=== block 1 ===
==> block_1/final_congestion.png <==
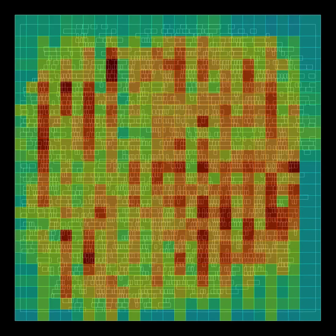

File: config.mk
export PLATFORM = sky130hd
export DESIGN_NAME = mul_unit
export DESIGN_NICKNAME = d
export VERILOG_FILES = /design/src/rtl/mul_unit.sv
export SDC_FILE = /design/constraint.sdc
export NUM_CORES = 1
export LEC_CHECK = 0
export ABC_AREA = 1
export CORE_MARGIN = 3
export CORE_UTILIZATION = 40
export CTS_CLUSTER_SIZE = 25
export DETAILED_ROUTE_END_ITERATION = 16
export GPL_ROUTABILITY_DRIVEN = 0
export SLEW_MARGIN = 5
export SYNTH_ARGS = -nofsm -noshare
export SYNTH_HDL_FRONTEND = slang
export SYNTH_SLANG_ARGS = --single-unit
File: constraint.sdc
create_clock -name clk -period 3.55 [get_ports clk]
set_input_delay 0.5325 -clock clk [delete_from_list [all_inputs] [get_ports clk]]
set_output_delay 0.5325 -clock clk [all_outputs]
set_load 0.01 [all_outputs]
File: src/rtl/mul_unit.sv
// Iterative RV32M multiply unit: 32-cycle shift-add multiplier that holds its
// selected 32-bit result on the CDB request port until the arbiter grants it.
module mul_unit #(
    parameter int ROB_DEPTH = 8,
    localparam int TAG_W = $clog2(ROB_DEPTH)
) (
    input  logic             clk,
    input  logic             rst,
    input  logic             flush,
    input  logic             in_valid,
    input  logic [2:0]       in_funct3,
    input  logic [31:0]      in_q1,
    input  logic [31:0]      in_q2,
    input  logic [TAG_W-1:0] in_rob_dest,
    output logic             unit_ready,
    output logic             cdb_req,
    input  logic             cdb_grant,
    output logic [TAG_W-1:0] cdb_rob_entry,
    output logic [31:0]      cdb_rd_data
);

    typedef enum logic [1:0] {
        IDLE,
        BUSY,
        DONE
    } state_t;

    state_t      state, state_next;
    logic [63:0] acc;
    logic [31:0] mcand;
    logic [31:0] mplier;
    logic [5:0]  cnt;
    logic        neg;
    logic        hi_half;

    logic        a_signed, b_signed;
    logic        a_neg, b_neg;
    logic [32:0] sum;
    logic [63:0] acc_next;
    logic [63:0] prod;
    logic        last_iter;

    // MULH treats both operands as signed, MULHSU only rs1; reserved codes act as MUL.
    always_comb begin
        a_signed = 1'b0;
        b_signed = 1'b0;
        case (in_funct3)
            3'd1: begin
                a_signed = 1'b1;
                b_signed = 1'b1;
            end
            3'd2: a_signed = 1'b1;
            default: ;
        endcase
    end

    assign a_neg = a_signed & in_q1[31];
    assign b_neg = b_signed & in_q2[31];

    // Add into the upper half with carry-out, then shift the whole accumulator right.
    assign sum       = {1'b0, acc[63:32]} + (mplier[0] ? {1'b0, mcand} : 33'd0);
    assign acc_next  = 64'({sum, acc[31:0]} >> 1);
    assign prod      = neg ? (~acc_next + 64'd1) : acc_next;
    assign last_iter = (cnt == 6'd31);

    assign unit_ready = (state == IDLE) && !in_valid && !rst;

    // NOTE: sequential state uses non-blocking assignments so every register
    // samples the pre-edge values of the others, independent of statement order.
    always_ff @(posedge clk) begin
        if (rst) begin
            state <= IDLE;
        end else begin
            state <= state_next;
        end
    end

    // NOTE: every output of this block is assigned a default first, so no path
    // leaves a value unassigned and no latch is inferred.
    always_comb begin
        state_next = state;
        if (flush) begin
            state_next = IDLE;
        end else begin
            case (state)
                IDLE:    if (in_valid) state_next = BUSY;
                BUSY:    if (last_iter) state_next = DONE;
                DONE:    if (cdb_grant) state_next = IDLE;
                default: state_next = IDLE;
            endcase
        end
    end

    always_ff @(posedge clk) begin
        if (rst) begin
            acc           <= '0;
            mcand         <= '0;
            mplier        <= '0;
            cnt           <= '0;
            neg           <= 1'b0;
            hi_half       <= 1'b0;
            cdb_req       <= 1'b0;
            cdb_rd_data   <= '0;
            cdb_rob_entry <= '0;
        end else if (flush) begin
            cdb_req <= 1'b0;
        end else begin
            case (state)
                IDLE: begin
                    if (in_valid) begin
                        mcand         <= a_neg ? (~in_q1 + 32'd1) : in_q1;
                        mplier        <= b_neg ? (~in_q2 + 32'd1) : in_q2;
                        neg           <= a_neg ^ b_neg;
                        hi_half       <= (in_funct3 == 3'd1) || (in_funct3 == 3'd2)
                                      || (in_funct3 == 3'd3);
                        acc           <= '0;
                        cnt           <= '0;
                        cdb_rob_entry <= in_rob_dest;
                    end
                end
                BUSY: begin
                    acc    <= acc_next;
                    mplier <= mplier >> 1;
                    cnt    <= cnt + 6'd1;
                    if (last_iter) begin
                        cdb_rd_data <= hi_half ? prod[63:32] : prod[31:0];
                        cdb_req     <= 1'b1;
                    end
                end
                DONE: begin
                    if (cdb_grant) cdb_req <= 1'b0;
                end
                default: cdb_req <= 1'b0;
            endcase
        end
    end

endmodule
=== block 2 ===
## src/rtl/formatter_pkt_if.sv

```systemverilog
// Packet formatter bus: upstream word handshake plus downstream grant/data.
// The master side drives words and grants; the formatter sits on the slave side.
interface formatter_pkt_if #(
  parameter int DW    = 32,
  parameter int ID_W  = 2,
  parameter int LEN_W = 6
);
  logic             a2f_val;
  logic [ID_W-1:0]  a2f_id;
  logic [LEN_W-1:0] a2f_len;
  logic [DW-1:0]    a2f_data;
  logic             a2f_ack;
  logic             fmt_id_req;
  logic             fmt_req;
  logic             fmt_grant;
  logic             fmt_start;
  logic             fmt_end;
  logic [DW-1:0]    fmt_data;
  logic [ID_W-1:0]  fmt_chid;
  logic [LEN_W-1:0] fmt_length;

  modport master (
    output a2f_val, a2f_id, a2f_len, a2f_data, fmt_grant,
    input  a2f_ack, fmt_id_req, fmt_req, fmt_start, fmt_end,
           fmt_data, fmt_chid, fmt_length
  );

  modport slave (
    input  a2f_val, a2f_id, a2f_len, a2f_data, fmt_grant,
    output a2f_ack, fmt_id_req, fmt_req, fmt_start, fmt_end,
           fmt_data, fmt_chid, fmt_length
  );
endinterface

```

## src/rtl/formatter_pkt.sv

```systemverilog
// Packet formatter: buffers one packet of up to MAXLEN words, requests a
// downstream grant, then replays the packet with start/end framing.
//
// state | meaning
// IDLE  | ready for a new packet; first word goes to slot 0, id/len latched
// LOAD  | collecting the remaining words of the packet
// REQ   | packet complete, fmt_req high until a grant is sampled
// SEND  | one buffered word per cycle on fmt_data
// GAPW  | GAP idle cycles after fmt_end before accepting the next packet
module formatter_pkt #(
  parameter int DW     = 32,
  parameter int ID_W   = 2,
  parameter int LEN_W  = 6,
  parameter int MAXLEN = 32,
  parameter int GAP    = 0
) (
  input logic            clk_i,
  input logic            rst_n,
  formatter_pkt_if.slave pkt
);

  typedef enum logic [2:0] {IDLE, LOAD, REQ, SEND, GAPW} state_t;

  localparam int AW = (MAXLEN > 1) ? $clog2(MAXLEN) : 1;
  localparam int GW = (GAP > 1) ? $clog2(GAP) : 1;
  localparam logic [GW-1:0]  GAP_LOAD = (GAP > 0) ? GW'(GAP - 1) : '0;
  localparam logic [LEN_W-1:0] MAX_L  = LEN_W'(MAXLEN);
  localparam logic [LEN_W:0]   MAX_X  = (LEN_W+1)'(MAXLEN);
  localparam logic [LEN_W:0]   ONE_X  = (LEN_W+1)'(1);

  state_t           state_q;
  logic [LEN_W:0]   wr_ptr_q, rd_ptr_q;
  logic [LEN_W:0]   wr_ptr_d, rd_ptr_d;
  logic [GW-1:0]    gap_cnt_q;
  logic             fmt_id_req_q, fmt_req_q, fmt_start_q, fmt_end_q;
  logic [DW-1:0]    fmt_data_q;
  logic [ID_W-1:0]  fmt_chid_q;
  logic [LEN_W-1:0] fmt_length_q;

  logic [DW-1:0]    mem [MAXLEN];

  logic             xfer;
  logic [LEN_W-1:0] len_eff;
  logic [LEN_W:0]   len_x;
  logic [DW-1:0]    rd_word;

  // Handshake, length clamp and pointer increments
  always_comb begin
    xfer     = pkt.a2f_val && ((state_q == IDLE) || (state_q == LOAD));
    len_eff  = ((pkt.a2f_len == '0) || ({1'b0, pkt.a2f_len} > MAX_X)) ? MAX_L : pkt.a2f_len;
    len_x    = {1'b0, fmt_length_q};
    wr_ptr_d = wr_ptr_q + ONE_X;
    rd_ptr_d = rd_ptr_q + ONE_X;
    rd_word  = mem[rd_ptr_q[AW-1:0]];
  end

  // Packet buffer; contents survive reset since pointers gate all reads
  always_ff @(posedge clk_i) begin
    if (xfer) mem[wr_ptr_q[AW-1:0]] <= pkt.a2f_data;
  end

  // Sequencer with registered outputs
  always_ff @(posedge clk_i or negedge rst_n) begin
    if (!rst_n) begin
      state_q      <= IDLE;
      wr_ptr_q     <= '0;
      rd_ptr_q     <= '0;
      gap_cnt_q    <= '0;
      fmt_id_req_q <= 1'b0;
      fmt_req_q    <= 1'b0;
      fmt_start_q  <= 1'b0;
      fmt_end_q    <= 1'b0;
      fmt_data_q   <= '0;
      fmt_chid_q   <= '0;
      fmt_length_q <= '0;
    end else begin
      case (state_q)
        IDLE: begin
          fmt_id_req_q <= 1'b1;
          if (xfer) begin
            fmt_id_req_q <= 1'b0;
            fmt_chid_q   <= pkt.a2f_id;
            fmt_length_q <= len_eff;
            wr_ptr_q     <= ONE_X;
            if (len_eff == LEN_W'(1)) begin
              state_q   <= REQ;
              fmt_req_q <= 1'b1;
            end else begin
              state_q <= LOAD;
            end
          end
        end

        LOAD: begin
          if (xfer) begin
            wr_ptr_q <= wr_ptr_d;
            if (wr_ptr_d == len_x) begin
              state_q   <= REQ;
              fmt_req_q <= 1'b1;
            end
          end
        end

        REQ: begin
          if (fmt_req_q && pkt.fmt_grant) begin
            fmt_req_q   <= 1'b0;
            state_q     <= SEND;
            fmt_data_q  <= rd_word;
            fmt_start_q <= 1'b1;
            fmt_end_q   <= (rd_ptr_d == len_x);
            rd_ptr_q    <= rd_ptr_d;
          end
        end

        SEND: begin
          if (fmt_end_q) begin
            fmt_start_q <= 1'b0;
            fmt_end_q   <= 1'b0;
            if (GAP == 0) begin
              state_q      <= IDLE;
              fmt_id_req_q <= 1'b1;
              wr_ptr_q     <= '0;
              rd_ptr_q     <= '0;
            end else begin
              state_q   <= GAPW;
              gap_cnt_q <= GAP_LOAD;
            end
          end else begin
            fmt_data_q  <= rd_word;
            fmt_start_q <= 1'b0;
            fmt_end_q   <= (rd_ptr_d == len_x);
            rd_ptr_q    <= rd_ptr_d;
          end
        end

        GAPW: begin
          if (gap_cnt_q == '0) begin
            state_q      <= IDLE;
            fmt_id_req_q <= 1'b1;
            wr_ptr_q     <= '0;
            rd_ptr_q     <= '0;
          end else begin
            gap_cnt_q <= gap_cnt_q - GW'(1);
          end
        end

        default: state_q <= IDLE;
      endcase
    end
  end

  assign pkt.a2f_ack    = xfer;
  assign pkt.fmt_id_req = fmt_id_req_q;
  assign pkt.fmt_req    = fmt_req_q;
  assign pkt.fmt_start  = fmt_start_q;
  assign pkt.fmt_end    = fmt_end_q;
  assign pkt.fmt_data   = fmt_data_q;
  assign pkt.fmt_chid   = fmt_chid_q;
  assign pkt.fmt_length = fmt_length_q;

endmodule
```

## src/flat_wrapper.sv

```systemverilog
// flat-port wrapper written by rule: the top's interface ports become plain ports
module formatter_pkt_flat 
#(
  parameter int DW     = 32,
  parameter int ID_W   = 2,
  parameter int LEN_W  = 6,
  parameter int MAXLEN = 32,
  parameter int GAP    = 0
)
  (clk_i, rst_n, pkt_a2f_val, pkt_a2f_id, pkt_a2f_len, pkt_a2f_data, pkt_fmt_grant, pkt_a2f_ack, pkt_fmt_id_req, pkt_fmt_req, pkt_fmt_start, pkt_fmt_end, pkt_fmt_data, pkt_fmt_chid, pkt_fmt_length);
  formatter_pkt_if #(.DW(DW), .ID_W(ID_W), .LEN_W(LEN_W)) pkt_i ();
  input logic clk_i;
  input logic rst_n;
  input wire logic [$bits(pkt_i.a2f_val)-1:0] pkt_a2f_val;
  input wire logic [$bits(pkt_i.a2f_id)-1:0] pkt_a2f_id;
  input wire logic [$bits(pkt_i.a2f_len)-1:0] pkt_a2f_len;
  input wire logic [$bits(pkt_i.a2f_data)-1:0] pkt_a2f_data;
  input wire logic [$bits(pkt_i.fmt_grant)-1:0] pkt_fmt_grant;
  output wire logic [$bits(pkt_i.a2f_ack)-1:0] pkt_a2f_ack;
  output wire logic [$bits(pkt_i.fmt_id_req)-1:0] pkt_fmt_id_req;
  output wire logic [$bits(pkt_i.fmt_req)-1:0] pkt_fmt_req;
  output wire logic [$bits(pkt_i.fmt_start)-1:0] pkt_fmt_start;
  output wire logic [$bits(pkt_i.fmt_end)-1:0] pkt_fmt_end;
  output wire logic [$bits(pkt_i.fmt_data)-1:0] pkt_fmt_data;
  output wire logic [$bits(pkt_i.fmt_chid)-1:0] pkt_fmt_chid;
  output wire logic [$bits(pkt_i.fmt_length)-1:0] pkt_fmt_length;
  assign pkt_i.a2f_val = pkt_a2f_val;
  assign pkt_i.a2f_id = pkt_a2f_id;
  assign pkt_i.a2f_len = pkt_a2f_len;
  assign pkt_i.a2f_data = pkt_a2f_data;
  assign pkt_i.fmt_grant = pkt_fmt_grant;
  assign pkt_a2f_ack = pkt_i.a2f_ack;
  assign pkt_fmt_id_req = pkt_i.fmt_id_req;
  assign pkt_fmt_req = pkt_i.fmt_req;
  assign pkt_fmt_start = pkt_i.fmt_start;
  assign pkt_fmt_end = pkt_i.fmt_end;
  assign pkt_fmt_data = pkt_i.fmt_data;
  assign pkt_fmt_chid = pkt_i.fmt_chid;
  assign pkt_fmt_length = pkt_i.fmt_length;
  formatter_pkt #(.DW(DW), .ID_W(ID_W), .LEN_W(LEN_W), .MAXLEN(MAXLEN), .GAP(GAP)) u_core (.clk_i(clk_i), .rst_n(rst_n), .pkt(pkt_i));
endmodule
```

## config.mk

```make
export PLATFORM = sky130hd
export DESIGN_NAME = formatter_pkt_flat
export DESIGN_NICKNAME = d
export VERILOG_FILES = /design/src/rtl/formatter_pkt_if.sv /design/src/rtl/formatter_pkt.sv /design/src/flat_wrapper.sv
export SDC_FILE = /design/constraint.sdc
export NUM_CORES = 1
export LEC_CHECK = 0
export CELL_PAD_IN_SITES_DETAIL_PLACEMENT = 0
export CELL_PAD_IN_SITES_GLOBAL_PLACEMENT = 2
export CORE_MARGIN = 2
export CORE_UTILIZATION = 53
export DETAILED_ROUTE_END_ITERATION = 10
export GPL_TIMING_DRIVEN = 0
export MAX_ROUTING_LAYER = met4
export PLACE_DENSITY = 0.88
export SLEW_MARGIN = 15
export SYNTH_ARGS = -nofsm -noshare
export SYNTH_HDL_FRONTEND = slang
export SYNTH_SLANG_ARGS = --single-unit
```

## constraint.sdc

```tcl
create_clock -name clk_i -period 5.2 [get_ports clk_i]
set_clock_uncertainty 0.2 [all_clocks]
set_input_delay 1.56 -clock clk_i [delete_from_list [all_inputs] [get_ports clk_i]]
set_output_delay 1.56 -clock clk_i [all_outputs]
set_load 0.05 [all_outputs]
```

=== block 3 ===
$ cat src/rtl/imem_loader_if.sv
// Byte-stream and imem write-port bundle for the boot-time instruction memory loader.
// Byte handshake: a byte moves on a rising edge where rx_valid and rx_ready are both high;
// the source keeps rx_data stable and rx_valid high until that edge, and rx_ready never depends on rx_valid.
interface imem_loader_if #(
    parameter int Dbits = 32,
    parameter int Abits = 5
);
    logic             start;
    logic             rx_valid;
    logic [7:0]       rx_data;
    logic             rx_ready;
    logic             imem_we;
    logic [Abits-1:0] imem_addr;
    logic [Dbits-1:0] imem_wdata;
    logic             cpu_hold;
    logic             busy;
    logic             done;
    logic [Dbits-1:0] checksum;
    logic [1:0]       state_dbg;

    modport master (
        output start, rx_valid, rx_data,
        input  rx_ready, imem_we, imem_addr, imem_wdata, cpu_hold, busy, done, checksum, state_dbg
    );

    modport slave (
        input  start, rx_valid, rx_data,
        output rx_ready, imem_we, imem_addr, imem_wdata, cpu_hold, busy, done, checksum, state_dbg
    );
endinterface

$ cat src/rtl/imem_loader.sv
// Assembles an MSB-first byte stream into Dbits-wide words and writes them to imem
// addresses 0..Nloc-1 while holding the CPU in reset; keeps an XOR checksum of the session.
module imem_loader #(
    parameter int Nloc  = 32,
    parameter int Dbits = 32,
    parameter int Abits = 5
) (
    input  logic          clk,
    input  logic          reset,
    imem_loader_if.slave  bus
);
    localparam int NB = Dbits / 8;
    localparam int BW = (NB > 1) ? $clog2(NB) : 1;
    localparam logic [BW-1:0]    LAST_BYTE = BW'(NB - 1);
    localparam logic [Abits-1:0] LAST_WORD = Abits'(Nloc - 1);

    typedef enum logic [1:0] {
        S_IDLE  = 2'd0,
        S_RECV  = 2'd1,
        S_WRITE = 2'd2,
        S_DONE  = 2'd3
    } state_t;

    state_t           state_q, state_d;
    logic [BW-1:0]    byte_cnt_q, byte_cnt_d;
    logic [Abits-1:0] word_cnt_q, word_cnt_d;
    logic [Dbits-1:0] word_q, word_d;
    logic [Dbits-1:0] checksum_q, checksum_d;
    logic [Abits-1:0] imem_addr_q, imem_addr_d;
    logic [Dbits-1:0] imem_wdata_q, imem_wdata_d;
    logic             rx_ready_q, rx_ready_d;
    logic             imem_we_q, imem_we_d;
    logic             busy_q, busy_d;
    logic             cpu_hold_q, cpu_hold_d;
    logic             done_q, done_d;
    logic             hs;

    // rx_ready is a registered copy of "in RECV", so the handshake never loops back combinationally.
    assign hs = rx_ready_q & bus.rx_valid;

    always_comb begin
        state_d      = state_q;
        byte_cnt_d   = byte_cnt_q;
        word_cnt_d   = word_cnt_q;
        word_d       = word_q;
        checksum_d   = checksum_q;
        imem_addr_d  = imem_addr_q;
        imem_wdata_d = imem_wdata_q;

        case (state_q)
            S_IDLE, S_DONE: begin
                if (bus.start) begin
                    state_d    = S_RECV;
                    byte_cnt_d = '0;
                    word_cnt_d = '0;
                    checksum_d = '0;
                end
            end
            S_RECV: begin
                if (hs) begin
                    word_d = (word_q << 8) | Dbits'(bus.rx_data);
                    if (byte_cnt_q == LAST_BYTE) begin
                        byte_cnt_d   = '0;
                        state_d      = S_WRITE;
                        imem_addr_d  = word_cnt_q;
                        imem_wdata_d = word_d;
                    end else begin
                        byte_cnt_d = byte_cnt_q + BW'(1);
                    end
                end
            end
            S_WRITE: begin
                checksum_d = checksum_q ^ word_q;
                if (word_cnt_q == LAST_WORD) begin
                    state_d = S_DONE;
                end else begin
                    word_cnt_d = word_cnt_q + Abits'(1);
                    state_d    = S_RECV;
                end
            end
            default: state_d = S_IDLE;
        endcase

        // Outputs are registered: decode them from the state being entered.
        rx_ready_d = (state_d == S_RECV);
        imem_we_d  = (state_d == S_WRITE);
        busy_d     = (state_d == S_RECV) || (state_d == S_WRITE);
        cpu_hold_d = busy_d;
        done_d     = (state_d == S_DONE);
    end

    always_ff @(posedge clk) begin
        if (reset) begin
            state_q      <= S_IDLE;
            byte_cnt_q   <= '0;
            word_cnt_q   <= '0;
            word_q       <= '0;
            checksum_q   <= '0;
            imem_addr_q  <= '0;
            imem_wdata_q <= '0;
            rx_ready_q   <= 1'b0;
            imem_we_q    <= 1'b0;
            busy_q       <= 1'b0;
            cpu_hold_q   <= 1'b0;
            done_q       <= 1'b0;
        end else begin
            state_q      <= state_d;
            byte_cnt_q   <= byte_cnt_d;
            word_cnt_q   <= word_cnt_d;
            word_q       <= word_d;
            checksum_q   <= checksum_d;
            imem_addr_q  <= imem_addr_d;
            imem_wdata_q <= imem_wdata_d;
            rx_ready_q   <= rx_ready_d;
            imem_we_q    <= imem_we_d;
            busy_q       <= busy_d;
            cpu_hold_q   <= cpu_hold_d;
            done_q       <= done_d;
        end
    end

    assign bus.rx_ready   = rx_ready_q;
    assign bus.imem_we    = imem_we_q;
    assign bus.imem_addr  = imem_addr_q;
    assign bus.imem_wdata = imem_wdata_q;
    assign bus.busy       = busy_q;
    assign bus.cpu_hold   = cpu_hold_q;
    assign bus.done       = done_q;
    assign bus.checksum   = checksum_q;
    assign bus.state_dbg  = state_q;
endmodule

$ cat src/flat_wrapper.sv
// flat-port wrapper written by rule: the top's interface ports become plain ports
module imem_loader_flat 
#(
    parameter int Nloc  = 32,
    parameter int Dbits = 32,
    parameter int Abits = 5
)
  (clk, reset, bus_start, bus_rx_valid, bus_rx_data, bus_rx_ready, bus_imem_we, bus_imem_addr, bus_imem_wdata, bus_cpu_hold, bus_busy, bus_done, bus_checksum, bus_state_dbg);
  imem_loader_if #(.Dbits(Dbits), .Abits(Abits)) bus_i ();
  input  logic clk;
  input  logic reset;
  input wire logic [$bits(bus_i.start)-1:0] bus_start;
  input wire logic [$bits(bus_i.rx_valid)-1:0] bus_rx_valid;
  input wire logic [$bits(bus_i.rx_data)-1:0] bus_rx_data;
  output wire logic [$bits(bus_i.rx_ready)-1:0] bus_rx_ready;
  output wire logic [$bits(bus_i.imem_we)-1:0] bus_imem_we;
  output wire logic [$bits(bus_i.imem_addr)-1:0] bus_imem_addr;
  output wire logic [$bits(bus_i.imem_wdata)-1:0] bus_imem_wdata;
  output wire logic [$bits(bus_i.cpu_hold)-1:0] bus_cpu_hold;
  output wire logic [$bits(bus_i.busy)-1:0] bus_busy;
  output wire logic [$bits(bus_i.done)-1:0] bus_done;
  output wire logic [$bits(bus_i.checksum)-1:0] bus_checksum;
  output wire logic [$bits(bus_i.state_dbg)-1:0] bus_state_dbg;
  assign bus_i.start = bus_start;
  assign bus_i.rx_valid = bus_rx_valid;
  assign bus_i.rx_data = bus_rx_data;
  assign bus_rx_ready = bus_i.rx_ready;
  assign bus_imem_we = bus_i.imem_we;
  assign bus_imem_addr = bus_i.imem_addr;
  assign bus_imem_wdata = bus_i.imem_wdata;
  assign bus_cpu_hold = bus_i.cpu_hold;
  assign bus_busy = bus_i.busy;
  assign bus_done = bus_i.done;
  assign bus_checksum = bus_i.checksum;
  assign bus_state_dbg = bus_i.state_dbg;
  imem_loader #(.Nloc(Nloc), .Dbits(Dbits), .Abits(Abits)) u_core (.clk(clk), .reset(reset), .bus(bus_i));
endmodule
$ cat config.mk
export PLATFORM = sky130hd
export DESIGN_NAME = imem_loader_flat
export DESIGN_NICKNAME = d
export VERILOG_FILES = /design/src/rtl/imem_loader_if.sv /design/src/rtl/imem_loader.sv /design/src/flat_wrapper.sv
export SDC_FILE = /design/constraint.sdc
export NUM_CORES = 1
export LEC_CHECK = 0
export CORE_UTILIZATION = 30
export DETAILED_ROUTE_END_ITERATION = 10
export MAX_ROUTING_LAYER = met4
export PLACE_DENSITY_LB_ADDON = 0.25
export SLEW_MARGIN = 20
export SYNTH_ARGS = -nofsm -noshare
export SYNTH_HDL_FRONTEND = slang
export SYNTH_SLANG_ARGS = --single-unit
$ cat constraint.sdc
create_clock -name clk -period 2.15 [get_ports clk]
set_clock_uncertainty 0.15 [all_clocks]
set_input_delay 0.645 -clock clk [delete_from_list [all_inputs] [get_ports clk]]
set_output_delay 0.645 -clock clk [all_outputs]
set_load 0.02 [all_outputs]
=== block 4 ===
--- src/rtl/if_pkg.sv ---
// Shared types and constants for the instruction-fetch stage.
package if_pkg;

    typedef enum logic [1:0] {
        IDLE = 2'd0,
        WAIT = 2'd1,
        DROP = 2'd2
    } fetch_state_t;

    localparam int unsigned INSTR_BYTES      = 4;
    localparam int unsigned INSTR_ALIGN_MASK = INSTR_BYTES - 1;
    localparam int unsigned MAX_OCCUPANCY    = 2;
    localparam int unsigned OCC_W            = 2;

endpackage

--- src/rtl/if_skid_buffer.sv ---
// One-entry {pc, instr} skid buffer that absorbs a fetch response arriving
// while the presented instruction is being held.
module if_skid_buffer #(
    parameter int unsigned W = 32
) (
    input  logic         clk,
    input  logic         rst,
    input  logic         push,
    input  logic         pop,
    input  logic         flush,
    input  logic [W-1:0] push_pc,
    input  logic [W-1:0] push_instr,
    output logic         valid,
    output logic [W-1:0] pc,
    output logic [W-1:0] instr
);

    logic         valid_q, valid_d;
    logic [W-1:0] pc_q, pc_d;
    logic [W-1:0] instr_q, instr_d;

    // Flush wins; a simultaneous push and pop replaces the entry.
    always_comb begin
        valid_d = valid_q;
        pc_d    = pc_q;
        instr_d = instr_q;
        if (flush) begin
            valid_d = 1'b0;
        end else if (push) begin
            valid_d = 1'b1;
            pc_d    = push_pc;
            instr_d = push_instr;
        end else if (pop) begin
            valid_d = 1'b0;
        end
    end

    always_ff @(posedge clk) begin
        if (rst) begin
            valid_q <= 1'b0;
            pc_q    <= '0;
            instr_q <= '0;
        end else begin
            valid_q <= valid_d;
            pc_q    <= pc_d;
            instr_q <= instr_d;
        end
    end

    assign valid = valid_q;
    assign pc    = pc_q;
    assign instr = instr_q;

endmodule

--- src/rtl/if_fetch_unit.sv ---
// Instruction-fetch stage: owns the fetch PC, a single-outstanding imem port
// and the IF/ID producer registers (output regs plus one skid entry).
module if_fetch_unit
    import if_pkg::*;
#(
    parameter int unsigned     size     = 32,
    parameter logic [size-1:0] RESET_PC = '0
) (
    input  logic            CLK,
    input  logic            RESET,
    input  logic            STALL,
    input  logic            REDIRECT,
    input  logic [size-1:0] REDIRECT_PC,
    output logic            imem_req,
    output logic [size-1:0] imem_addr,
    input  logic            imem_rvalid,
    input  logic [size-1:0] imem_rdata,
    output logic [size-1:0] PC_IF,
    output logic [size-1:0] idata_IF,
    output logic [size-1:0] adder_IF,
    output logic            VALID_IF,
    output logic            CLEAR_IF
);

    fetch_state_t    state_q, state_d;
    logic [size-1:0] fetch_pc_q, fetch_pc_d;
    logic [size-1:0] inflight_addr_q, inflight_addr_d;
    logic [size-1:0] pc_q, pc_d;
    logic [size-1:0] idata_q, idata_d;
    logic [size-1:0] adder_q, adder_d;
    logic            valid_q, valid_d;

    logic             consume_c;
    logic             capture_c;
    logic             out_free_c;
    logic             issue_slot_c;
    logic             issue_c;
    logic [OCC_W-1:0] occ_now_c;
    logic [OCC_W-1:0] occ_next_c;

    logic            skid_push;
    logic            skid_pop;
    logic            skid_flush;
    logic            skid_valid;
    logic [size-1:0] skid_pc;
    logic [size-1:0] skid_instr;

    // Handshake terms; a response completing this cycle frees the port for a back-to-back issue.
    always_comb begin
        consume_c    = valid_q & ~STALL;
        capture_c    = (state_q == WAIT) & imem_rvalid & ~REDIRECT;
        out_free_c   = ~valid_q | consume_c;
        occ_now_c    = OCC_W'(valid_q) + OCC_W'(skid_valid);
        occ_next_c   = occ_now_c + OCC_W'(capture_c) - OCC_W'(consume_c);
        issue_slot_c = (state_q == IDLE) | ((state_q == WAIT) & imem_rvalid);
        issue_c      = ~RESET & ~REDIRECT & issue_slot_c
                     & (occ_next_c < OCC_W'(MAX_OCCUPANCY));
    end

    // FSM state register.
    always_ff @(posedge CLK) begin
        if (RESET) begin
            state_q <= IDLE;
        end else begin
            state_q <= state_d;
        end
    end

    // FSM next state; a redirect with a request in flight must discard its response.
    always_comb begin
        state_d = state_q;
        unique case (state_q)
            IDLE: begin
                if (issue_c) begin
                    state_d = WAIT;
                end
            end
            WAIT: begin
                if (imem_rvalid) begin
                    state_d = issue_c ? WAIT : IDLE;
                end else if (REDIRECT) begin
                    state_d = DROP;
                end
            end
            DROP: begin
                if (imem_rvalid) begin
                    state_d = IDLE;
                end
            end
            default: state_d = IDLE;
        endcase
    end

    // FSM outputs: the request strobe tracks this cycle's redirect/reset inputs.
    always_comb begin
        imem_req  = issue_c;
        imem_addr = fetch_pc_q;
    end

    // Fetch PC, in-flight address, output registers and skid control.
    always_comb begin
        fetch_pc_d      = fetch_pc_q;
        inflight_addr_d = inflight_addr_q;
        pc_d            = pc_q;
        idata_d         = idata_q;
        adder_d         = adder_q;
        valid_d         = valid_q;
        skid_push       = 1'b0;
        skid_pop        = 1'b0;
        skid_flush      = 1'b0;

        if (REDIRECT) begin
            fetch_pc_d = REDIRECT_PC & ~size'(INSTR_ALIGN_MASK);
            valid_d    = 1'b0;
            skid_flush = 1'b1;
        end else begin
            if (issue_c) begin
                fetch_pc_d      = fetch_pc_q + size'(INSTR_BYTES);
                inflight_addr_d = fetch_pc_q;
            end
            if (out_free_c) begin
                if (skid_valid) begin
                    // Older skid word goes out first; a new arrival takes its place.
                    pc_d      = skid_pc;
                    idata_d   = skid_instr;
                    adder_d   = skid_pc + size'(INSTR_BYTES);
                    valid_d   = 1'b1;
                    skid_pop  = 1'b1;
                    skid_push = capture_c;
                end else if (capture_c) begin
                    pc_d    = inflight_addr_q;
                    idata_d = imem_rdata;
                    adder_d = inflight_addr_q + size'(INSTR_BYTES);
                    valid_d = 1'b1;
                end else begin
                    valid_d = 1'b0;
                end
            end else begin
                skid_push = capture_c;
            end
        end
    end

    always_ff @(posedge CLK) begin
        if (RESET) begin
            fetch_pc_q      <= RESET_PC;
            inflight_addr_q <= '0;
            pc_q            <= '0;
            idata_q         <= '0;
            adder_q         <= '0;
            valid_q         <= 1'b0;
        end else begin
            fetch_pc_q      <= fetch_pc_d;
            inflight_addr_q <= inflight_addr_d;
            pc_q            <= pc_d;
            idata_q         <= idata_d;
            adder_q         <= adder_d;
            valid_q         <= valid_d;
        end
    end

    if_skid_buffer #(
        .W (size)
    ) u_skid (
        .clk        (CLK),
        .rst        (RESET),
        .push       (skid_push),
        .pop        (skid_pop),
        .flush      (skid_flush),
        .push_pc    (inflight_addr_q),
        .push_instr (imem_rdata),
        .valid      (skid_valid),
        .pc         (skid_pc),
        .instr      (skid_instr)
    );

    assign PC_IF    = pc_q;
    assign idata_IF = idata_q;
    assign adder_IF = adder_q;
    assign VALID_IF = valid_q;
    assign CLEAR_IF = ~valid_q;

endmodule

--- config.mk ---
export PLATFORM = sky130hd
export DESIGN_NAME = if_fetch_unit
export DESIGN_NICKNAME = d
export VERILOG_FILES = /design/src/rtl/if_pkg.sv /design/src/rtl/if_skid_buffer.sv /design/src/rtl/if_fetch_unit.sv
export SDC_FILE = /design/constraint.sdc
export NUM_CORES = 1
export LEC_CHECK = 0
export CAP_MARGIN = 20
export CELL_PAD_IN_SITES_DETAIL_PLACEMENT = 1
export CELL_PAD_IN_SITES_GLOBAL_PLACEMENT = 1
export CORE_MARGIN = 8
export CORE_UTILIZATION = 25
export DETAILED_ROUTE_END_ITERATION = 8
export HOLD_SLACK_MARGIN = 0.12
export PLACE_DENSITY_LB_ADDON = 0.25
export SLEW_MARGIN = 20
export SYNTH_ARGS = -nofsm -noshare
export SYNTH_HDL_FRONTEND = slang
export SYNTH_SLANG_ARGS = --single-unit
export TNS_END_PERCENT = 1
--- constraint.sdc ---
create_clock -name CLK -period 4.2 [get_ports CLK]
set_input_delay 0.84 -clock CLK [delete_from_list [all_inputs] [get_ports CLK]]
set_output_delay 0.84 -clock CLK [all_outputs]
set_load 0.01 [all_outputs]
==> block_4/final_congestion.png <==
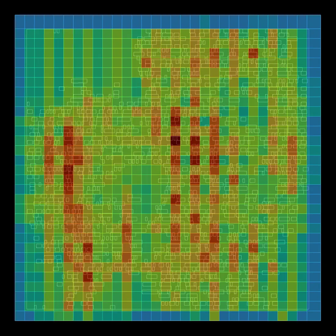
met1 GRT Util: 0.191
M3 GR Usage: 0.0287

==> Changelog: implementation, block 4 <==
### Physical design

* Pwr top: clock
* CTS Root Cell: clkbuf_16
* Commonest cells post-synth: 240 x nand2_1, 218 x dfxtp_1, 113 x a21oi_1
* Total power at 5310 uW
* Sw power at 1250 uW
* Worst vdd ir at 267 uV
* Final wirelength at 34500 um
* Seq_cells at 218
* Met2 GRT Util at 0.223
* Status: completed
* Fmax achieved at 253 MHz
* WL met2 at 15300 um
* Comb area leader: simple AND/OR/NAND/NOR gates
* Bufs w/o clock at 220
* Syn Inst Count at 1204
* Area grow syn2layout at 34.7%
* Num rows at 73
* Ports at 200
## block 4: worst paths after layout
| kind | end | slack [ns] | cells past startpoint |
|---|---|---|---|
| max | imem_req | 0.24 | 11 |
| min reg2reg | u_skid.instr[24] | 0.45 | 2 |
| min | u_skid.instr[24] | 0.45 | 2 |
| max reg2reg | imem_addr[22] | 1.11 | 12 |
## block 4: worst max-delay path, stage by stage
cell,delay (ns)
clkdlybuf4s50_1,0.49
and3b_1,0.19
nand2_1,0.09
ha_1,0.28
inv_1,0.04
ha_1,0.30
a21oi_4,0.17
xnor2_1,0.10
or3_1,0.38
clkinv_1,0.08
clkbuf_2,0.15
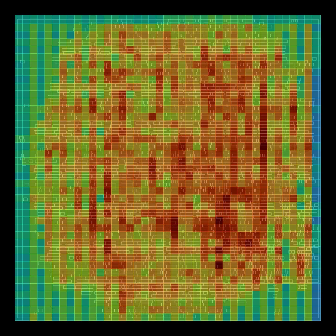
(block_2/final_congestion.png)
met2 GRT Util: 0.423
Total GRT Usage: 0.269
M3 GR Usage: 0.0458

==> Changelog: implementation, block 2 <==
### Physical design

* Status: completed
* Routability-driven placement congestion ratio at 0.801
* Clock buf/inv share at 0.0695
* Critical path capture point: pkt_a2f_ack
* Placed cells at 3066
* P_leak at 0.0153 uW
* Worst reg2reg path depth at 8
* Die ar. at 80800 um2
* Final wirelength at 105000 um
* WL met2 at 51500 um
* Num rows at 102
* Via Count at 21100
* Post-CTS Setup Bufs at 0
* Worst min-delay path category: reg -> reg
* Tap Cells at 1040
* GRT overflow at 0
* Worst Hold End: u_core.pkt.fmt_data[4]
* CP startpoint kind: input port
* Antenna violations before repair at 0
* Via count of the first global-routing pass at 21700
* Final Slew Violations at 0
* Routed len/inst at 32.2 um
* Worst path depth at 3
* CTS Sinks at 1084
* Final WS setup at 0.390 ns
* Pin slew with the least headroom to its limit at 1.25 ns
* Max Cap Viol at 0
* CTS max path bufs at 3
* Initial DRT Pass Iterations at 6
* Post-synth area hogs: edfxtp_1 74%, mux4_2 14%, dfrtp_1 3.6%, mux2i_1 1.5%, o22ai_1 1.0%
* Flop-to-flop setup slack at 1.35 ns
* Max reg flops at 1024
* Largest class: flip-flops and latches
* Core area at 77600 um2
* CP peak stage delay at 0.54 ns
* Filler cell count at 5199
* Area leader share at 0.739
* Syn Inst Count at 1901
* Kind of critical path: in -> out
* Area grow syn2layout at 15.8%
* Power per cell area at 532 nW/um2
* NonClk Buf Share at 0.0454
* Top Layout Cells: 1024 x edfxtp_1, 256 x mux4_2, 106 x clkbuf_16
block 2: power by group:
part / total (uW) / switching [uW] / leakage [uW] / internal (uW)
Combinational: 7960 / 4790 / 0.00365 / 3160
Sequential: 10300 / 290 / 0.00996 / 9970
Clock: 7390 / 3200 / 0.00164 / 4190
block 2: cell families after synthesis:
group	count (synthesis)	share of synthesized area
fa+ha+maj	9	0.00271
flops	1084	0.775
buf+inv	119	0.0130
mux	321	0.154
compound gates	227	0.0370
simple gates	128	0.0150
xor+xnor	13	0.00274
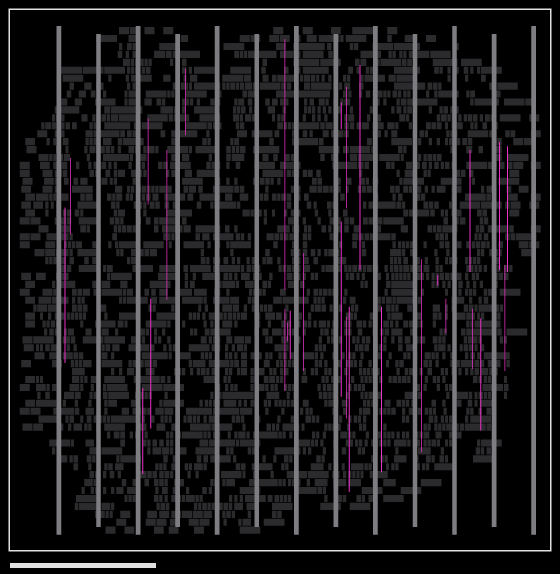
(block_1/met4.png)
Bar = 50 um. Supply wires on this layer in grey. Cells faint in the background.
wire length on this layer: 1070 um
nets with wire on the layer: 25
main direction: vertical
longest straight run: 85.7 um
Via Count: 14100
final wirelength: 41700 um

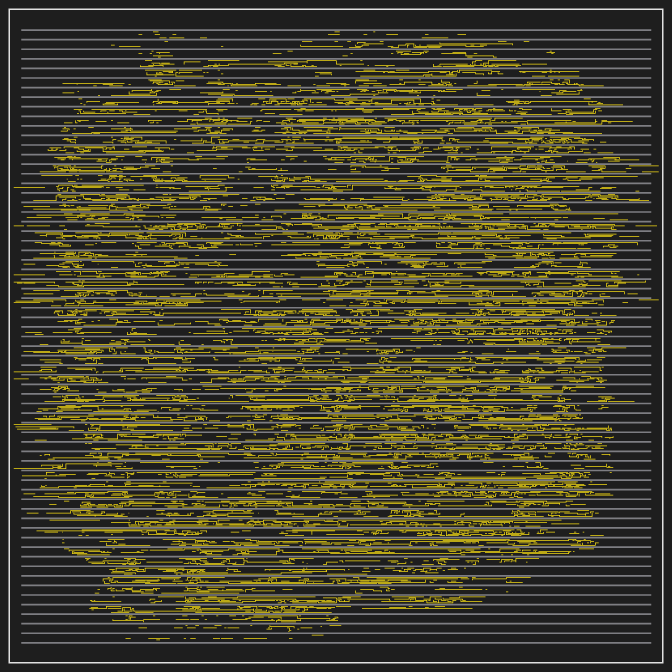
(block_1/met1.png)
Supply wires on this layer in grey.
main direction: horizontal
longest straight run: 76.1 um
wire length on this layer: 19500 um
met1 GRT Util: 0.333

## Picture notes: block_1/final_congestion.png
M3 GR Usage: 0.0377
routed len/inst: 15.7 um
final core occ: 0.481
global route hottest layer: met2
met2 GRT Util: 0.395

==> Changelog: implementation, block 1 <==
### Physical design

* Max-slew headroom at 0.434
* Max Cap Viol at 0
* FF-to-FF End: cdb_rd_data[30]
* Fin crit period at 3.32 ns
* Total GRT Usage at 0.244
* Clock buffer count at 18
* Fmax achieved at 301 MHz
* Post-CTS Setup Bufs at 0
* CP peak stage delay at 0.40 ns
* Status: completed
* Syn Inst Count at 2189
* Share of cells above drive strength 1 at 0.0662
* Kind of critical path: reg -> reg
* Critical path capture point: cdb_rd_data[30]
* Post-synth area hogs: dfxtp_1 27%, nand2_1 20%, inv_1 8.6%, a21oi_1 6.8%, nand3_1 5.6%
* P_leak at 0.00736 uW
* Register share of total power at 0.424
* Worst path depth at 20
* Worst Setup End Kind: flip-flop
* Die Ht at 185 um
* R2r startpoint: mplier[0]
* Worst-path maximum fanout at 32
* Cell count listed in synth_stat.txt at 2189
* Post-synthesis simple-gate area fraction at 0.392
* Post-CTS Hold Fix Bufs at 0
* Post-synth area from yosys stat at 12800 um2
* Pwr top: clock
* Clock net power at 2140 uW
* Final setup TNS at 0 ns
* Hold_sp: cdb_rd_data[0]
* Ports at 112
* Vias/cell at 5.29
* Area leader share at 0.270
[block 1: per-layer routing]
layer  up-vias  part of all wire  GRT usage  wire length, um
li1       7180                 -          -                -
met1      6404              0.47      0.333            19500
met2       441              0.45      0.395            18700
met3        60             0.057     0.0377             2380
met4         0             0.026     0.0804             1070
met5         -                 0          0                0
[block 1: registers in the layout (all words and copies together) (netlist names)]
register	flops
cdb_rob_entry	3
neg	1
acc	63
state	2
cdb_req	1
hi_half	1
cnt	6
mcand	32
mplier	32
cdb_rd_data	32
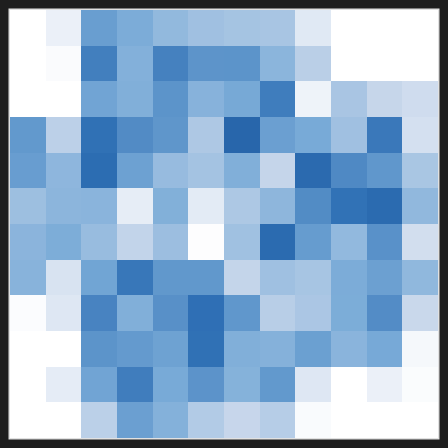
(block_3/density.png)
12 x 12 tiles, from white (low) to dark blue (high), 0 to 100% covered.
emptiest ninth of the die: north-east
nearly empty tiles: 15%
fullest tile: 78%
final core occ: 0.418
core area: 14500 um2
fp_density: 0.307

==> Changelog: implementation, block 3 <==
### Physical design

* Status: completed
* Highest metal used: met4
* RSZ-0062 raised after global routing: false
* Seq. pwr at 2140 uW
* Cell taking the most area after synthesis: dfxtp_1
* Hold Violations, Final at 0
* Total GRT Usage at 0.166
* Logic share of the area at 0.309
* Post-synthesis simple-gate area fraction at 0.210
* CP startpoint kind: flip-flop
* Mean Syn Cell Area at 8.05 um2
* Fmax achieved at 478 MHz
* Clock buf/inv share at 0.0891
* Clock Power Share at 0.515
* NonClk Buf Share at 0.167
* CTS Sinks at 114
* Max Cap Viol at 0
* Initial DRT Pass Iterations at 6
* Fin crit period at 2.09 ns
* Non-filler cells, final at 837
* Tap Cells at 184
* Ports at 88
* Largest class: flip-flops and latches
block 3: layout by cell type, fill, tap and decap left out, types with 3 or more instances in the layout:
cell               n
dlymetal6s2s_1     6
inv_1             34
nor2_1             3
buf_4             13
buf_12             6
clkbuf_16         17
or3_1             32
o31ai_1            3
clkinv_2           5
nand4_1            3
a21oi_1          109
o21ai_0           35
clkbuf_1           5
nand2_1          142
ha_1               6
clkbuf_8           3
dfxtp_1          114
nor2b_1            3
clkdlybuf4s50_1   11
nand3_1            4
dlygate4sd2_1     69
nand2b_1           3

==> gallery <==
Placed cells, one colour a class.
panel A
Bar = 100 um. Fill, decap, tap and diode cells in grey.
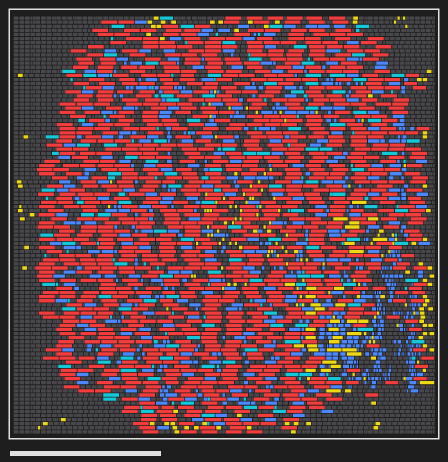
panel B
Bar = 50 um. Fill, decap, tap and diode cells in grey.
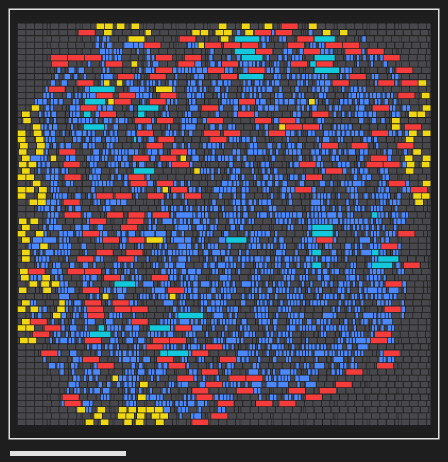
panel C
Bar = 50 um. Fill, decap, tap and diode cells in grey.
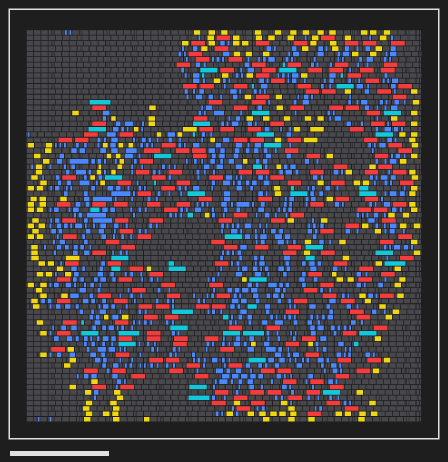
panel D
Bar = 20 um. Fill, decap, tap and diode cells in grey.
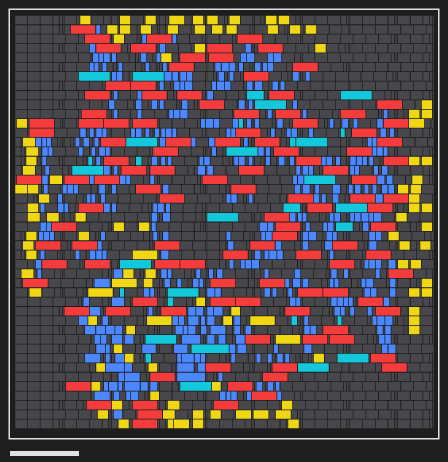
Panel C comes from block 4.
Panel B comes from block 1.
Panel A comes from block 2.
Panel D comes from block 3.
The one with the most cells is panel A.

Key to panel B:
legend:
  cyan:
    class: clock drivers and dummy loads
    cells: 32
    share_of_their_area: 4.6%
  red:
    class: flip-flops
    cells: 173
    share_of_their_area: 24%
  yellow:
    class: other buffers and delay cells
    cells: 129
    share_of_their_area: 8.8%
  blue:
    class: all other logic
    cells: 1932
    share_of_their_area: 63%


=== block 5 ===
==> block_5/final_congestion.png <==
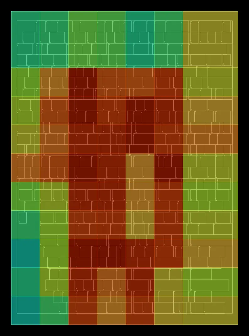

$ cat src/rtl/control_sequencer.sv
// Purpose: hardwired control unit. It fetches an instruction through the shared bus,
//          then steps the ALU3 / MULDIV / UNARY execute sequence that the opcode in ir selects.
// Latency: one state per clk. NOP takes 4 cycles, UNARY 5, ALU3 6 and MULDIV 7 (T0 to next T0).
// Backpressure: stop is sampled only at instruction end. It parks the unit in PAUSE until it drops.
// Ports:
//   clk, clr (async active-high reset); ir[31:0] instruction (opcode/Ra/Rb/Rc); stop pause request
//   PCout..LOin single-bit datapath strobes; alu_op[4:0]; reg_in/reg_out one-hot register enables;
//   run high whenever the sequencer is neither in reset nor halted.
module control_sequencer (
    input  logic        clk,
    input  logic        clr,
    input  logic [31:0] ir,
    input  logic        stop,
    output logic        PCout,
    output logic        PCin,
    output logic        incPC,
    output logic        MARin,
    output logic        Read,
    output logic        MDRin,
    output logic        MDRout,
    output logic        IRin,
    output logic        Yin,
    output logic        Zin,
    output logic        ZLowOut,
    output logic        ZHighOut,
    output logic        HIin,
    output logic        LOin,
    output logic [4:0]  alu_op,
    output logic [15:0] reg_in,
    output logic [15:0] reg_out,
    output logic        run
);

    typedef enum logic [3:0] {
        S_RESET = 4'd0,
        S_T0    = 4'd1,
        S_T1    = 4'd2,
        S_T2    = 4'd3,
        S_T3    = 4'd4,
        S_T4    = 4'd5,
        S_T5    = 4'd6,
        S_T6    = 4'd7,
        S_PAUSE = 4'd8,
        S_HALT  = 4'd9
    } state_t;

    state_t state;
    state_t state_nxt;

    logic [4:0] opcode;
    logic [3:0] ra;
    logic [3:0] rb;
    logic [3:0] rc;
    logic       is_alu3;
    logic       is_muldiv;
    logic       is_unary;
    logic       is_halt;
    logic       unused_ir_low;

    assign opcode = ir[31:27];
    assign ra     = ir[26:23];
    assign rb     = ir[22:19];
    assign rc     = ir[18:15];

    // Immediate/constant field is not consumed by the control path.
    assign unused_ir_low = ^ir[14:0];

    assign is_alu3   = (opcode >= 5'b00011) && (opcode <= 5'b01011);
    assign is_muldiv = (opcode == 5'b01110) || (opcode == 5'b01111);
    assign is_unary  = (opcode == 5'b10000) || (opcode == 5'b10001);
    assign is_halt   = (opcode == 5'b11011);

    function automatic logic [15:0] onehot(input logic [3:0] idx);
        onehot = 16'h0001 << idx;
    endfunction

    // State register: clr forces RESET immediately, so the decoded outputs drop without a clock.
    always_ff @(posedge clk or posedge clr) begin
        if (clr) begin
            state <= S_RESET;
        end else begin
            state <= state_nxt;
        end
    end

    // Next-state logic. The instruction class is consulted only from T3 on, when ir is valid.
    always_comb begin
        state_t end_state;
        end_state = stop ? S_PAUSE : S_T0;
        state_nxt = state;
        case (state)
            S_RESET: state_nxt = S_T0;
            S_T0:    state_nxt = S_T1;
            S_T1:    state_nxt = S_T2;
            S_T2:    state_nxt = S_T3;
            S_T3: begin
                if (is_halt) begin
                    state_nxt = S_HALT;
                end else if (is_alu3 || is_muldiv || is_unary) begin
                    state_nxt = S_T4;
                end else begin
                    state_nxt = end_state;
                end
            end
            S_T4:    state_nxt = is_unary ? end_state : S_T5;
            S_T5:    state_nxt = is_muldiv ? S_T6 : end_state;
            S_T6:    state_nxt = end_state;
            S_PAUSE: state_nxt = stop ? S_PAUSE : S_T0;
            S_HALT:  state_nxt = S_HALT;
            default: state_nxt = S_RESET;
        endcase
    end

    // Moore output decode from state and the held instruction.
    always_comb begin
        PCout    = 1'b0;
        PCin     = 1'b0;
        incPC    = 1'b0;
        MARin    = 1'b0;
        Read     = 1'b0;
        MDRin    = 1'b0;
        MDRout   = 1'b0;
        IRin     = 1'b0;
        Yin      = 1'b0;
        Zin      = 1'b0;
        ZLowOut  = 1'b0;
        ZHighOut = 1'b0;
        HIin     = 1'b0;
        LOin     = 1'b0;
        alu_op   = 5'b00000;
        reg_in   = 16'h0000;
        reg_out  = 16'h0000;
        run      = (state != S_RESET) && (state != S_HALT);
        case (state)
            S_T0: begin
                PCout = 1'b1;
                MARin = 1'b1;
                incPC = 1'b1;
                Zin   = 1'b1;
            end
            S_T1: begin
                ZLowOut = 1'b1;
                PCin    = 1'b1;
                Read    = 1'b1;
                MDRin   = 1'b1;
            end
            S_T2: begin
                MDRout = 1'b1;
                IRin   = 1'b1;
            end
            S_T3: begin
                if (is_alu3) begin
                    reg_out = onehot(rb);
                    Yin     = 1'b1;
                end else if (is_muldiv) begin
                    reg_out = onehot(ra);
                    Yin     = 1'b1;
                end else if (is_unary) begin
                    reg_out = onehot(rb);
                    alu_op  = opcode;
                    Zin     = 1'b1;
                end
            end
            S_T4: begin
                if (is_alu3) begin
                    reg_out = onehot(rc);
                    alu_op  = opcode;
                    Zin     = 1'b1;
                end else if (is_muldiv) begin
                    reg_out = onehot(rb);
                    alu_op  = opcode;
                    Zin     = 1'b1;
                end else if (is_unary) begin
                    ZLowOut = 1'b1;
                    reg_in  = onehot(ra);
                end
            end
            S_T5: begin
                if (is_alu3) begin
                    ZLowOut = 1'b1;
                    reg_in  = onehot(ra);
                end else if (is_muldiv) begin
                    ZLowOut = 1'b1;
                    LOin    = 1'b1;
                end
            end
            S_T6: begin
                ZHighOut = 1'b1;
                HIin     = 1'b1;
            end
            default: begin
            end
        endcase
    end

endmodule

$ cat config.mk
export PLATFORM = sky130hd
export DESIGN_NAME = control_sequencer
export DESIGN_NICKNAME = d
export VERILOG_FILES = /design/src/rtl/control_sequencer.sv
export SDC_FILE = /design/constraint.sdc
export NUM_CORES = 1
export LEC_CHECK = 0
export CAP_MARGIN = 15
export CORE_ASPECT_RATIO = 1.4
export CORE_UTILIZATION = 41
export CTS_BUF_LIST = sky130_fd_sc_hd__clkbuf_2 sky130_fd_sc_hd__clkbuf_4 sky130_fd_sc_hd__clkbuf_8
export CTS_CLUSTER_DIAMETER = 80
export DETAILED_ROUTE_END_ITERATION = 10
export PLACE_DENSITY = 0.84
export SETUP_SLACK_MARGIN = 0.15
export SYNTH_ARGS = -nofsm -noshare
export SYNTH_HDL_FRONTEND = slang
export SYNTH_SLANG_ARGS = --single-unit
$ cat constraint.sdc
create_clock -name clk -period 2.3 [get_ports clk]
set_input_delay 0.345 -clock clk [delete_from_list [all_inputs] [get_ports clk]]
set_output_delay 0.345 -clock clk [all_outputs]
set_load 0.01 [all_outputs]
=== block 6 ===
`src/rtl/deskew_pkg.sv`:
```
// Shared definitions for the output deskew stage.
//   state_t : controller states (idle, running a job, done pulse)
//   beat_t  : per-row qualifier carried alongside the data through the valid pipe
//   lane_lo : low bit index of a lane inside a packed row vector
package deskew_pkg;

  typedef enum logic [1:0] {
    S_IDLE = 2'd0,
    S_RUN  = 2'd1,
    S_DONE = 2'd2
  } state_t;

  typedef struct packed {
    logic valid;
    logic last;
  } beat_t;

  function automatic int unsigned lane_lo(input int unsigned lane, input int unsigned width);
    return lane * width;
  endfunction

endpackage

```
`src/rtl/deskew_lane.sv`:
```
// Enable-gated delay line for one lane of the skewed result stream.
//   clk, rst_n : clock, async active-low reset
//   en         : advance; 0 holds every stage
//   din        : lane input
//   dout_c     : lane output after DEPTH stages (a straight wire when DEPTH is 0)
module deskew_lane #(
  parameter int unsigned DATA_WIDTH = 16,
  parameter int unsigned DEPTH      = 0
) (
  input  logic                  clk,
  input  logic                  rst_n,
  input  logic                  en,
  input  logic [DATA_WIDTH-1:0] din,
  output logic [DATA_WIDTH-1:0] dout_c
);

  if (DEPTH == 0) begin : g_wire
    logic unused_c;
    assign unused_c = ^{clk, rst_n, en};
    assign dout_c   = din;
  end else begin : g_dly
    logic [DATA_WIDTH-1:0] stage_q [DEPTH];

    // Shift register; stage 0 takes the lane input.
    always_ff @(posedge clk or negedge rst_n) begin : p_shift
      if (!rst_n) begin
        for (int unsigned i = 0; i < DEPTH; i++) stage_q[i] <= '0;
      end else if (en) begin
        stage_q[0] <= din;
        for (int unsigned i = 1; i < DEPTH; i++) stage_q[i] <= stage_q[i-1];
      end
    end

    assign dout_c = stage_q[DEPTH-1];
  end

endmodule

```
`src/rtl/deskew_registers.sv`:
```
// Output deskew stage of the systolic array: realigns the skewed result stream
// (lane j arriving j cycles after lane 0) into whole rows and frames a job.
//   clk, rst_n     : clock, async active-low reset
//   en             : global advance shared with the array
//   start/cfg_rows : begin a job of cfg_rows rows
//   in_valid       : row valid, aligned to lane 0 of packed_din
//   packed_din     : skewed lanes, lane j at [j*DATA_WIDTH +: DATA_WIDTH]
//   packed_dout    : aligned row
//   out_valid/out_last : row present / final row of the job
//   busy, done     : job in progress / one-cycle completion pulse
//   err_overrun    : sticky, a row arrived while none was expected
module deskew_registers
  import deskew_pkg::*;
#(
  parameter int unsigned DATA_WIDTH = 16,
  parameter int unsigned N          = 4,
  parameter int unsigned CNT_WIDTH  = 8
) (
  input  logic                    clk,
  input  logic                    rst_n,
  input  logic                    en,
  input  logic                    start,
  input  logic [CNT_WIDTH-1:0]    cfg_rows,
  input  logic                    in_valid,
  input  logic [DATA_WIDTH*N-1:0] packed_din,
  output logic [DATA_WIDTH*N-1:0] packed_dout,
  output logic                    out_valid,
  output logic                    out_last,
  output logic                    busy,
  output logic                    done,
  output logic                    err_overrun
);

  localparam int unsigned BUS_W = DATA_WIDTH * N;

  state_t               state_q, state_d;
  logic [CNT_WIDTH-1:0] rows_q, in_cnt_q;
  beat_t [N-1:0]        pipe_q;
  beat_t                beat_c;
  logic                 accept_c, last_c, overrun_c;
  logic [BUS_W-1:0]     aligned_c;

  // Lane j needs N-1-j stages so every lane of a row lines up at the output register.
  for (genvar j = 0; j < N; j++) begin : g_lane
    deskew_lane #(
      .DATA_WIDTH(DATA_WIDTH),
      .DEPTH     (N - 1 - j)
    ) u_lane (
      .clk   (clk),
      .rst_n (rst_n),
      .en    (en),
      .din   (packed_din[lane_lo(j, DATA_WIDTH) +: DATA_WIDTH]),
      .dout_c(aligned_c[lane_lo(j, DATA_WIDTH) +: DATA_WIDTH])
    );
  end

  // Next state, row acceptance and overrun detection; start overrides everything.
  always_comb begin : p_next
    state_d   = state_q;
    accept_c  = 1'b0;
    last_c    = 1'b0;
    overrun_c = 1'b0;
    if (start) begin
      state_d  = (cfg_rows != '0) ? S_RUN : S_DONE;
      accept_c = (cfg_rows != '0) && in_valid && en;
      last_c   = (cfg_rows == CNT_WIDTH'(1));
    end else begin
      case (state_q)
        S_RUN:   if (en && out_valid && out_last) state_d = S_DONE;
        S_DONE:  state_d = S_IDLE;
        default: state_d = S_IDLE;
      endcase
      if (in_valid && en) begin
        if (state_q == S_RUN && in_cnt_q < rows_q) begin
          accept_c = 1'b1;
          last_c   = (in_cnt_q == rows_q - CNT_WIDTH'(1));
        end else begin
          overrun_c = 1'b1;
        end
      end
    end
    beat_c.valid = accept_c;
    beat_c.last  = accept_c && last_c;
  end

  // Controller state, row counter and the {valid,last} pipe.
  always_ff @(posedge clk or negedge rst_n) begin : p_ctrl
    if (!rst_n) begin
      state_q     <= S_IDLE;
      rows_q      <= '0;
      in_cnt_q    <= '0;
      pipe_q      <= '0;
      busy        <= 1'b0;
      done        <= 1'b0;
      err_overrun <= 1'b0;
    end else begin
      state_q <= state_d;
      busy    <= (state_d != S_IDLE);
      done    <= (state_d == S_DONE);
      if (start) begin
        // Restart discards every in-flight row; a row arriving with start is row 0.
        rows_q      <= cfg_rows;
        in_cnt_q    <= accept_c ? CNT_WIDTH'(1) : '0;
        err_overrun <= 1'b0;
        pipe_q      <= '0;
        pipe_q[0]   <= beat_c;
      end else begin
        if (accept_c)  in_cnt_q    <= in_cnt_q + CNT_WIDTH'(1);
        if (overrun_c) err_overrun <= 1'b1;
        if (en)        pipe_q      <= {pipe_q[N-2:0], beat_c};
      end
    end
  end

  // Common output register closing every lane's delay path.
  always_ff @(posedge clk or negedge rst_n) begin : p_dout
    if (!rst_n)  packed_dout <= '0;
    else if (en) packed_dout <= aligned_c;
  end

  assign out_valid = pipe_q[N-1].valid;
  assign out_last  = pipe_q[N-1].last;

endmodule

```
`config.mk`:
```
export PLATFORM = sky130hd
export DESIGN_NAME = deskew_registers
export DESIGN_NICKNAME = d
export VERILOG_FILES = /design/src/rtl/deskew_pkg.sv /design/src/rtl/deskew_lane.sv /design/src/rtl/deskew_registers.sv
export SDC_FILE = /design/constraint.sdc
export NUM_CORES = 1
export LEC_CHECK = 0
export ABC_AREA = 1
export CAP_MARGIN = 40
export CELL_PAD_IN_SITES_DETAIL_PLACEMENT = 0
export CELL_PAD_IN_SITES_GLOBAL_PLACEMENT = 1
export CORE_MARGIN = 2
export CORE_UTILIZATION = 23
export DETAILED_ROUTE_END_ITERATION = 7
export GPL_TIMING_DRIVEN = 0
export PLACE_DENSITY = 0.6
export SLEW_MARGIN = 25
export SYNTH_ARGS = -nofsm -noshare
export SYNTH_HDL_FRONTEND = slang
export SYNTH_SLANG_ARGS = --single-unit
```
`constraint.sdc`:
```
create_clock -name clk -period 4.7 [get_ports clk]
set_input_delay 1.175 -clock clk [delete_from_list [all_inputs] [get_ports clk]]
set_output_delay 1.175 -clock clk [all_outputs]
set_load 0.02 [all_outputs]
```
=== block 7 ===
### src/rtl/sensor_conditioner_if.sv
// Signal bundle between the intersection sensors / traffic FSM and the sensor_conditioner.
// The master drives the raw sensors and ped_clr; the slave returns the conditioned levels.
interface sensor_conditioner_if;
  logic [3:0] car_raw;
  logic       button_raw;
  logic       ped_clr;
  logic       car1;
  logic       car2;
  logic       car3;
  logic       car4;
  logic       ped;
  logic [3:0] sensor_fault;

  modport master (
    output car_raw, button_raw, ped_clr,
    input  car1, car2, car3, car4, ped, sensor_fault
  );

  modport slave (
    input  car_raw, button_raw, ped_clr,
    output car1, car2, car3, car4, ped, sensor_fault
  );
endinterface

### src/rtl/sensor_conditioner.sv
// Synchronizes and debounces four car loops plus the pedestrian button, masks stuck loops,
// and holds the pedestrian request until the traffic FSM clears it.
module sensor_conditioner #(
  parameter int SYNC_STAGES  = 2,
  parameter int DEBOUNCE     = 8,
  parameter int STUCK_CYCLES = 1024
) (
  input  logic                 clock,
  input  logic                 reset,
  sensor_conditioner_if.slave  bus
);
  localparam int NCH   = 5;
  localparam int CNT_W = (DEBOUNCE > 1) ? $clog2(DEBOUNCE) : 1;
  localparam int STK_W = $clog2(STUCK_CYCLES + 1);
  localparam logic [CNT_W-1:0] CNT_LAST  = CNT_W'(DEBOUNCE - 1);
  localparam logic [STK_W-1:0] STK_LIMIT = STK_W'(STUCK_CYCLES);

  logic [NCH-1:0]   sync_q [SYNC_STAGES];
  logic [NCH-1:0]   sync_d [SYNC_STAGES];
  logic [NCH-1:0]   db_q, db_d;
  logic [CNT_W-1:0] cnt_q [NCH];
  logic [CNT_W-1:0] cnt_d [NCH];
  logic [STK_W-1:0] stk_q [4];
  logic [STK_W-1:0] stk_d [4];
  logic [3:0]       fault_q, fault_d;
  logic             db_btn_q, db_btn_d;
  logic             ped_q, ped_d;
  logic [NCH-1:0]   s;
  logic             rise;

  // Channel 4 is the button; channels 0..3 are car1..car4.
  assign s = sync_q[SYNC_STAGES-1];

  always_comb begin
    sync_d[0] = {bus.button_raw, bus.car_raw};
    for (int i = 1; i < SYNC_STAGES; i++) begin
      sync_d[i] = sync_q[i-1];
    end
  end

  always_comb begin
    db_d = db_q;
    for (int c = 0; c < NCH; c++) begin
      cnt_d[c] = '0;
      if (s[c] != db_q[c]) begin
        if (cnt_q[c] == CNT_LAST) begin
          db_d[c] = s[c];
        end else begin
          cnt_d[c] = cnt_q[c] + 1'b1;
        end
      end
    end
  end

  // Stuck detector follows the next debounced level so the fault lands on the
  // STUCK_CYCLES-th edge counting the rising edge itself, and heals on the falling edge.
  always_comb begin
    fault_d = fault_q;
    for (int c = 0; c < 4; c++) begin
      stk_d[c] = stk_q[c];
      if (!db_d[c]) begin
        stk_d[c]   = '0;
        fault_d[c] = 1'b0;
      end else if (!fault_q[c]) begin
        stk_d[c] = stk_q[c] + 1'b1;
        if (stk_d[c] == STK_LIMIT) begin
          fault_d[c] = 1'b1;
        end
      end
    end
  end

  assign rise = db_q[4] & ~db_btn_q;

  always_comb begin
    db_btn_d = db_q[4];
    if (rise) begin
      ped_d = 1'b1;
    end else if (bus.ped_clr) begin
      ped_d = 1'b0;
    end else begin
      ped_d = ped_q;
    end
  end

  always_ff @(posedge clock) begin
    if (reset) begin
      for (int i = 0; i < SYNC_STAGES; i++) begin
        sync_q[i] <= '0;
      end
      for (int c = 0; c < NCH; c++) begin
        cnt_q[c] <= '0;
      end
      for (int c = 0; c < 4; c++) begin
        stk_q[c] <= '0;
      end
      db_q     <= '0;
      fault_q  <= '0;
      db_btn_q <= 1'b0;
      ped_q    <= 1'b0;
    end else begin
      for (int i = 0; i < SYNC_STAGES; i++) begin
        sync_q[i] <= sync_d[i];
      end
      for (int c = 0; c < NCH; c++) begin
        cnt_q[c] <= cnt_d[c];
      end
      for (int c = 0; c < 4; c++) begin
        stk_q[c] <= stk_d[c];
      end
      db_q     <= db_d;
      fault_q  <= fault_d;
      db_btn_q <= db_btn_d;
      ped_q    <= ped_d;
    end
  end

  assign bus.car1         = db_q[0] & ~fault_q[0];
  assign bus.car2         = db_q[1] & ~fault_q[1];
  assign bus.car3         = db_q[2] & ~fault_q[2];
  assign bus.car4         = db_q[3] & ~fault_q[3];
  assign bus.ped          = ped_q;
  assign bus.sensor_fault = fault_q;
endmodule

### src/flat_wrapper.sv
// flat-port wrapper written by rule: the top's interface ports become plain ports
module sensor_conditioner_flat 
#(
  parameter int SYNC_STAGES  = 2,
  parameter int DEBOUNCE     = 8,
  parameter int STUCK_CYCLES = 1024
)
  (clock, reset, bus_car_raw, bus_button_raw, bus_ped_clr, bus_car1, bus_car2, bus_car3, bus_car4, bus_ped, bus_sensor_fault);
  sensor_conditioner_if bus_i ();
  input  logic clock;
  input  logic reset;
  input wire logic [$bits(bus_i.car_raw)-1:0] bus_car_raw;
  input wire logic [$bits(bus_i.button_raw)-1:0] bus_button_raw;
  input wire logic [$bits(bus_i.ped_clr)-1:0] bus_ped_clr;
  output wire logic [$bits(bus_i.car1)-1:0] bus_car1;
  output wire logic [$bits(bus_i.car2)-1:0] bus_car2;
  output wire logic [$bits(bus_i.car3)-1:0] bus_car3;
  output wire logic [$bits(bus_i.car4)-1:0] bus_car4;
  output wire logic [$bits(bus_i.ped)-1:0] bus_ped;
  output wire logic [$bits(bus_i.sensor_fault)-1:0] bus_sensor_fault;
  assign bus_i.car_raw = bus_car_raw;
  assign bus_i.button_raw = bus_button_raw;
  assign bus_i.ped_clr = bus_ped_clr;
  assign bus_car1 = bus_i.car1;
  assign bus_car2 = bus_i.car2;
  assign bus_car3 = bus_i.car3;
  assign bus_car4 = bus_i.car4;
  assign bus_ped = bus_i.ped;
  assign bus_sensor_fault = bus_i.sensor_fault;
  sensor_conditioner #(.SYNC_STAGES(SYNC_STAGES), .DEBOUNCE(DEBOUNCE), .STUCK_CYCLES(STUCK_CYCLES)) u_core (.clock(clock), .reset(reset), .bus(bus_i));
endmodule
### config.mk
export PLATFORM = sky130hd
export DESIGN_NAME = sensor_conditioner_flat
export DESIGN_NICKNAME = d
export VERILOG_FILES = /design/src/rtl/sensor_conditioner_if.sv /design/src/rtl/sensor_conditioner.sv /design/src/flat_wrapper.sv
export SDC_FILE = /design/constraint.sdc
export NUM_CORES = 1
export LEC_CHECK = 0
export ABC_CLOCK_PERIOD_IN_PS = 3200
export CAP_MARGIN = 40
export CORE_AREA = 8 8 95 114
export CTS_BUF_LIST = sky130_fd_sc_hd__clkbuf_8
export CTS_CLUSTER_SIZE = 16
export DETAILED_ROUTE_END_ITERATION = 8
export DIE_AREA = 0 0 103 122
export PLACE_DENSITY = 0.55
export SLEW_MARGIN = 10
export SYNTH_ARGS = -nofsm -noshare
export SYNTH_HDL_FRONTEND = slang
export SYNTH_SLANG_ARGS = --single-unit
### constraint.sdc
create_clock -name clock -period 3.2 [get_ports clock]
set_input_delay 0.8 -clock clock [delete_from_list [all_inputs] [get_ports clock]]
set_output_delay 0.8 -clock clock [all_outputs]
set_load 0.02 [all_outputs]
=== block 8 ===
--- config.mk ---
export PLATFORM = sky130hd
export DESIGN_NAME = wb_port_arbiter
export DESIGN_NICKNAME = d
export VERILOG_FILES = /design/src/rtl/wb_port_arbiter.sv
export SDC_FILE = /design/constraint.sdc
export NUM_CORES = 1
export LEC_CHECK = 0
export CORE_MARGIN = 1.5
export CORE_UTILIZATION = 39
export DETAILED_ROUTE_END_ITERATION = 10
export PLACE_DENSITY = 0.77
export SLEW_MARGIN = 30
export SYNTH_ARGS = -nofsm -noshare
export SYNTH_HDL_FRONTEND = slang
export SYNTH_SLANG_ARGS = --single-unit
export TNS_END_PERCENT = 100
--- constraint.sdc ---
create_clock -name clk -period 1.7 [get_ports clk]
set_clock_uncertainty 0.15 [all_clocks]
set_input_delay 0.17 -clock clk [delete_from_list [all_inputs] [get_ports clk]]
set_output_delay 0.17 -clock clk [all_outputs]
set_load 0.05 [all_outputs]
--- src/rtl/wb_port_arbiter.sv ---
// wb_port_arbiter
//   Shares the register-file write port between the pipeline WB stage and a
//   multi-cycle unit (MDU). The pipeline normally wins; the MDU takes the port
//   whenever the pipeline is not writing. If the MDU loses STARVE_LIMIT
//   consecutive cycles, the pipeline is frozen for one cycle (stall_req) and
//   the MDU result is written.
//
// Ports
//   clk, rst            : clock, asynchronous active-high reset
//   wb_regwrite/rd/data : pipeline WB-stage write request
//   mdu_valid/rd/data   : MDU result request (held stable until mdu_ready)
//   mdu_ready           : MDU result accepted this cycle (combinational)
//   stall_req           : pipeline freeze request (high while in FORCE)
//   rf_we/waddr/wdata   : registered register-file write port
module wb_port_arbiter #(
   parameter int unsigned STARVE_LIMIT = 4
) (
   input  logic        clk,
   input  logic        rst,
   input  logic        wb_regwrite,
   input  logic [4:0]  wb_rd,
   input  logic [31:0] wb_data,
   input  logic        mdu_valid,
   input  logic [4:0]  mdu_rd,
   input  logic [31:0] mdu_data,
   output logic        mdu_ready,
   output logic        stall_req,
   output logic        rf_we,
   output logic [4:0]  rf_waddr,
   output logic [31:0] rf_wdata
);

   typedef enum logic [1:0] {
      IDLE  = 2'd0,
      WAIT  = 2'd1,
      FORCE = 2'd2
   } state_t;

   state_t      state_q, state_d;
   logic [2:0]  starve_cnt_q, starve_cnt_d;
   logic        rf_we_q, rf_we_d;
   logic [4:0]  rf_waddr_q, rf_waddr_d;
   logic [31:0] rf_wdata_q, rf_wdata_d;

   logic        pipe_req;
   logic        in_force;
   logic        grant_mdu;
   logic [2:0]  cnt_inc;

   always_ff @(posedge clk or posedge rst) begin
      if (rst) begin
         state_q      <= IDLE;
         starve_cnt_q <= '0;
         rf_we_q      <= 1'b0;
         rf_waddr_q   <= '0;
         rf_wdata_q   <= '0;
      end else begin
         state_q      <= state_d;
         starve_cnt_q <= starve_cnt_d;
         rf_we_q      <= rf_we_d;
         rf_waddr_q   <= rf_waddr_d;
         rf_wdata_q   <= rf_wdata_d;
      end
   end

   always_comb begin
      pipe_req  = wb_regwrite & (wb_rd != 5'd0);
      in_force  = (state_q == FORCE);
      grant_mdu = mdu_valid & (in_force | ~pipe_req);
      cnt_inc   = (starve_cnt_q == 3'd7) ? 3'd7 : starve_cnt_q + 3'd1;

      state_d      = state_q;
      starve_cnt_d = starve_cnt_q;
      rf_we_d      = 1'b0;
      rf_waddr_d   = rf_waddr_q;
      rf_wdata_d   = rf_wdata_q;

      if (grant_mdu) begin
         state_d      = IDLE;
         starve_cnt_d = '0;
         // rd=0 results are consumed but never written
         if (mdu_rd != 5'd0) begin
            rf_we_d    = 1'b1;
            rf_waddr_d = mdu_rd;
            rf_wdata_d = mdu_data;
         end
      end else if (in_force) begin
         // MDU withdrew during the forced cycle; FORCE still lasts one cycle
         state_d      = IDLE;
         starve_cnt_d = '0;
      end else begin
         if (pipe_req) begin
            rf_we_d    = 1'b1;
            rf_waddr_d = wb_rd;
            rf_wdata_d = wb_data;
         end
         if (mdu_valid) begin
            // MDU lost arbitration to the pipeline this cycle
            starve_cnt_d = cnt_inc;
            state_d      = (cnt_inc == 3'(STARVE_LIMIT)) ? FORCE : WAIT;
         end else if (state_q == WAIT) begin
            state_d      = IDLE;
            starve_cnt_d = '0;
         end
      end

      // reset gating keeps the handshake quiet while rst is held
      mdu_ready = ~rst & grant_mdu;
      stall_req = in_force;
      rf_we     = rf_we_q;
      rf_waddr  = rf_waddr_q;
      rf_wdata  = rf_wdata_q;
   end

endmodule

==> block_8/port_nets.png <==
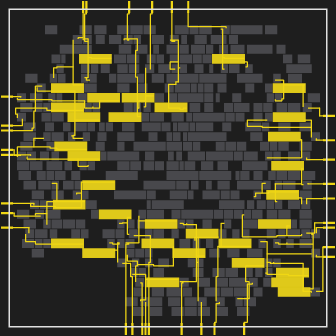
legend:
  yellow:
    port: rf_wdata
    bits: 32
    direction: output
    edge: 9 south, 9 east, 8 west, 6 north
    end_cells: 32
    buffers: 32
    wire: 1100 um
Ports: 118
port buffer count: 117

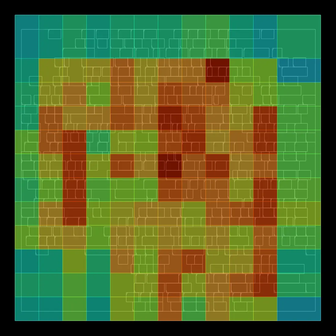
(block_8/final_congestion.png)
routed len/inst: 19.5 um
met1 GRT Util: 0.326
Total GRT Usage: 0.252
global route hottest layer: met2

==> Changelog: implementation, block 8 <==
### Physical design

* Sequential share of cell area at 0.244
* Final core occ at 0.635
* Post-synth area hogs: dfrtp_1 38%, a31oi_1 15%, a2111oi_0 11%, nor2b_1 7.2%, o211ai_1 6.6%
* Async set or reset register ratio after synthesis at 1.00
* Multiplexer share at 0.0180
* Worst vdd ir at 437 uV
* Comb area leader: AND-OR/OR-AND gates
* Max Cap Viol at 0
* Antenna violations before repair at 0
* Logic share of the area at 0.361
* # setup viols final at 0
* CTS Sinks at 43
* P_leak at 0.00168 uW
* Fp_density at 0.410
* Commonest cells post-synth: 67 x a31oi_1, 43 x dfrtp_1, 35 x a2111oi_0
* Cell count listed in synth_stat.txt at 300
* Most common cell in the netlist: a31oi_1
* Status: completed
* RSZ-0062 raised after global routing: true
* H-tree Lvls at 2
* Die ar. at 7830 um2
* DP HPWL at 6710 um
* Layout Nets at 500
* Post-CTS Setup Bufs at 1
* Fmax achieved at 598 MHz
* Seq/Total Area, Yosys at 0.378
* Final period util at 0.984
* Clock buffer count at 6
* Area of placed instances at 4210 um2
==> block 8: final timing paths <==
path / start / to / slack, ns / depth (start not counted)
worst max-delay path: wb_rd[4] / mdu_ready / 0.03 / 5
worst min register to register: rf_waddr[1] / rf_waddr[1] / 0.45 / 2
max in group asynchronous: rst / rf_wdata[20] / 0.74 / 3
worst min-delay path: wb_rd[4] / rf_waddr[4] / 0.07 / 3
min in group asynchronous: rst / rf_wdata[19] / 0.25 / 3
worst max register to register: state_q[1] / rf_wdata[19] / 0.08 / 5
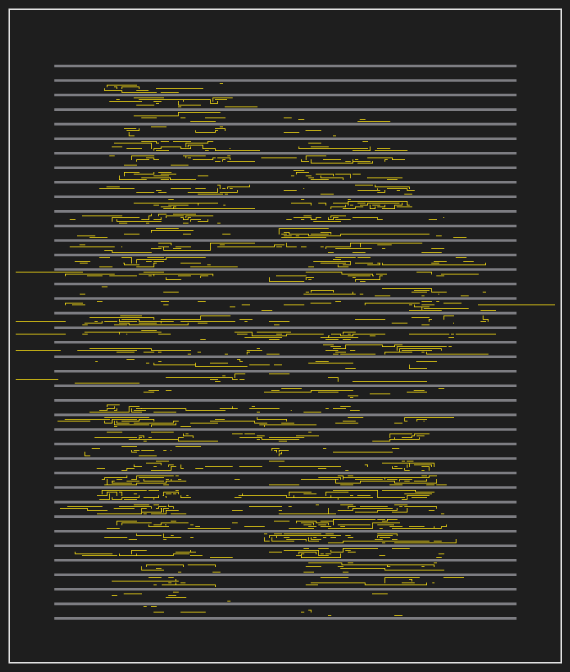
(block_7/met1.png)
Supply wires on this layer in grey.
nets with wire on the layer: 387
share of all routed wire: 50%
longest straight run: 19.3 um
final wirelength: 5740 um
met1 GRT Util: 0.124
Via Count: 2459

==> Changelog: implementation, block 7 <==
### Physical design

* Status: completed
* Combinational share of power at 0.013
* Fp_density at 0.391
* ANT nets after route at 0
* Worst vdd ir at 239 uV
* First-pass GRT wire length at 10100 um
* Post-synthesis simple-gate area fraction at 0.264
* Fin crit period at 2.46 ns
* Seq. pwr at 1010 uW
* Kind of critical path: reg -> out
* M3 GR Usage at 0.0280
* Cts bufs inserted at 9
* Fmax achieved at 406 MHz
* Sw Ratio at 0.199
* Core area at 8940 um2
* Routability-driven placement congestion ratio at 0.761
* Metal1 wirelength at 2880 um
* Clock skew at 0.00477 ns
* Chip width at 103 um
* Async set or reset register ratio after synthesis at 0
* Final WS setup at 0.737 ns
* Post-synth area hogs: dfxtp_1 46%, xor2_1 7.0%, nor2_1 5.8%, xnor2_1 5.5%, ha_1 5.0%
* RSZ-0062 raised after global routing: false
* Critical Path Start: u_core.bus.sensor_fault[2]
* Clk latency late pin at 0.34 ns
* Fin Hold WS at 0.432 ns
* CP peak stage delay at 0.70 ns
* H-tree Lvls at 3
* Highest metal used: met4
* Sw power at 382 uW
-- block 7: layout make-up --
class / instances / area, um2 / share of cell area
repair buffers: 18 / 175 / 0.0439
clock inverters: 7 / 120 / 0.0301
clock buffers: 9 / 124 / 0.0310
flip-flops and latches: 80 / 1600 / 0.401
well taps: 120 / 150 / 0.0376
inverters: 4 / 15.0 / 0.00376
multi-input cells: 276 / 1810 / 0.452
-- block 7: cells by family after synthesis --
logic type,count (synthesis)
and+or+nand+nor,178
DFF,80
xor gates and xnor gates,51
AOI/OAI and AO/OA,23
buffers and inverters,17
adders and majority gates,14
muxes,10
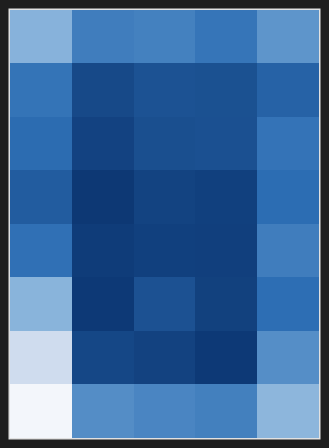
(block_5/density.png)
5 x 8 tiles, from white (low) to dark blue (high), 0 to 100% covered.
densest ninth of the die: centre
mean over tiles: 75%
emptiest ninth of the die: south-west
fullest tile: 97%
tiles over 75% full: 55%
final core occ: 0.862
core area: 3680 um2
fp_density: 0.433

## Picture notes: block_5/final_congestion.png
routed len/inst: 20.2 um
met2 GRT Util: 0.614

==> Changelog: implementation, block 5 <==
### Physical design

* Mapped Area at 1590 um2
* Post-synth area from yosys stat at 1590 um2
* Ports at 87
* Max-slew headroom at 0.700
* Setup slack at placement at -0.677 ns
* Chip width at 54.7 um
* Pwr top: combinational logic
* Internal at 831 uW
* Fin Hold WS at 0.309 ns
* Routability-driven placement congestion ratio at 0.922
* Most common cell in the netlist: nor3_1
* Status: completed
* Mean Syn Cell Area at 6.69 um2
* Critical Path AT at 1.95 ns
* Combinational share of power at 0.822
* Area leader share at 0.0912
* Register share of total power at 0.082
* Worst-path maximum fanout at 8
* Flop-to-flop setup slack at 0.65 ns
* Largest net degree at the start of global routing at 15
* Layout Nets at 394
block 5: area by class of cell:
cell class / count / area share
Sequential cell: 4 / 0.0316
Tap cell: 42 / 0.0166
Clock buffer: 3 / 0.0130
Timing Repair Buffer: 148 / 0.393
Multi-Input combinational cell: 200 / 0.543
Inverter: 2 / 0.00237
block 5: worst min path at each step:
stage / from / endpoint
final: clr / state[0]
after global routing: clr / state[2]
after CTS: clr / state[0]
after detailed placement: clr / state[3]
after global placement: clr / state[0]
after floorplan: clr / state[0]
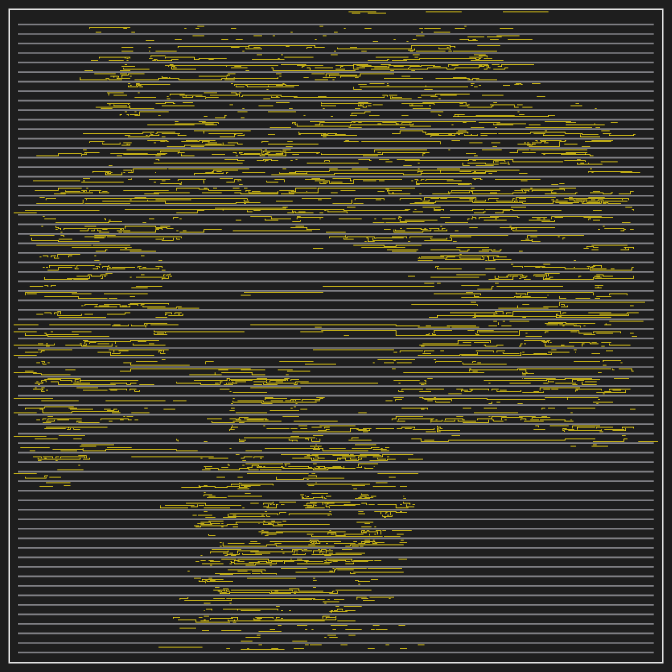
(block_6/met1.png)
Supply wires on this layer in grey.
main direction: horizontal
nets with wire on the layer: 1001
longest straight run: 62.6 um
final wirelength: 20600 um
met1 GRT Util: 0.159
Via Count: 5931

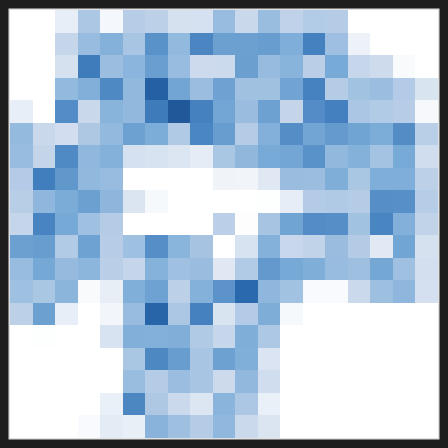
(block_6/density.png)
19 x 19 tiles, from white (low) to dark blue (high), 0 to 100% covered.
nearly empty tiles: 26%
tiles over 75% full: 1.1%
densest ninth of the die: north
emptiest ninth of the die: south-east
final core occ: 0.317
fp_density: 0.235
core area: 32600 um2

==> Changelog: implementation, block 6 <==
### Physical design

* Status: completed
* Global route hottest layer: met2
* Cell count listed in synth_stat.txt at 861
* WL met2 at 9580 um
* Combinational gate power at 602 uW
* Final setup TNS at 0 ns
* Vias/cell at 4.00
* Clock Power Share at 0.386
* Area grow syn2layout at 35.3%
* Post-synthesis simple-gate area fraction at 0.220
* Pwr top: registers
* NonClk Buf Share at 0.162
* Met2 GRT Util at 0.204
* Hold Violations, Final at 0
* Invs w/o clock at 78
* Seq_cells at 189
## block 6: Yosys cell counts, types with 2 or more instances
| cell | n |
|---|---|
| nor2_2 | 3 |
| xor2_1 | 3 |
| o21ai_0 | 104 |
| o22ai_1 | 6 |
| ha_1 | 10 |
| clkbuf_1 | 18 |
| nor2_4 | 2 |
| inv_2 | 3 |
| a21oi_1 | 7 |
| inv_1 | 74 |
| buf_1 | 2 |
| nand3_1 | 20 |
| nand4_1 | 2 |
| nand2_1 | 367 |
| nor3_1 | 3 |
| buf_2 | 18 |
| nor2_1 | 19 |
| dfrtp_1 | 189 |

==> layout pictures side by side <==
Placed cells, one colour a class.
picture 1
Bar = 50 um. Fill, decap, tap and diode cells in grey.
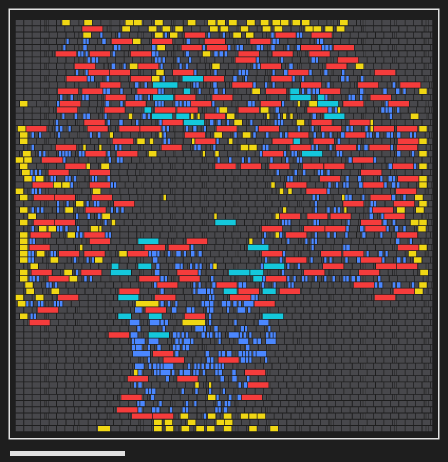
picture 2
Bar = 20 um. Fill, decap, tap and diode cells in grey.
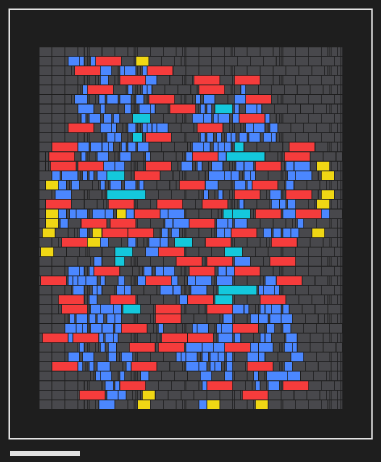
picture 3
Bar = 20 um. Fill, decap, tap and diode cells in grey.
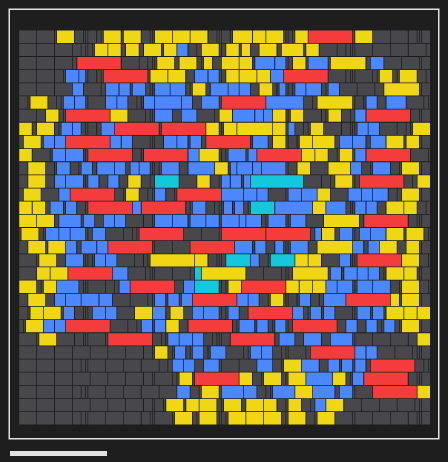
picture 4
Bar = 20 um. Fill, decap, tap and diode cells in grey.
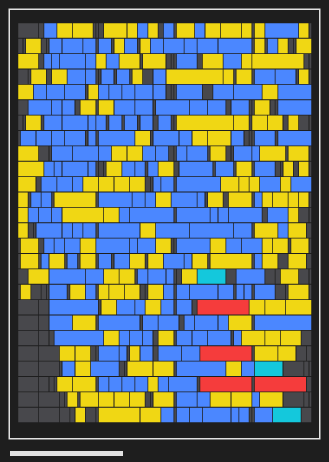
- most sequential cells: picture 1
- most cells: picture 1
picture 3: block 8
picture 4: block 5
picture 1: block 6
picture 2: block 7

Key to picture 4:
legend:
  blue:
    class: all other logic
    cells: 202
    share_of_their_area: 55%
  cyan:
    class: cells driving clock nets
    cells: 3
    share_of_their_area: 1.3%
  red:
    class: flip-flops
    cells: 4
    share_of_their_area: 3.2%
  yellow:
    class: other buffers and delay cells
    cells: 148
    share_of_their_area: 40%


=== block 9 ===
==> block_9/density.png <==
21 x 21 tiles, from white (low) to dark blue (high), 0 to 100% covered.
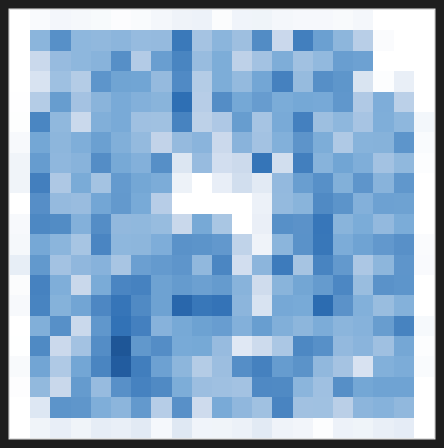

**config.mk**
```make
export PLATFORM = sky130hd
export DESIGN_NAME = id_ex_stage
export DESIGN_NICKNAME = d
export VERILOG_FILES = /design/src/rtl/pipe_pkg.sv /design/src/rtl/fwd_mux.sv /design/src/rtl/id_ex_stage.sv
export SDC_FILE = /design/constraint.sdc
export NUM_CORES = 1
export LEC_CHECK = 0
export CAP_MARGIN = 20
export CELL_PAD_IN_SITES_DETAIL_PLACEMENT = 1
export CELL_PAD_IN_SITES_GLOBAL_PLACEMENT = 2
export CORE_AREA = 8 8 203 205
export DETAILED_ROUTE_END_ITERATION = 10
export DIE_AREA = 0 0 211 213
export PLACE_DENSITY_LB_ADDON = 0.15
export SLEW_MARGIN = 10
export SYNTH_ARGS = -nofsm -noshare
export SYNTH_HDL_FRONTEND = slang
export SYNTH_SLANG_ARGS = --single-unit
```
**constraint.sdc**
```tcl
create_clock -name clk -period 2.3 [get_ports clk]
set_clock_uncertainty 0.1 [all_clocks]
set_input_delay 0.23 -clock clk [delete_from_list [all_inputs] [get_ports clk]]
set_output_delay 0.23 -clock clk [all_outputs]
set_load 0.03 [all_outputs]
```
**src/rtl/pipe_pkg.sv**
```systemverilog
// Shared pipeline definitions: ALU operation codes and forward-select encoding.
package pipe_pkg;

  localparam logic [4:0] ALU_AND = 5'd0;
  localparam logic [4:0] ALU_OR  = 5'd1;
  localparam logic [4:0] ALU_ADD = 5'd2;
  localparam logic [4:0] ALU_SUB = 5'd3;
  localparam logic [4:0] ALU_SLT = 5'd4;
  localparam logic [4:0] ALU_NOR = 5'd5;
  localparam logic [4:0] ALU_XOR = 5'd6;
  localparam logic [4:0] ALU_SLL = 5'd7;
  localparam logic [4:0] ALU_SRL = 5'd8;
  localparam logic [4:0] ALU_SRA = 5'd9;

  typedef enum logic [1:0] {
    FWD_REG   = 2'd0,
    FWD_EXMEM = 2'd1,
    FWD_MEMWB = 2'd2
  } fwd_sel_e;

endpackage

```
**src/rtl/fwd_mux.sv**
```systemverilog
// Forwarding mux for one source register. EX/MEM beats MEM/WB; r0 is never forwarded.
module fwd_mux
  import pipe_pkg::*;
#(
  parameter int DW = 32,
  parameter int AW = 5
) (
  input  logic [AW-1:0] addr,
  input  logic [DW-1:0] reg_val,
  input  logic          exmem_en,
  input  logic [AW-1:0] exmem_dst,
  input  logic [DW-1:0] exmem_val,
  input  logic          memwb_en,
  input  logic [AW-1:0] memwb_dst,
  input  logic [DW-1:0] memwb_val,
  output logic [DW-1:0] val,
  output fwd_sel_e      sel
);

  // Pick the youngest producer of addr, falling back to the registered value.
  always_comb begin
    sel = FWD_REG;
    val = reg_val;
    if (addr != '0) begin
      if (exmem_en && exmem_dst == addr) begin
        sel = FWD_EXMEM;
        val = exmem_val;
      end else if (memwb_en && memwb_dst == addr) begin
        sel = FWD_MEMWB;
        val = memwb_val;
      end
    end
  end

endmodule

```
**src/rtl/id_ex_stage.sv**
```systemverilog
// ID/EX pipeline register with operand forwarding, load-use bubble insertion,
// flush and downstream hold.
module id_ex_stage
  import pipe_pkg::*;
#(
  parameter int DW = 32,
  parameter int AW = 5
) (
  input  logic          clk,
  input  logic          rst_n,
  input  logic          id_valid,
  input  logic [AW-1:0] id_rs_addr,
  input  logic [AW-1:0] id_rt_addr,
  input  logic          id_uses_rs,
  input  logic          id_uses_rt,
  input  logic [DW-1:0] id_rs_data,
  input  logic [DW-1:0] id_rt_data,
  input  logic [DW-1:0] id_imm,
  input  logic [4:0]    id_shamt,
  input  logic [4:0]    id_alu_conf,
  input  logic          id_sign,
  input  logic          id_alu_src1,
  input  logic          id_alu_src2,
  input  logic [AW-1:0] id_dst_addr,
  input  logic          id_reg_write,
  input  logic          id_mem_read,
  input  logic          id_mem_write,
  input  logic          flush,
  input  logic          ex_hold,
  input  logic          exmem_reg_write,
  input  logic [AW-1:0] exmem_dst,
  input  logic [DW-1:0] exmem_result,
  input  logic          memwb_reg_write,
  input  logic [AW-1:0] memwb_dst,
  input  logic [DW-1:0] memwb_data,
  output logic          stall_id,
  output logic          ex_valid,
  output logic [4:0]    ex_alu_conf,
  output logic          ex_sign,
  output logic [DW-1:0] ex_in1,
  output logic [DW-1:0] ex_in2,
  output logic [DW-1:0] ex_store_data,
  output logic [AW-1:0] ex_dst,
  output logic          ex_reg_write,
  output logic          ex_mem_read,
  output logic          ex_mem_write
);

  logic [AW-1:0] ex_rs_addr, ex_rt_addr;
  logic [DW-1:0] ex_rs_val, ex_rt_val, ex_imm;
  logic [4:0]    ex_shamt;
  logic          ex_alu_src1, ex_alu_src2;

  logic [DW-1:0] rs_fwd, rt_fwd, rs_byp, rt_byp;
  fwd_sel_e      rs_sel, rt_sel, rs_byp_sel, rt_byp_sel;
  logic          lu;

  fwd_mux #(.DW(DW), .AW(AW)) u_fwd_rs (
    .addr(ex_rs_addr), .reg_val(ex_rs_val),
    .exmem_en(exmem_reg_write), .exmem_dst(exmem_dst), .exmem_val(exmem_result),
    .memwb_en(memwb_reg_write), .memwb_dst(memwb_dst), .memwb_val(memwb_data),
    .val(rs_fwd), .sel(rs_sel)
  );

  fwd_mux #(.DW(DW), .AW(AW)) u_fwd_rt (
    .addr(ex_rt_addr), .reg_val(ex_rt_val),
    .exmem_en(exmem_reg_write), .exmem_dst(exmem_dst), .exmem_val(exmem_result),
    .memwb_en(memwb_reg_write), .memwb_dst(memwb_dst), .memwb_val(memwb_data),
    .val(rt_fwd), .sel(rt_sel)
  );

  // Capture-time bypass: only the writeback stage can be ahead of a fresh ID read.
  fwd_mux #(.DW(DW), .AW(AW)) u_byp_rs (
    .addr(id_rs_addr), .reg_val(id_rs_data),
    .exmem_en(1'b0), .exmem_dst('0), .exmem_val('0),
    .memwb_en(memwb_reg_write), .memwb_dst(memwb_dst), .memwb_val(memwb_data),
    .val(rs_byp), .sel(rs_byp_sel)
  );

  fwd_mux #(.DW(DW), .AW(AW)) u_byp_rt (
    .addr(id_rt_addr), .reg_val(id_rt_data),
    .exmem_en(1'b0), .exmem_dst('0), .exmem_val('0),
    .memwb_en(memwb_reg_write), .memwb_dst(memwb_dst), .memwb_val(memwb_data),
    .val(rt_byp), .sel(rt_byp_sel)
  );

  // Load in EX whose result a live ID instruction needs: one bubble is required.
  always_comb begin
    lu = ex_valid && ex_mem_read && (ex_dst != '0) && id_valid &&
         ((id_uses_rs && id_rs_addr == ex_dst) || (id_uses_rt && id_rt_addr == ex_dst));
    stall_id = lu || ex_hold;
  end

  // EX register: hold re-latches forwarded operands, flush/lu load a bubble, else capture.
  always_ff @(posedge clk or negedge rst_n) begin
    if (!rst_n) begin
      ex_valid     <= 1'b0;
      ex_rs_addr   <= '0;
      ex_rt_addr   <= '0;
      ex_rs_val    <= '0;
      ex_rt_val    <= '0;
      ex_imm       <= '0;
      ex_shamt     <= '0;
      ex_alu_conf  <= ALU_AND;
      ex_sign      <= 1'b0;
      ex_alu_src1  <= 1'b0;
      ex_alu_src2  <= 1'b0;
      ex_dst       <= '0;
      ex_reg_write <= 1'b0;
      ex_mem_read  <= 1'b0;
      ex_mem_write <= 1'b0;
    end else if (ex_hold) begin
      // A producer may retire during the hold; keep whatever it supplied.
      if (rs_sel != FWD_REG) ex_rs_val <= rs_fwd;
      if (rt_sel != FWD_REG) ex_rt_val <= rt_fwd;
    end else if (flush || lu) begin
      ex_valid     <= 1'b0;
      ex_rs_addr   <= '0;
      ex_rt_addr   <= '0;
      ex_rs_val    <= '0;
      ex_rt_val    <= '0;
      ex_imm       <= '0;
      ex_shamt     <= '0;
      ex_alu_conf  <= ALU_AND;
      ex_sign      <= 1'b0;
      ex_alu_src1  <= 1'b0;
      ex_alu_src2  <= 1'b0;
      ex_dst       <= '0;
      ex_reg_write <= 1'b0;
      ex_mem_read  <= 1'b0;
      ex_mem_write <= 1'b0;
    end else begin
      ex_valid     <= id_valid;
      ex_rs_addr   <= id_rs_addr;
      ex_rt_addr   <= id_rt_addr;
      ex_rs_val    <= (rs_byp_sel == FWD_REG) ? id_rs_data : rs_byp;
      ex_rt_val    <= (rt_byp_sel == FWD_REG) ? id_rt_data : rt_byp;
      ex_imm       <= id_imm;
      ex_shamt     <= id_shamt;
      ex_alu_conf  <= id_alu_conf;
      ex_sign      <= id_sign;
      ex_alu_src1  <= id_alu_src1;
      ex_alu_src2  <= id_alu_src2;
      ex_dst       <= id_dst_addr;
      ex_reg_write <= id_reg_write;
      ex_mem_read  <= id_mem_read;
      ex_mem_write <= id_mem_write;
    end
  end

  // ALU operand selection; in1 carries the shift amount for shift ops.
  always_comb begin
    ex_in1        = ex_alu_src1 ? {{(DW-5){1'b0}}, ex_shamt} : rs_fwd;
    ex_in2        = ex_alu_src2 ? ex_imm : rt_fwd;
    ex_store_data = rt_fwd;
  end

endmodule

```
=== block 10 ===
[config.mk]
export PLATFORM = sky130hd
export DESIGN_NAME = display_mux_7seg
export DESIGN_NICKNAME = d
export VERILOG_FILES = /design/src/rtl/display_pkg.sv /design/src/rtl/display_mux_7seg_bcd_to_7seg.sv /design/src/rtl/display_mux_7seg.sv
export SDC_FILE = /design/constraint.sdc
export NUM_CORES = 1
export LEC_CHECK = 0
export CORE_MARGIN = 10
export CORE_UTILIZATION = 55
export CTS_BUF_LIST = sky130_fd_sc_hd__clkbuf_8
export DETAILED_ROUTE_END_ITERATION = 6
export PLACE_DENSITY = 0.77
export SLEW_MARGIN = 30
export SYNTH_ARGS = -nofsm -noshare
export SYNTH_HDL_FRONTEND = slang
export SYNTH_SLANG_ARGS = --single-unit
[constraint.sdc]
create_clock -name clk -period 4.45 [get_ports clk]
set_clock_uncertainty 0.2 [all_clocks]
set_input_delay 0.89 -clock clk [delete_from_list [all_inputs] [get_ports clk]]
set_output_delay 0.89 -clock clk [all_outputs]
set_load 0.005 [all_outputs]
[src/rtl/display_pkg.sv]
// Shared glyph constants and sizing helper for the 7-segment display multiplexer.
// All glyphs are active-high {a,b,c,d,e,f,g}; polarity is applied at the output register.
package display_pkg;

  localparam logic [6:0] SEG_DIGIT [0:9] = '{
    7'b1111110,  // 0
    7'b0110000,  // 1
    7'b1101101,  // 2
    7'b1111001,  // 3
    7'b0110011,  // 4
    7'b1011011,  // 5
    7'b1011111,  // 6
    7'b1110000,  // 7
    7'b1111111,  // 8
    7'b1111011   // 9
  };

  localparam logic [6:0] SEG_DASH = 7'b0000001;
  localparam logic [6:0] SEG_OFF  = 7'b0000000;

  function automatic int cnt_width(input int unsigned n);
    return (n <= 2) ? 1 : $clog2(n);
  endfunction

endpackage

[src/rtl/display_mux_7seg_bcd_to_7seg.sv]
// Combinational BCD to 7-segment decoder, active-high {a..g}.
// Non-decimal codes show a dash so a corrupted digit is never mistaken for a blank.
module bcd_to_7seg
  import display_pkg::*;
(
  input  logic [3:0] bcd_i,
  output logic [6:0] seg_o
);

  always_comb begin
    seg_o = SEG_DASH;
    case (bcd_i)
      4'd0: seg_o = SEG_DIGIT[0];
      4'd1: seg_o = SEG_DIGIT[1];
      4'd2: seg_o = SEG_DIGIT[2];
      4'd3: seg_o = SEG_DIGIT[3];
      4'd4: seg_o = SEG_DIGIT[4];
      4'd5: seg_o = SEG_DIGIT[5];
      4'd6: seg_o = SEG_DIGIT[6];
      4'd7: seg_o = SEG_DIGIT[7];
      4'd8: seg_o = SEG_DIGIT[8];
      4'd9: seg_o = SEG_DIGIT[9];
      default: seg_o = SEG_DASH;
    endcase
  end

endmodule

[src/rtl/display_mux_7seg.sv]
// Four-digit MM:SS scan multiplexer with per-slot blanking and once-per-frame input snapshot.
// Optional feature: DISPLAY_BLINK_EN adds the blink input and a free-running blink phase divider.
module display_mux_7seg
  import display_pkg::*;
#(
  parameter int unsigned CLK_HZ         = 50_000_000,
  parameter int unsigned SCAN_HZ        = 1000,
  parameter int unsigned BLANK_CYCLES   = 500,
  parameter bit          SEG_ACTIVE_LOW = 1'b1,
  parameter int unsigned BLINK_HZ       = 2
) (
  input  logic       clk,
  input  logic       rstn,
  input  logic       en,
  input  logic [3:0] dig3,
  input  logic [3:0] dig2,
  input  logic [3:0] dig1,
  input  logic [3:0] dig0,
  input  logic [3:0] dp_mask,
`ifdef DISPLAY_BLINK_EN
  input  logic       blink,
`endif
  output logic [6:0] seg,
  output logic       dp,
  output logic [3:0] dig,
  output logic       frame_start
);

  localparam int unsigned SLOT      = CLK_HZ / SCAN_HZ;
  localparam int          CW        = cnt_width(SLOT);
  localparam logic [CW-1:0] CNT_LAST  = CW'(SLOT - 1);
  localparam logic [CW-1:0] CNT_BLANK = CW'(BLANK_CYCLES);
  localparam logic [6:0]  SEG_INACT = SEG_ACTIVE_LOW ? 7'h7F : 7'h00;
  localparam logic        DP_INACT  = SEG_ACTIVE_LOW;
  localparam logic [3:0]  DIG_INACT = SEG_ACTIVE_LOW ? 4'hF : 4'h0;

  if (BLANK_CYCLES >= SLOT || BLINK_HZ == 0) begin : g_bad_cfg
    $error("display_mux_7seg: BLANK_CYCLES must be below CLK_HZ/SCAN_HZ and BLINK_HZ nonzero");
  end

  logic [CW-1:0] cnt_q, cnt_d;
  logic [1:0]    idx_q, idx_d;
  logic [15:0]   digs_q, digs_d;
  logic [3:0]    mask_q, mask_d;
  logic          fs_q, fs_d;
  logic [6:0]    seg_q, seg_d;
  logic          dp_q, dp_d;
  logic [3:0]    dig_q, dig_d;

  logic          snap_now;
  logic          show;
  logic          blank_force;
  logic [3:0]    bcd_sel;
  logic          dp_sel;
  logic [6:0]    glyph;
  logic [3:0]    dig_act;

`ifdef DISPLAY_BLINK_EN
  localparam int unsigned HALF = CLK_HZ / (2 * BLINK_HZ);
  localparam int          HW   = cnt_width(HALF);
  localparam logic [HW-1:0] HALF_LAST = HW'(HALF - 1);

  logic [HW-1:0] bcnt_q, bcnt_d;
  logic          phase_q, phase_d;

  always_comb begin
    bcnt_d  = bcnt_q + 1'b1;
    phase_d = phase_q;
    if (bcnt_q == HALF_LAST) begin
      bcnt_d  = '0;
      phase_d = ~phase_q;
    end
  end

  always_ff @(posedge clk or negedge rstn) begin
    if (!rstn) begin
      bcnt_q  <= '0;
      phase_q <= 1'b0;
    end else begin
      bcnt_q  <= bcnt_d;
      phase_q <= phase_d;
    end
  end

  assign blank_force = blink & ~phase_q;
`else
  assign blank_force = 1'b0;
`endif

  // Snapshot values are forwarded on the snapshot cycle so d1 of the new frame shows fresh data.
  always_comb begin
    snap_now = (cnt_q == '0) && (idx_q == 2'd0);
    cnt_d    = (cnt_q == CNT_LAST) ? '0 : cnt_q + 1'b1;
    idx_d    = (cnt_q == CNT_LAST) ? idx_q + 2'd1 : idx_q;
    digs_d   = snap_now ? {dig3, dig2, dig1, dig0} : digs_q;
    mask_d   = snap_now ? dp_mask : mask_q;
    fs_d     = snap_now;

    case (idx_q)
      2'd0:    begin bcd_sel = digs_d[15:12]; dp_sel = mask_d[3]; end
      2'd1:    begin bcd_sel = digs_d[11:8];  dp_sel = mask_d[2]; end
      2'd2:    begin bcd_sel = digs_d[7:4];   dp_sel = mask_d[1]; end
      default: begin bcd_sel = digs_d[3:0];   dp_sel = mask_d[0]; end
    endcase

    show    = (cnt_q >= CNT_BLANK) && en && !blank_force;
    dig_act = show ? (4'b1000 >> idx_q) : 4'b0000;

    seg_d = SEG_ACTIVE_LOW ? ~glyph   : glyph;
    dp_d  = SEG_ACTIVE_LOW ? ~dp_sel  : dp_sel;
    dig_d = SEG_ACTIVE_LOW ? ~dig_act : dig_act;
  end

  bcd_to_7seg u_dec (
    .bcd_i (bcd_sel),
    .seg_o (glyph)
  );

  always_ff @(posedge clk or negedge rstn) begin
    if (!rstn) begin
      cnt_q  <= '0;
      idx_q  <= 2'd0;
      digs_q <= '0;
      mask_q <= '0;
      fs_q   <= 1'b0;
      seg_q  <= SEG_INACT;
      dp_q   <= DP_INACT;
      dig_q  <= DIG_INACT;
    end else begin
      cnt_q  <= cnt_d;
      idx_q  <= idx_d;
      digs_q <= digs_d;
      mask_q <= mask_d;
      fs_q   <= fs_d;
      seg_q  <= seg_d;
      dp_q   <= dp_d;
      dig_q  <= dig_d;
    end
  end

  assign seg         = seg_q;
  assign dp          = dp_q;
  assign dig         = dig_q;
  assign frame_start = fs_q;

endmodule

==> block_10/density.png <==
9 x 9 tiles, from white (low) to dark blue (high), 0 to 100% covered.
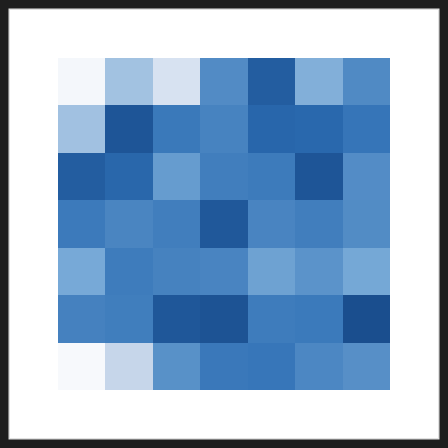
nearly empty tiles: 40%
densest ninth of the die: centre
tiles over 75% full: 14%
fullest tile: 88%
mean over tiles: 38%
core area: 4690 um2
final core occ: 0.662
fp_density: 0.561

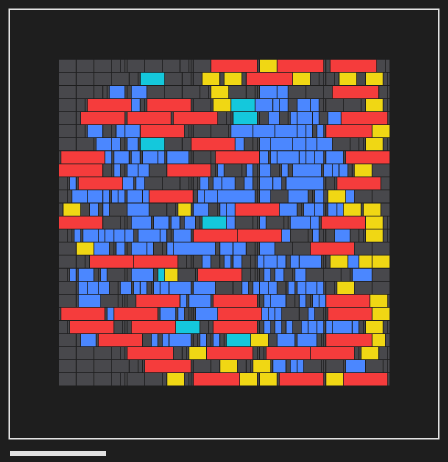
(block_10/cell_classes.png)
Bar = 20 um. Fill, decap, tap and diode cells in grey.
legend:
  red:
    class: flip-flops
    cells: 51
    share_of_their_area: 43%
  yellow:
    class: other buffers and delay cells
    cells: 38
    share_of_their_area: 12%
  blue:
    class: all other logic
    cells: 193
    share_of_their_area: 42%
  cyan:
    class: clock drivers and dummy loads
    cells: 8
    share_of_their_area: 3.3%
sequential share of cell area: 0.416
num rows: 25
final instance area: 3100 um2

==> Changelog: implementation, block 10 <==
### Physical design

* Status: completed
* Mapped Area at 2630 um2
* NonClk Buf Share at 0.119
* Highest metal used: met4
* Hold_sp: digs_q[4]
* TritonCTS clock tree: built
* Storage element area at 1290 um2
* FF-to-FF End: seg[1]
* CP startpoint kind: flip-flop
* Final WS setup at 0.495 ns
* Post-synth area from yosys stat at 2630 um2
* Combinational share of power at 0.090
* Largest class: flip-flops and latches
* Synth flops at 51
* Setup slack at placement at 0.527 ns
* Final Slew Violations at 0
* Logic share of the area at 0.399
* Seq_cells at 51
* Post-Synth AOI/OAI Area at 0.126
* Multiplexer share at 0.0247
* Cell Type Count at 53
* Die ar. at 7950 um2
* H-tree Lvls at 2
* Clock Power Share at 0.333
* Fmax achieved at 253 MHz
* Xor/xnor share at 0.0499
* Pin slew with the least headroom to its limit at 0.796 ns
* ANT cells at 0
* M3 GR Usage at 0.0337
* Layout Nets at 324
* RSZ-0062 raised after global routing: false
## block 10: power by group through the flow
stage	combinational, uW	sequential (uW)	clock [uW]
2_1_floorplan	30.0	496	0
3_3_place_gp	76.6	495	0
3_5_place_dp	77.0	495	0
4_1_cts	77.5	486	293
5_1_grt	85.3	488	313
6_report	75.7	486	280
## block 10: critical path, cell delays in order (launching register included)
cell      delay (ns)
dfrtp_1         0.42
inv_1           0.13
ha_1            0.32
and4bb_1        0.33
and4b_1         0.57
nand2_2         0.23
mux2i_1         0.18
and2_1          0.17
or2_1           0.28
ha_1            0.23
or4_1           0.51
a31oi_1         0.17
o22a_1          0.16
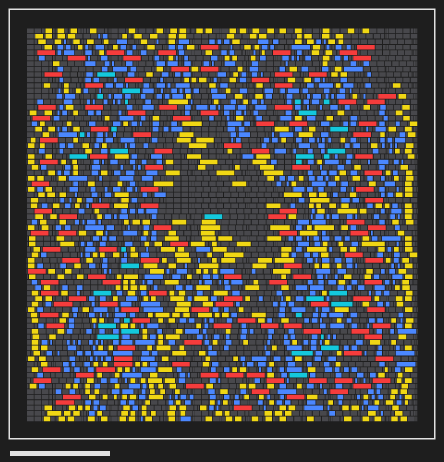
(block_9/cell_classes.png)
Bar = 50 um. Fill, decap, tap and diode cells in grey.
legend:
  cyan:
    class: clock drivers and dummy loads
    cells: 32
    share_of_their_area: 3.5%
  blue:
    class: all other logic
    cells: 790
    share_of_their_area: 41%
  red:
    class: flip-flops
    cells: 128
    share_of_their_area: 19%
  yellow:
    class: other buffers and delay cells
    cells: 570
    share_of_their_area: 36%
final instance area: 17900 um2
num rows: 72
core area: 38100 um2
sequential share of cell area: 0.179

## Picture notes: block_9/density.png
emptiest ninth of the die: north-east
nearly empty tiles: 9.8%
fullest tile: 85%
tiles over 75% full: 0.90%
final core occ: 0.470
fp_density: 0.237

==> Changelog: implementation, block 9 <==
### Physical design

* Ys Warns at 0
* Kind of critical path: reg -> out
* Worst Path Required at 1.97 ns
* # setup viols final at 152
* Seq_cells at 128
* Post-Synth AOI/OAI Area at 0.363
* GRT overflow at 0
* Placed cells at 1938
* Clock buf/inv share at 0.0341
* Seq. pwr at 2610 uW
* Initial DRT Pass Iterations at 4
* Filler cell count at 4121
* Area grow syn2layout at 98.4%
* Final WS setup at -0.815 ns
* Worst reg2reg path depth at 12
* Share of cells above drive strength 1 at 0.428
* Port buffer count at 321
* Cell count listed in synth_stat.txt at 1033
* Critical Path Start: ex_rt_addr[2]
* ANT cells at 2
* Status: complete, but fails checks
* Cells along the critical path: or4_4 -> nor2_4 -> nor3_2 -> buf_12 -> buf_6 -> buf_4 -> a221oi_2 -> a21oi_2 -> buf_6
* Violated checks: negative setup slack
* Crit-path slowest cell: or4_4
* Internal at 6040 uW
* Final period util at 1.35
* Die ar. at 44900 um2
* Flop-to-flop setup slack at -0.25 ns
* Combinational share of power at 0.417
* Layout Nets at 1717
* Seq/Total Area, Yosys at 0.355
* NonClk Buf Share at 0.351
* Logic share of the area at 0.392
* Vias/cell at 5.28
* Tap Cells at 518
* Clock Pin Slew Worst Setup and Hold Paths at 0.07 ns
* Met2 GRT Util at 0.390
* Clock Power Share at 0.310
* Final Slew Violations at 0
* Clock net power at 2960 uW
* Sw Ratio at 0.369
* Max Cap Viol at 0
* Fin crit period at 3.12 ns
* Register share of total power at 0.273
## block 9: flip-flops by register name, indices dropped and copies added, names as in the netlist
register	count
ex_shamt	5
ex_valid	1
ex_mem_write	1
ex_reg_write	1
ex_rs_addr	5
ex_rt_addr	5
ex_rt_val	32
ex_dst	5
ex_alu_src2	1
ex_alu_src1	1
ex_alu_conf	5
ex_rs_val	32
ex_sign	1
ex_mem_read	1
ex_imm	32
## block 9: per-layer routing
layer	vias up	routed length [um]	share of wire
li1	4955	-	-
met1	5492	22500	0.43
met2	281	26500	0.50
met3	39	2990	0.057
met4	2	683	0.013
met5	-	13	0.00025

==> screenshots <==
Routing congestion map.
image #1
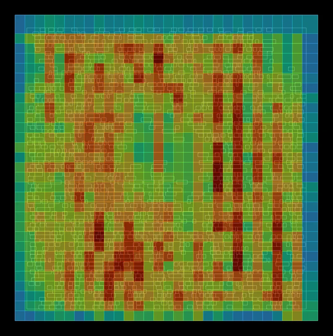
image #2
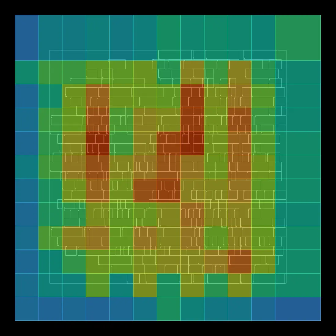
For block 10, see image #2.
For block 9, see image #1.


=== block 11 ===
$ cat src/rtl/fifo_stream_reader.sv
// Drains a standard-mode (non-FWFT) FIFO read port into a valid/ready stream through a skid buffer, with flush.
// Optional statistics outputs (words_delivered, words_discarded) are enabled by FIFO_STREAM_READER_STATISTICS_EN.
module fifo_stream_reader #(
    parameter int DATA_WIDTH   = 16,
    parameter int READ_LATENCY = 1,
    parameter int BUFFER_DEPTH = 4
) (
    input  logic                          clock,
    input  logic                          reset_n,
    output logic                          fifo_read_enable,
    input  logic [DATA_WIDTH-1:0]         fifo_read_data,
    input  logic                          fifo_read_data_valid,
    input  logic                          fifo_empty,
    input  logic                          flush,
    output logic                          flush_busy,
    output logic [DATA_WIDTH-1:0]         stream_data,
    output logic                          stream_valid,
    input  logic                          stream_ready,
    output logic [$clog2(BUFFER_DEPTH):0] occupancy
`ifdef FIFO_STREAM_READER_STATISTICS_EN
    ,
    output logic [31:0]                   words_delivered,
    output logic [31:0]                   words_discarded
`endif
);

    localparam int PW = $clog2(BUFFER_DEPTH);
    localparam int CW = $clog2(BUFFER_DEPTH) + 1;
    localparam int IW = $clog2(READ_LATENCY + 1) + 1;

    // Handshake: a word transfers on every rising clock edge where stream_valid && stream_ready;
    // stream_data is held stable while stream_valid is high and stream_ready is low.

    typedef enum logic {
        RUNNING  = 1'b0,
        FLUSHING = 1'b1
    } state_t;

    state_t                  state;
    state_t                  state_next;
    logic [PW-1:0]           wr_ptr;
    logic [PW-1:0]           rd_ptr;
    logic [CW-1:0]           count;
    logic [IW-1:0]           in_flight;
    logic [DATA_WIDTH-1:0]   buffer [BUFFER_DEPTH];
    logic                    pop;
    logic                    data_accept;
    logic                    buffer_write;
    logic                    flush_entry;
    logic [CW:0]             demand;

    // Returns with nothing outstanding (e.g. reads issued before a reset) are ignored.
    assign data_accept  = fifo_read_data_valid && (in_flight != '0);
    assign stream_valid = reset_n && (state == RUNNING) && (count != '0);
    assign pop          = stream_valid && stream_ready;
    assign stream_data  = buffer[rd_ptr];
    assign occupancy    = count;

    // One bit wider than count so the subtraction of a pop can never wrap.
    assign demand = {1'b0, count} + (CW + 1)'(in_flight) - (CW + 1)'(pop);

    always_comb begin
        state_next       = state;
        fifo_read_enable = 1'b0;
        flush_busy       = 1'b0;
        flush_entry      = 1'b0;
        buffer_write     = 1'b0;
        case (state)
            RUNNING: begin
                fifo_read_enable = reset_n && !fifo_empty && (demand < (CW + 1)'(BUFFER_DEPTH));
                if (flush) begin
                    state_next  = FLUSHING;
                    flush_entry = 1'b1;
                end else begin
                    buffer_write = data_accept;
                end
            end
            FLUSHING: begin
                flush_busy       = 1'b1;
                fifo_read_enable = reset_n && !fifo_empty && (in_flight < IW'(READ_LATENCY + 1));
                if (fifo_empty && (in_flight == '0) && !flush) begin
                    state_next = RUNNING;
                end
            end
            default: state_next = RUNNING;
        endcase
    end

    always_ff @(posedge clock) begin
        if (!reset_n) begin
            state     <= RUNNING;
            wr_ptr    <= '0;
            rd_ptr    <= '0;
            count     <= '0;
            in_flight <= '0;
        end else begin
            state <= state_next;
            case ({fifo_read_enable, data_accept})
                2'b10:   in_flight <= in_flight + IW'(1);
                2'b01:   in_flight <= in_flight - IW'(1);
                default: in_flight <= in_flight;
            endcase
            if (flush_entry) begin
                count  <= '0;
                wr_ptr <= '0;
                rd_ptr <= '0;
            end else begin
                if (buffer_write) begin
                    wr_ptr <= wr_ptr + PW'(1);
                end
                if (pop) begin
                    rd_ptr <= rd_ptr + PW'(1);
                end
                if (buffer_write && !pop) begin
                    count <= count + CW'(1);
                end else if (!buffer_write && pop) begin
                    count <= count - CW'(1);
                end
            end
        end
    end

    always_ff @(posedge clock) begin
        if (buffer_write) begin
            buffer[wr_ptr] <= fifo_read_data;
        end
    end

`ifdef FIFO_STREAM_READER_STATISTICS_EN
    logic [CW:0] discard_now;

    function automatic logic [31:0] sat_add(input logic [31:0] a, input logic [31:0] b);
        logic [32:0] s;
        s = {1'b0, a} + {1'b0, b};
        return s[32] ? 32'hFFFF_FFFF : s[31:0];
    endfunction

    // On flush entry the buffered words (minus one still popping) and any word landing that cycle are lost.
    always_comb begin
        discard_now = '0;
        if (flush_entry) begin
            discard_now = {1'b0, count} - (CW + 1)'(pop) + (CW + 1)'(data_accept);
        end else if (state == FLUSHING) begin
            discard_now = (CW + 1)'(data_accept);
        end
    end

    always_ff @(posedge clock) begin
        if (!reset_n) begin
            words_delivered <= '0;
            words_discarded <= '0;
        end else begin
            words_delivered <= sat_add(words_delivered, 32'(pop));
            words_discarded <= sat_add(words_discarded, 32'(discard_now));
        end
    end
`endif

endmodule
$ cat config.mk
export PLATFORM = sky130hd
export DESIGN_NAME = fifo_stream_reader
export DESIGN_NICKNAME = d
export VERILOG_FILES = /design/src/rtl/fifo_stream_reader.sv
export SDC_FILE = /design/constraint.sdc
export NUM_CORES = 1
export LEC_CHECK = 0
export CORE_MARGIN = 2
export CORE_UTILIZATION = 58
export CTS_CLUSTER_SIZE = 12
export DETAILED_ROUTE_END_ITERATION = 8
export PLACE_DENSITY = 0.81
export REMOVE_ABC_BUFFERS = 1
export SYNTH_ARGS = -nofsm -noshare
export SYNTH_HDL_FRONTEND = slang
export SYNTH_SLANG_ARGS = --single-unit
$ cat constraint.sdc
create_clock -name clock -period 5.9 [get_ports clock]
set_input_delay 1.77 -clock clock [delete_from_list [all_inputs] [get_ports clock]]
set_output_delay 1.77 -clock clock [all_outputs]
set_load 0.01 [all_outputs]
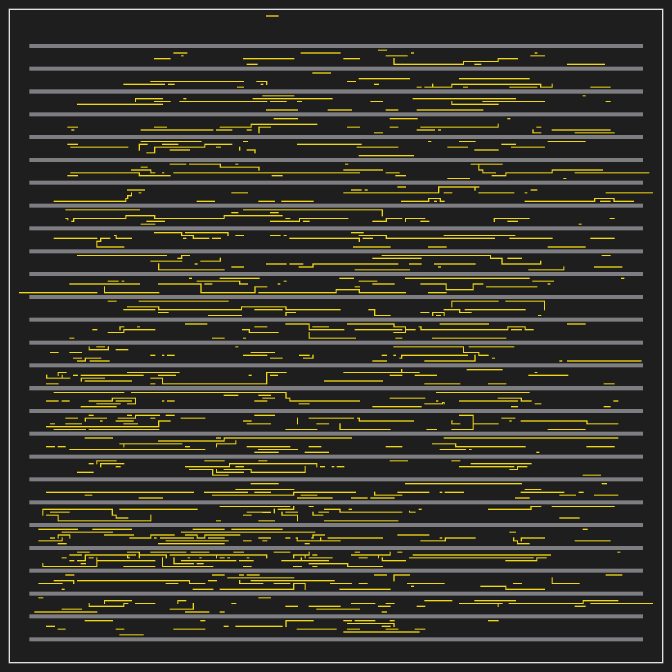
(block_11/met1.png)
Supply wires on this layer in grey.
wire length on this layer: 2270 um
share of all routed wire: 40%
main direction: horizontal
longest straight run: 22.1 um
met1 GRT Util: 0.247
final wirelength: 5650 um
Via Count: 1695

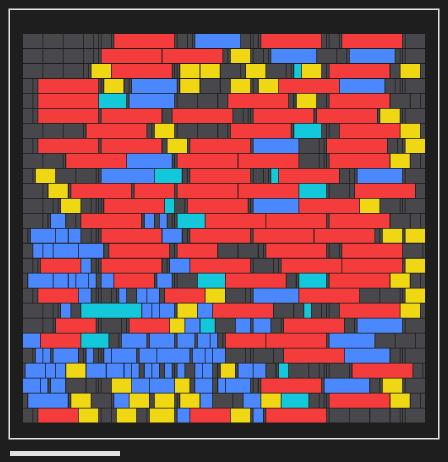
(block_11/cell_classes.png)
Bar = 20 um. Fill, decap, tap and diode cells in grey.
legend:
  yellow:
    class: other buffers and delay cells
    cells: 46
    share_of_their_area: 12%
  red:
    class: flip-flops
    cells: 76
    share_of_their_area: 58%
  cyan:
    class: clock drivers and dummy loads
    cells: 16
    share_of_their_area: 4.9%
  blue:
    class: all other logic
    cells: 94
    share_of_their_area: 25%
num rows: 26
sequential share of cell area: 0.567

==> Changelog: implementation <==
### Physical design

* Sw Ratio at 0.236
* Worst Setup End Kind: output pin
* Largest net degree at the start of global routing at 17
* Power per cell area at 303 nW/um2
* Buf/Inv on CP at 3
* # DRC at 0
* Post-CTS Hold Fix Bufs at 0
* Async set or reset register ratio after synthesis at 0
* Core area at 5170 um2
* Wire length on met3 at 204 um
* Total GRT Usage at 0.206
* Highest metal used: met4
* Final WS setup at 0.359 ns
* Status: completed
* Pwr top: registers
* Critical path capture point: fifo_read_enable
* Fin crit period at 5.54 ns
* TritonCTS clock tree: built
* Commonest Layout Cell: edfxtp_1
[registers in the layout, summed over array words and instances (netlist names), named ones only]
name,cells
buffer,64
state,1
wr_ptr,2
rd_ptr,2
in_flight,2
occupancy,3
[what timing repair did]
action | in CTS | in global routing
buffers inserted | 0 | 1
gates resized | 0 | 1
setup endpoints to repair | 0 | 1
[cell type report]
type | count | area (um2)
Tap cell | 70 | 87.6
Inverter | 14 | 52.6
Clock buffer | 10 | 128
Fill cell | 321 | 1360
Clock inverter | 6 | 55.1
Multi-Input combinational cell | 80 | 872
Timing Repair Buffer | 46 | 455
Sequential cell | 76 | 2160


## Gallery

The metal 4 layer.
Plate I
Bar = 50 um. Supply wires on this layer in grey. Cells faint in the background.
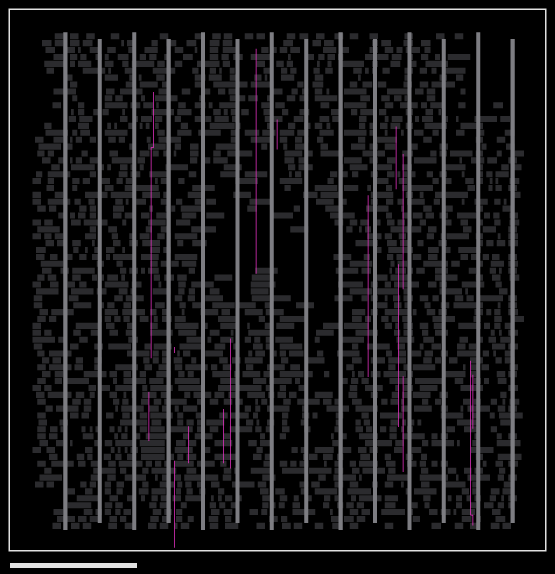
Plate II
Bar = 50 um. Supply wires on this layer in grey. Cells faint in the background.
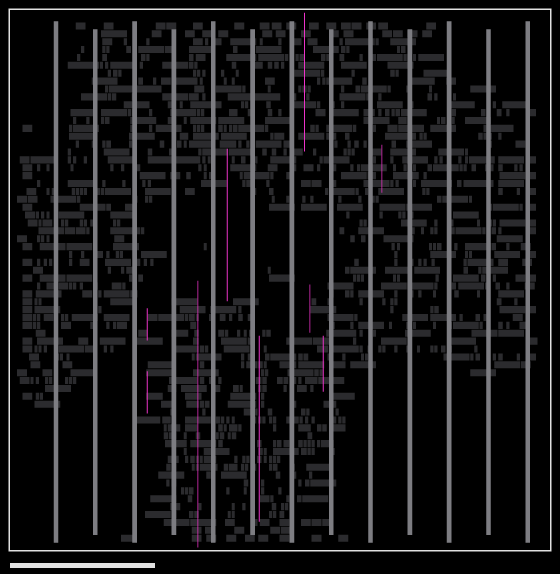
Plate III
Bar = 20 um. Supply wires on this layer in grey. Cells faint in the background.
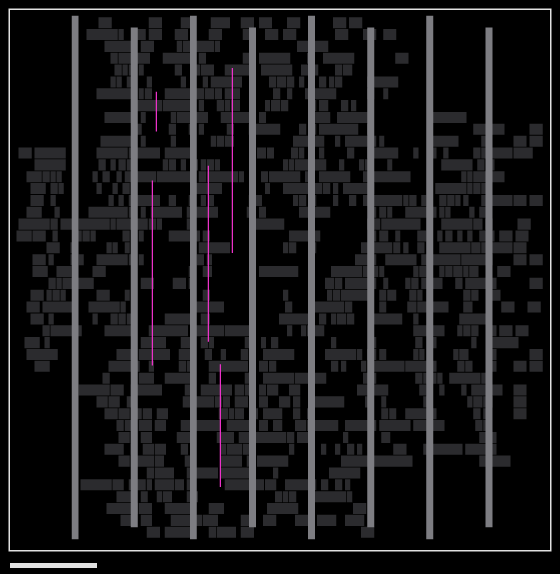
Plate IV
Bar = 100 um. Supply wires on this layer in grey. Cells faint in the background.
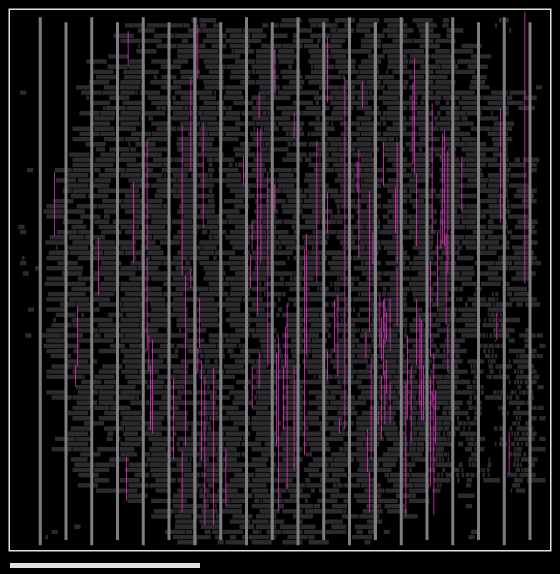
Plate V
Bar = 50 um. Supply wires on this layer in grey. Cells faint in the background.
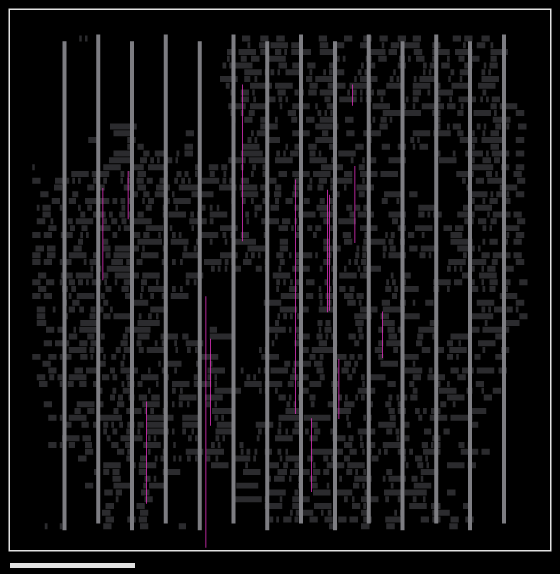
Plate VI
Bar = 20 um. Supply wires on this layer in grey. Cells faint in the background.
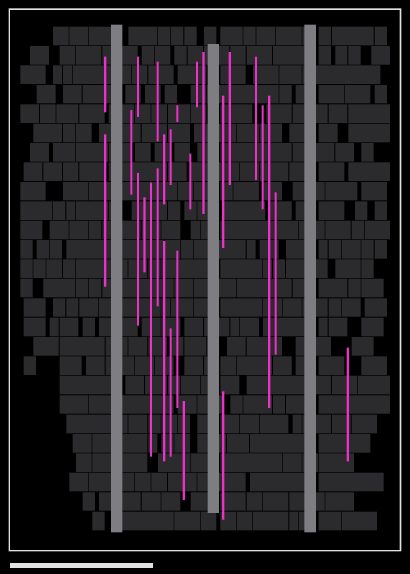
Block 3 is Plate III.
Block 4 is Plate V.
Block 2 is Plate IV.
Block 6 is Plate II.
Block 9 is Plate I.
Block 5 is Plate VI.
Of these, smallest die: Plate VI
Of these, largest die: Plate IV

Key to Plate VI:
main direction: vertical
longest straight run: 43.5 um


==> gallery <==
Cell area per tile.
shot_01.png
10 x 12 tiles, from white (low) to dark blue (high), 0 to 100% covered.
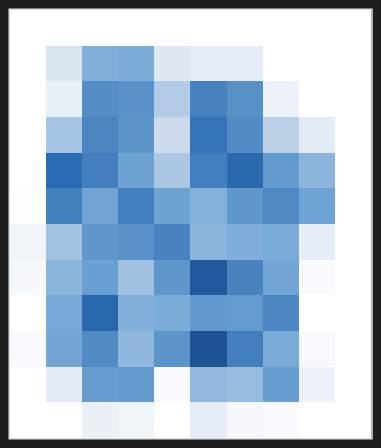
shot_02.png
22 x 22 tiles, from white (low) to dark blue (high), 0 to 100% covered.
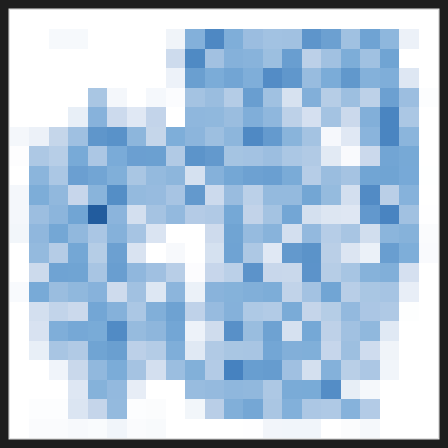
shot_03.png
28 x 28 tiles, from white (low) to dark blue (high), 0 to 100% covered.
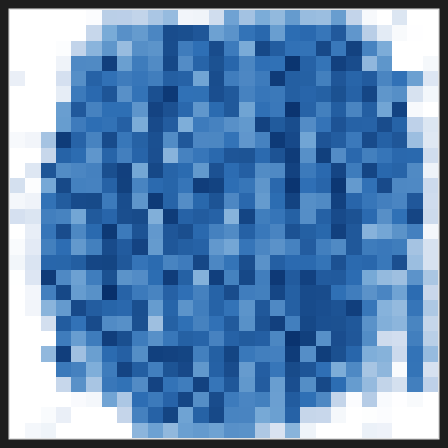
shot_04.png
9 x 9 tiles, from white (low) to dark blue (high), 0 to 100% covered.
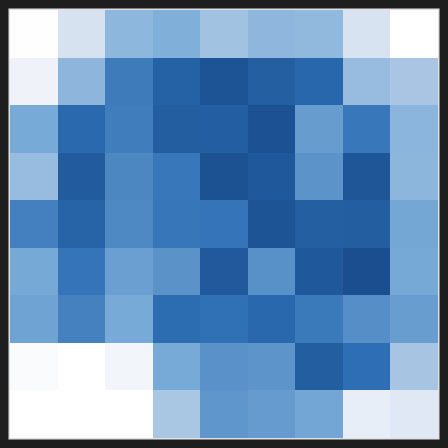
shot_05.png
8 x 8 tiles, from white (low) to dark blue (high), 0 to 100% covered.
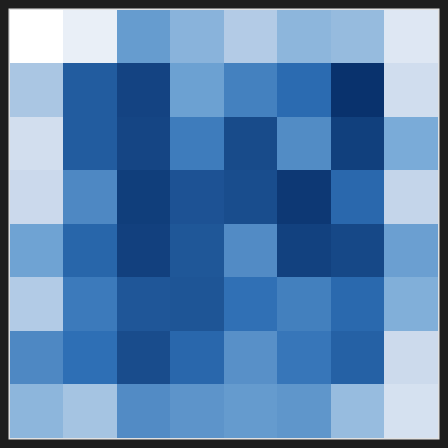
shot_06.png
19 x 19 tiles, from white (low) to dark blue (high), 0 to 100% covered.
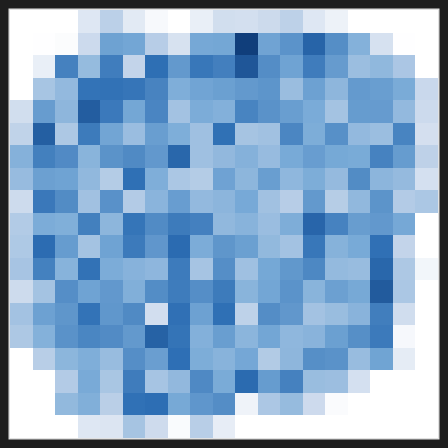
- shot_05.png = block 11
- shot_03.png = block 2
- shot_02.png = block 4
- shot_01.png = block 7
- shot_06.png = block 1
- shot_04.png = block 8
Of these, lowest utilization: shot_02.png
Of these, highest utilization: shot_05.png

Power and IR drop assume default switching activity.
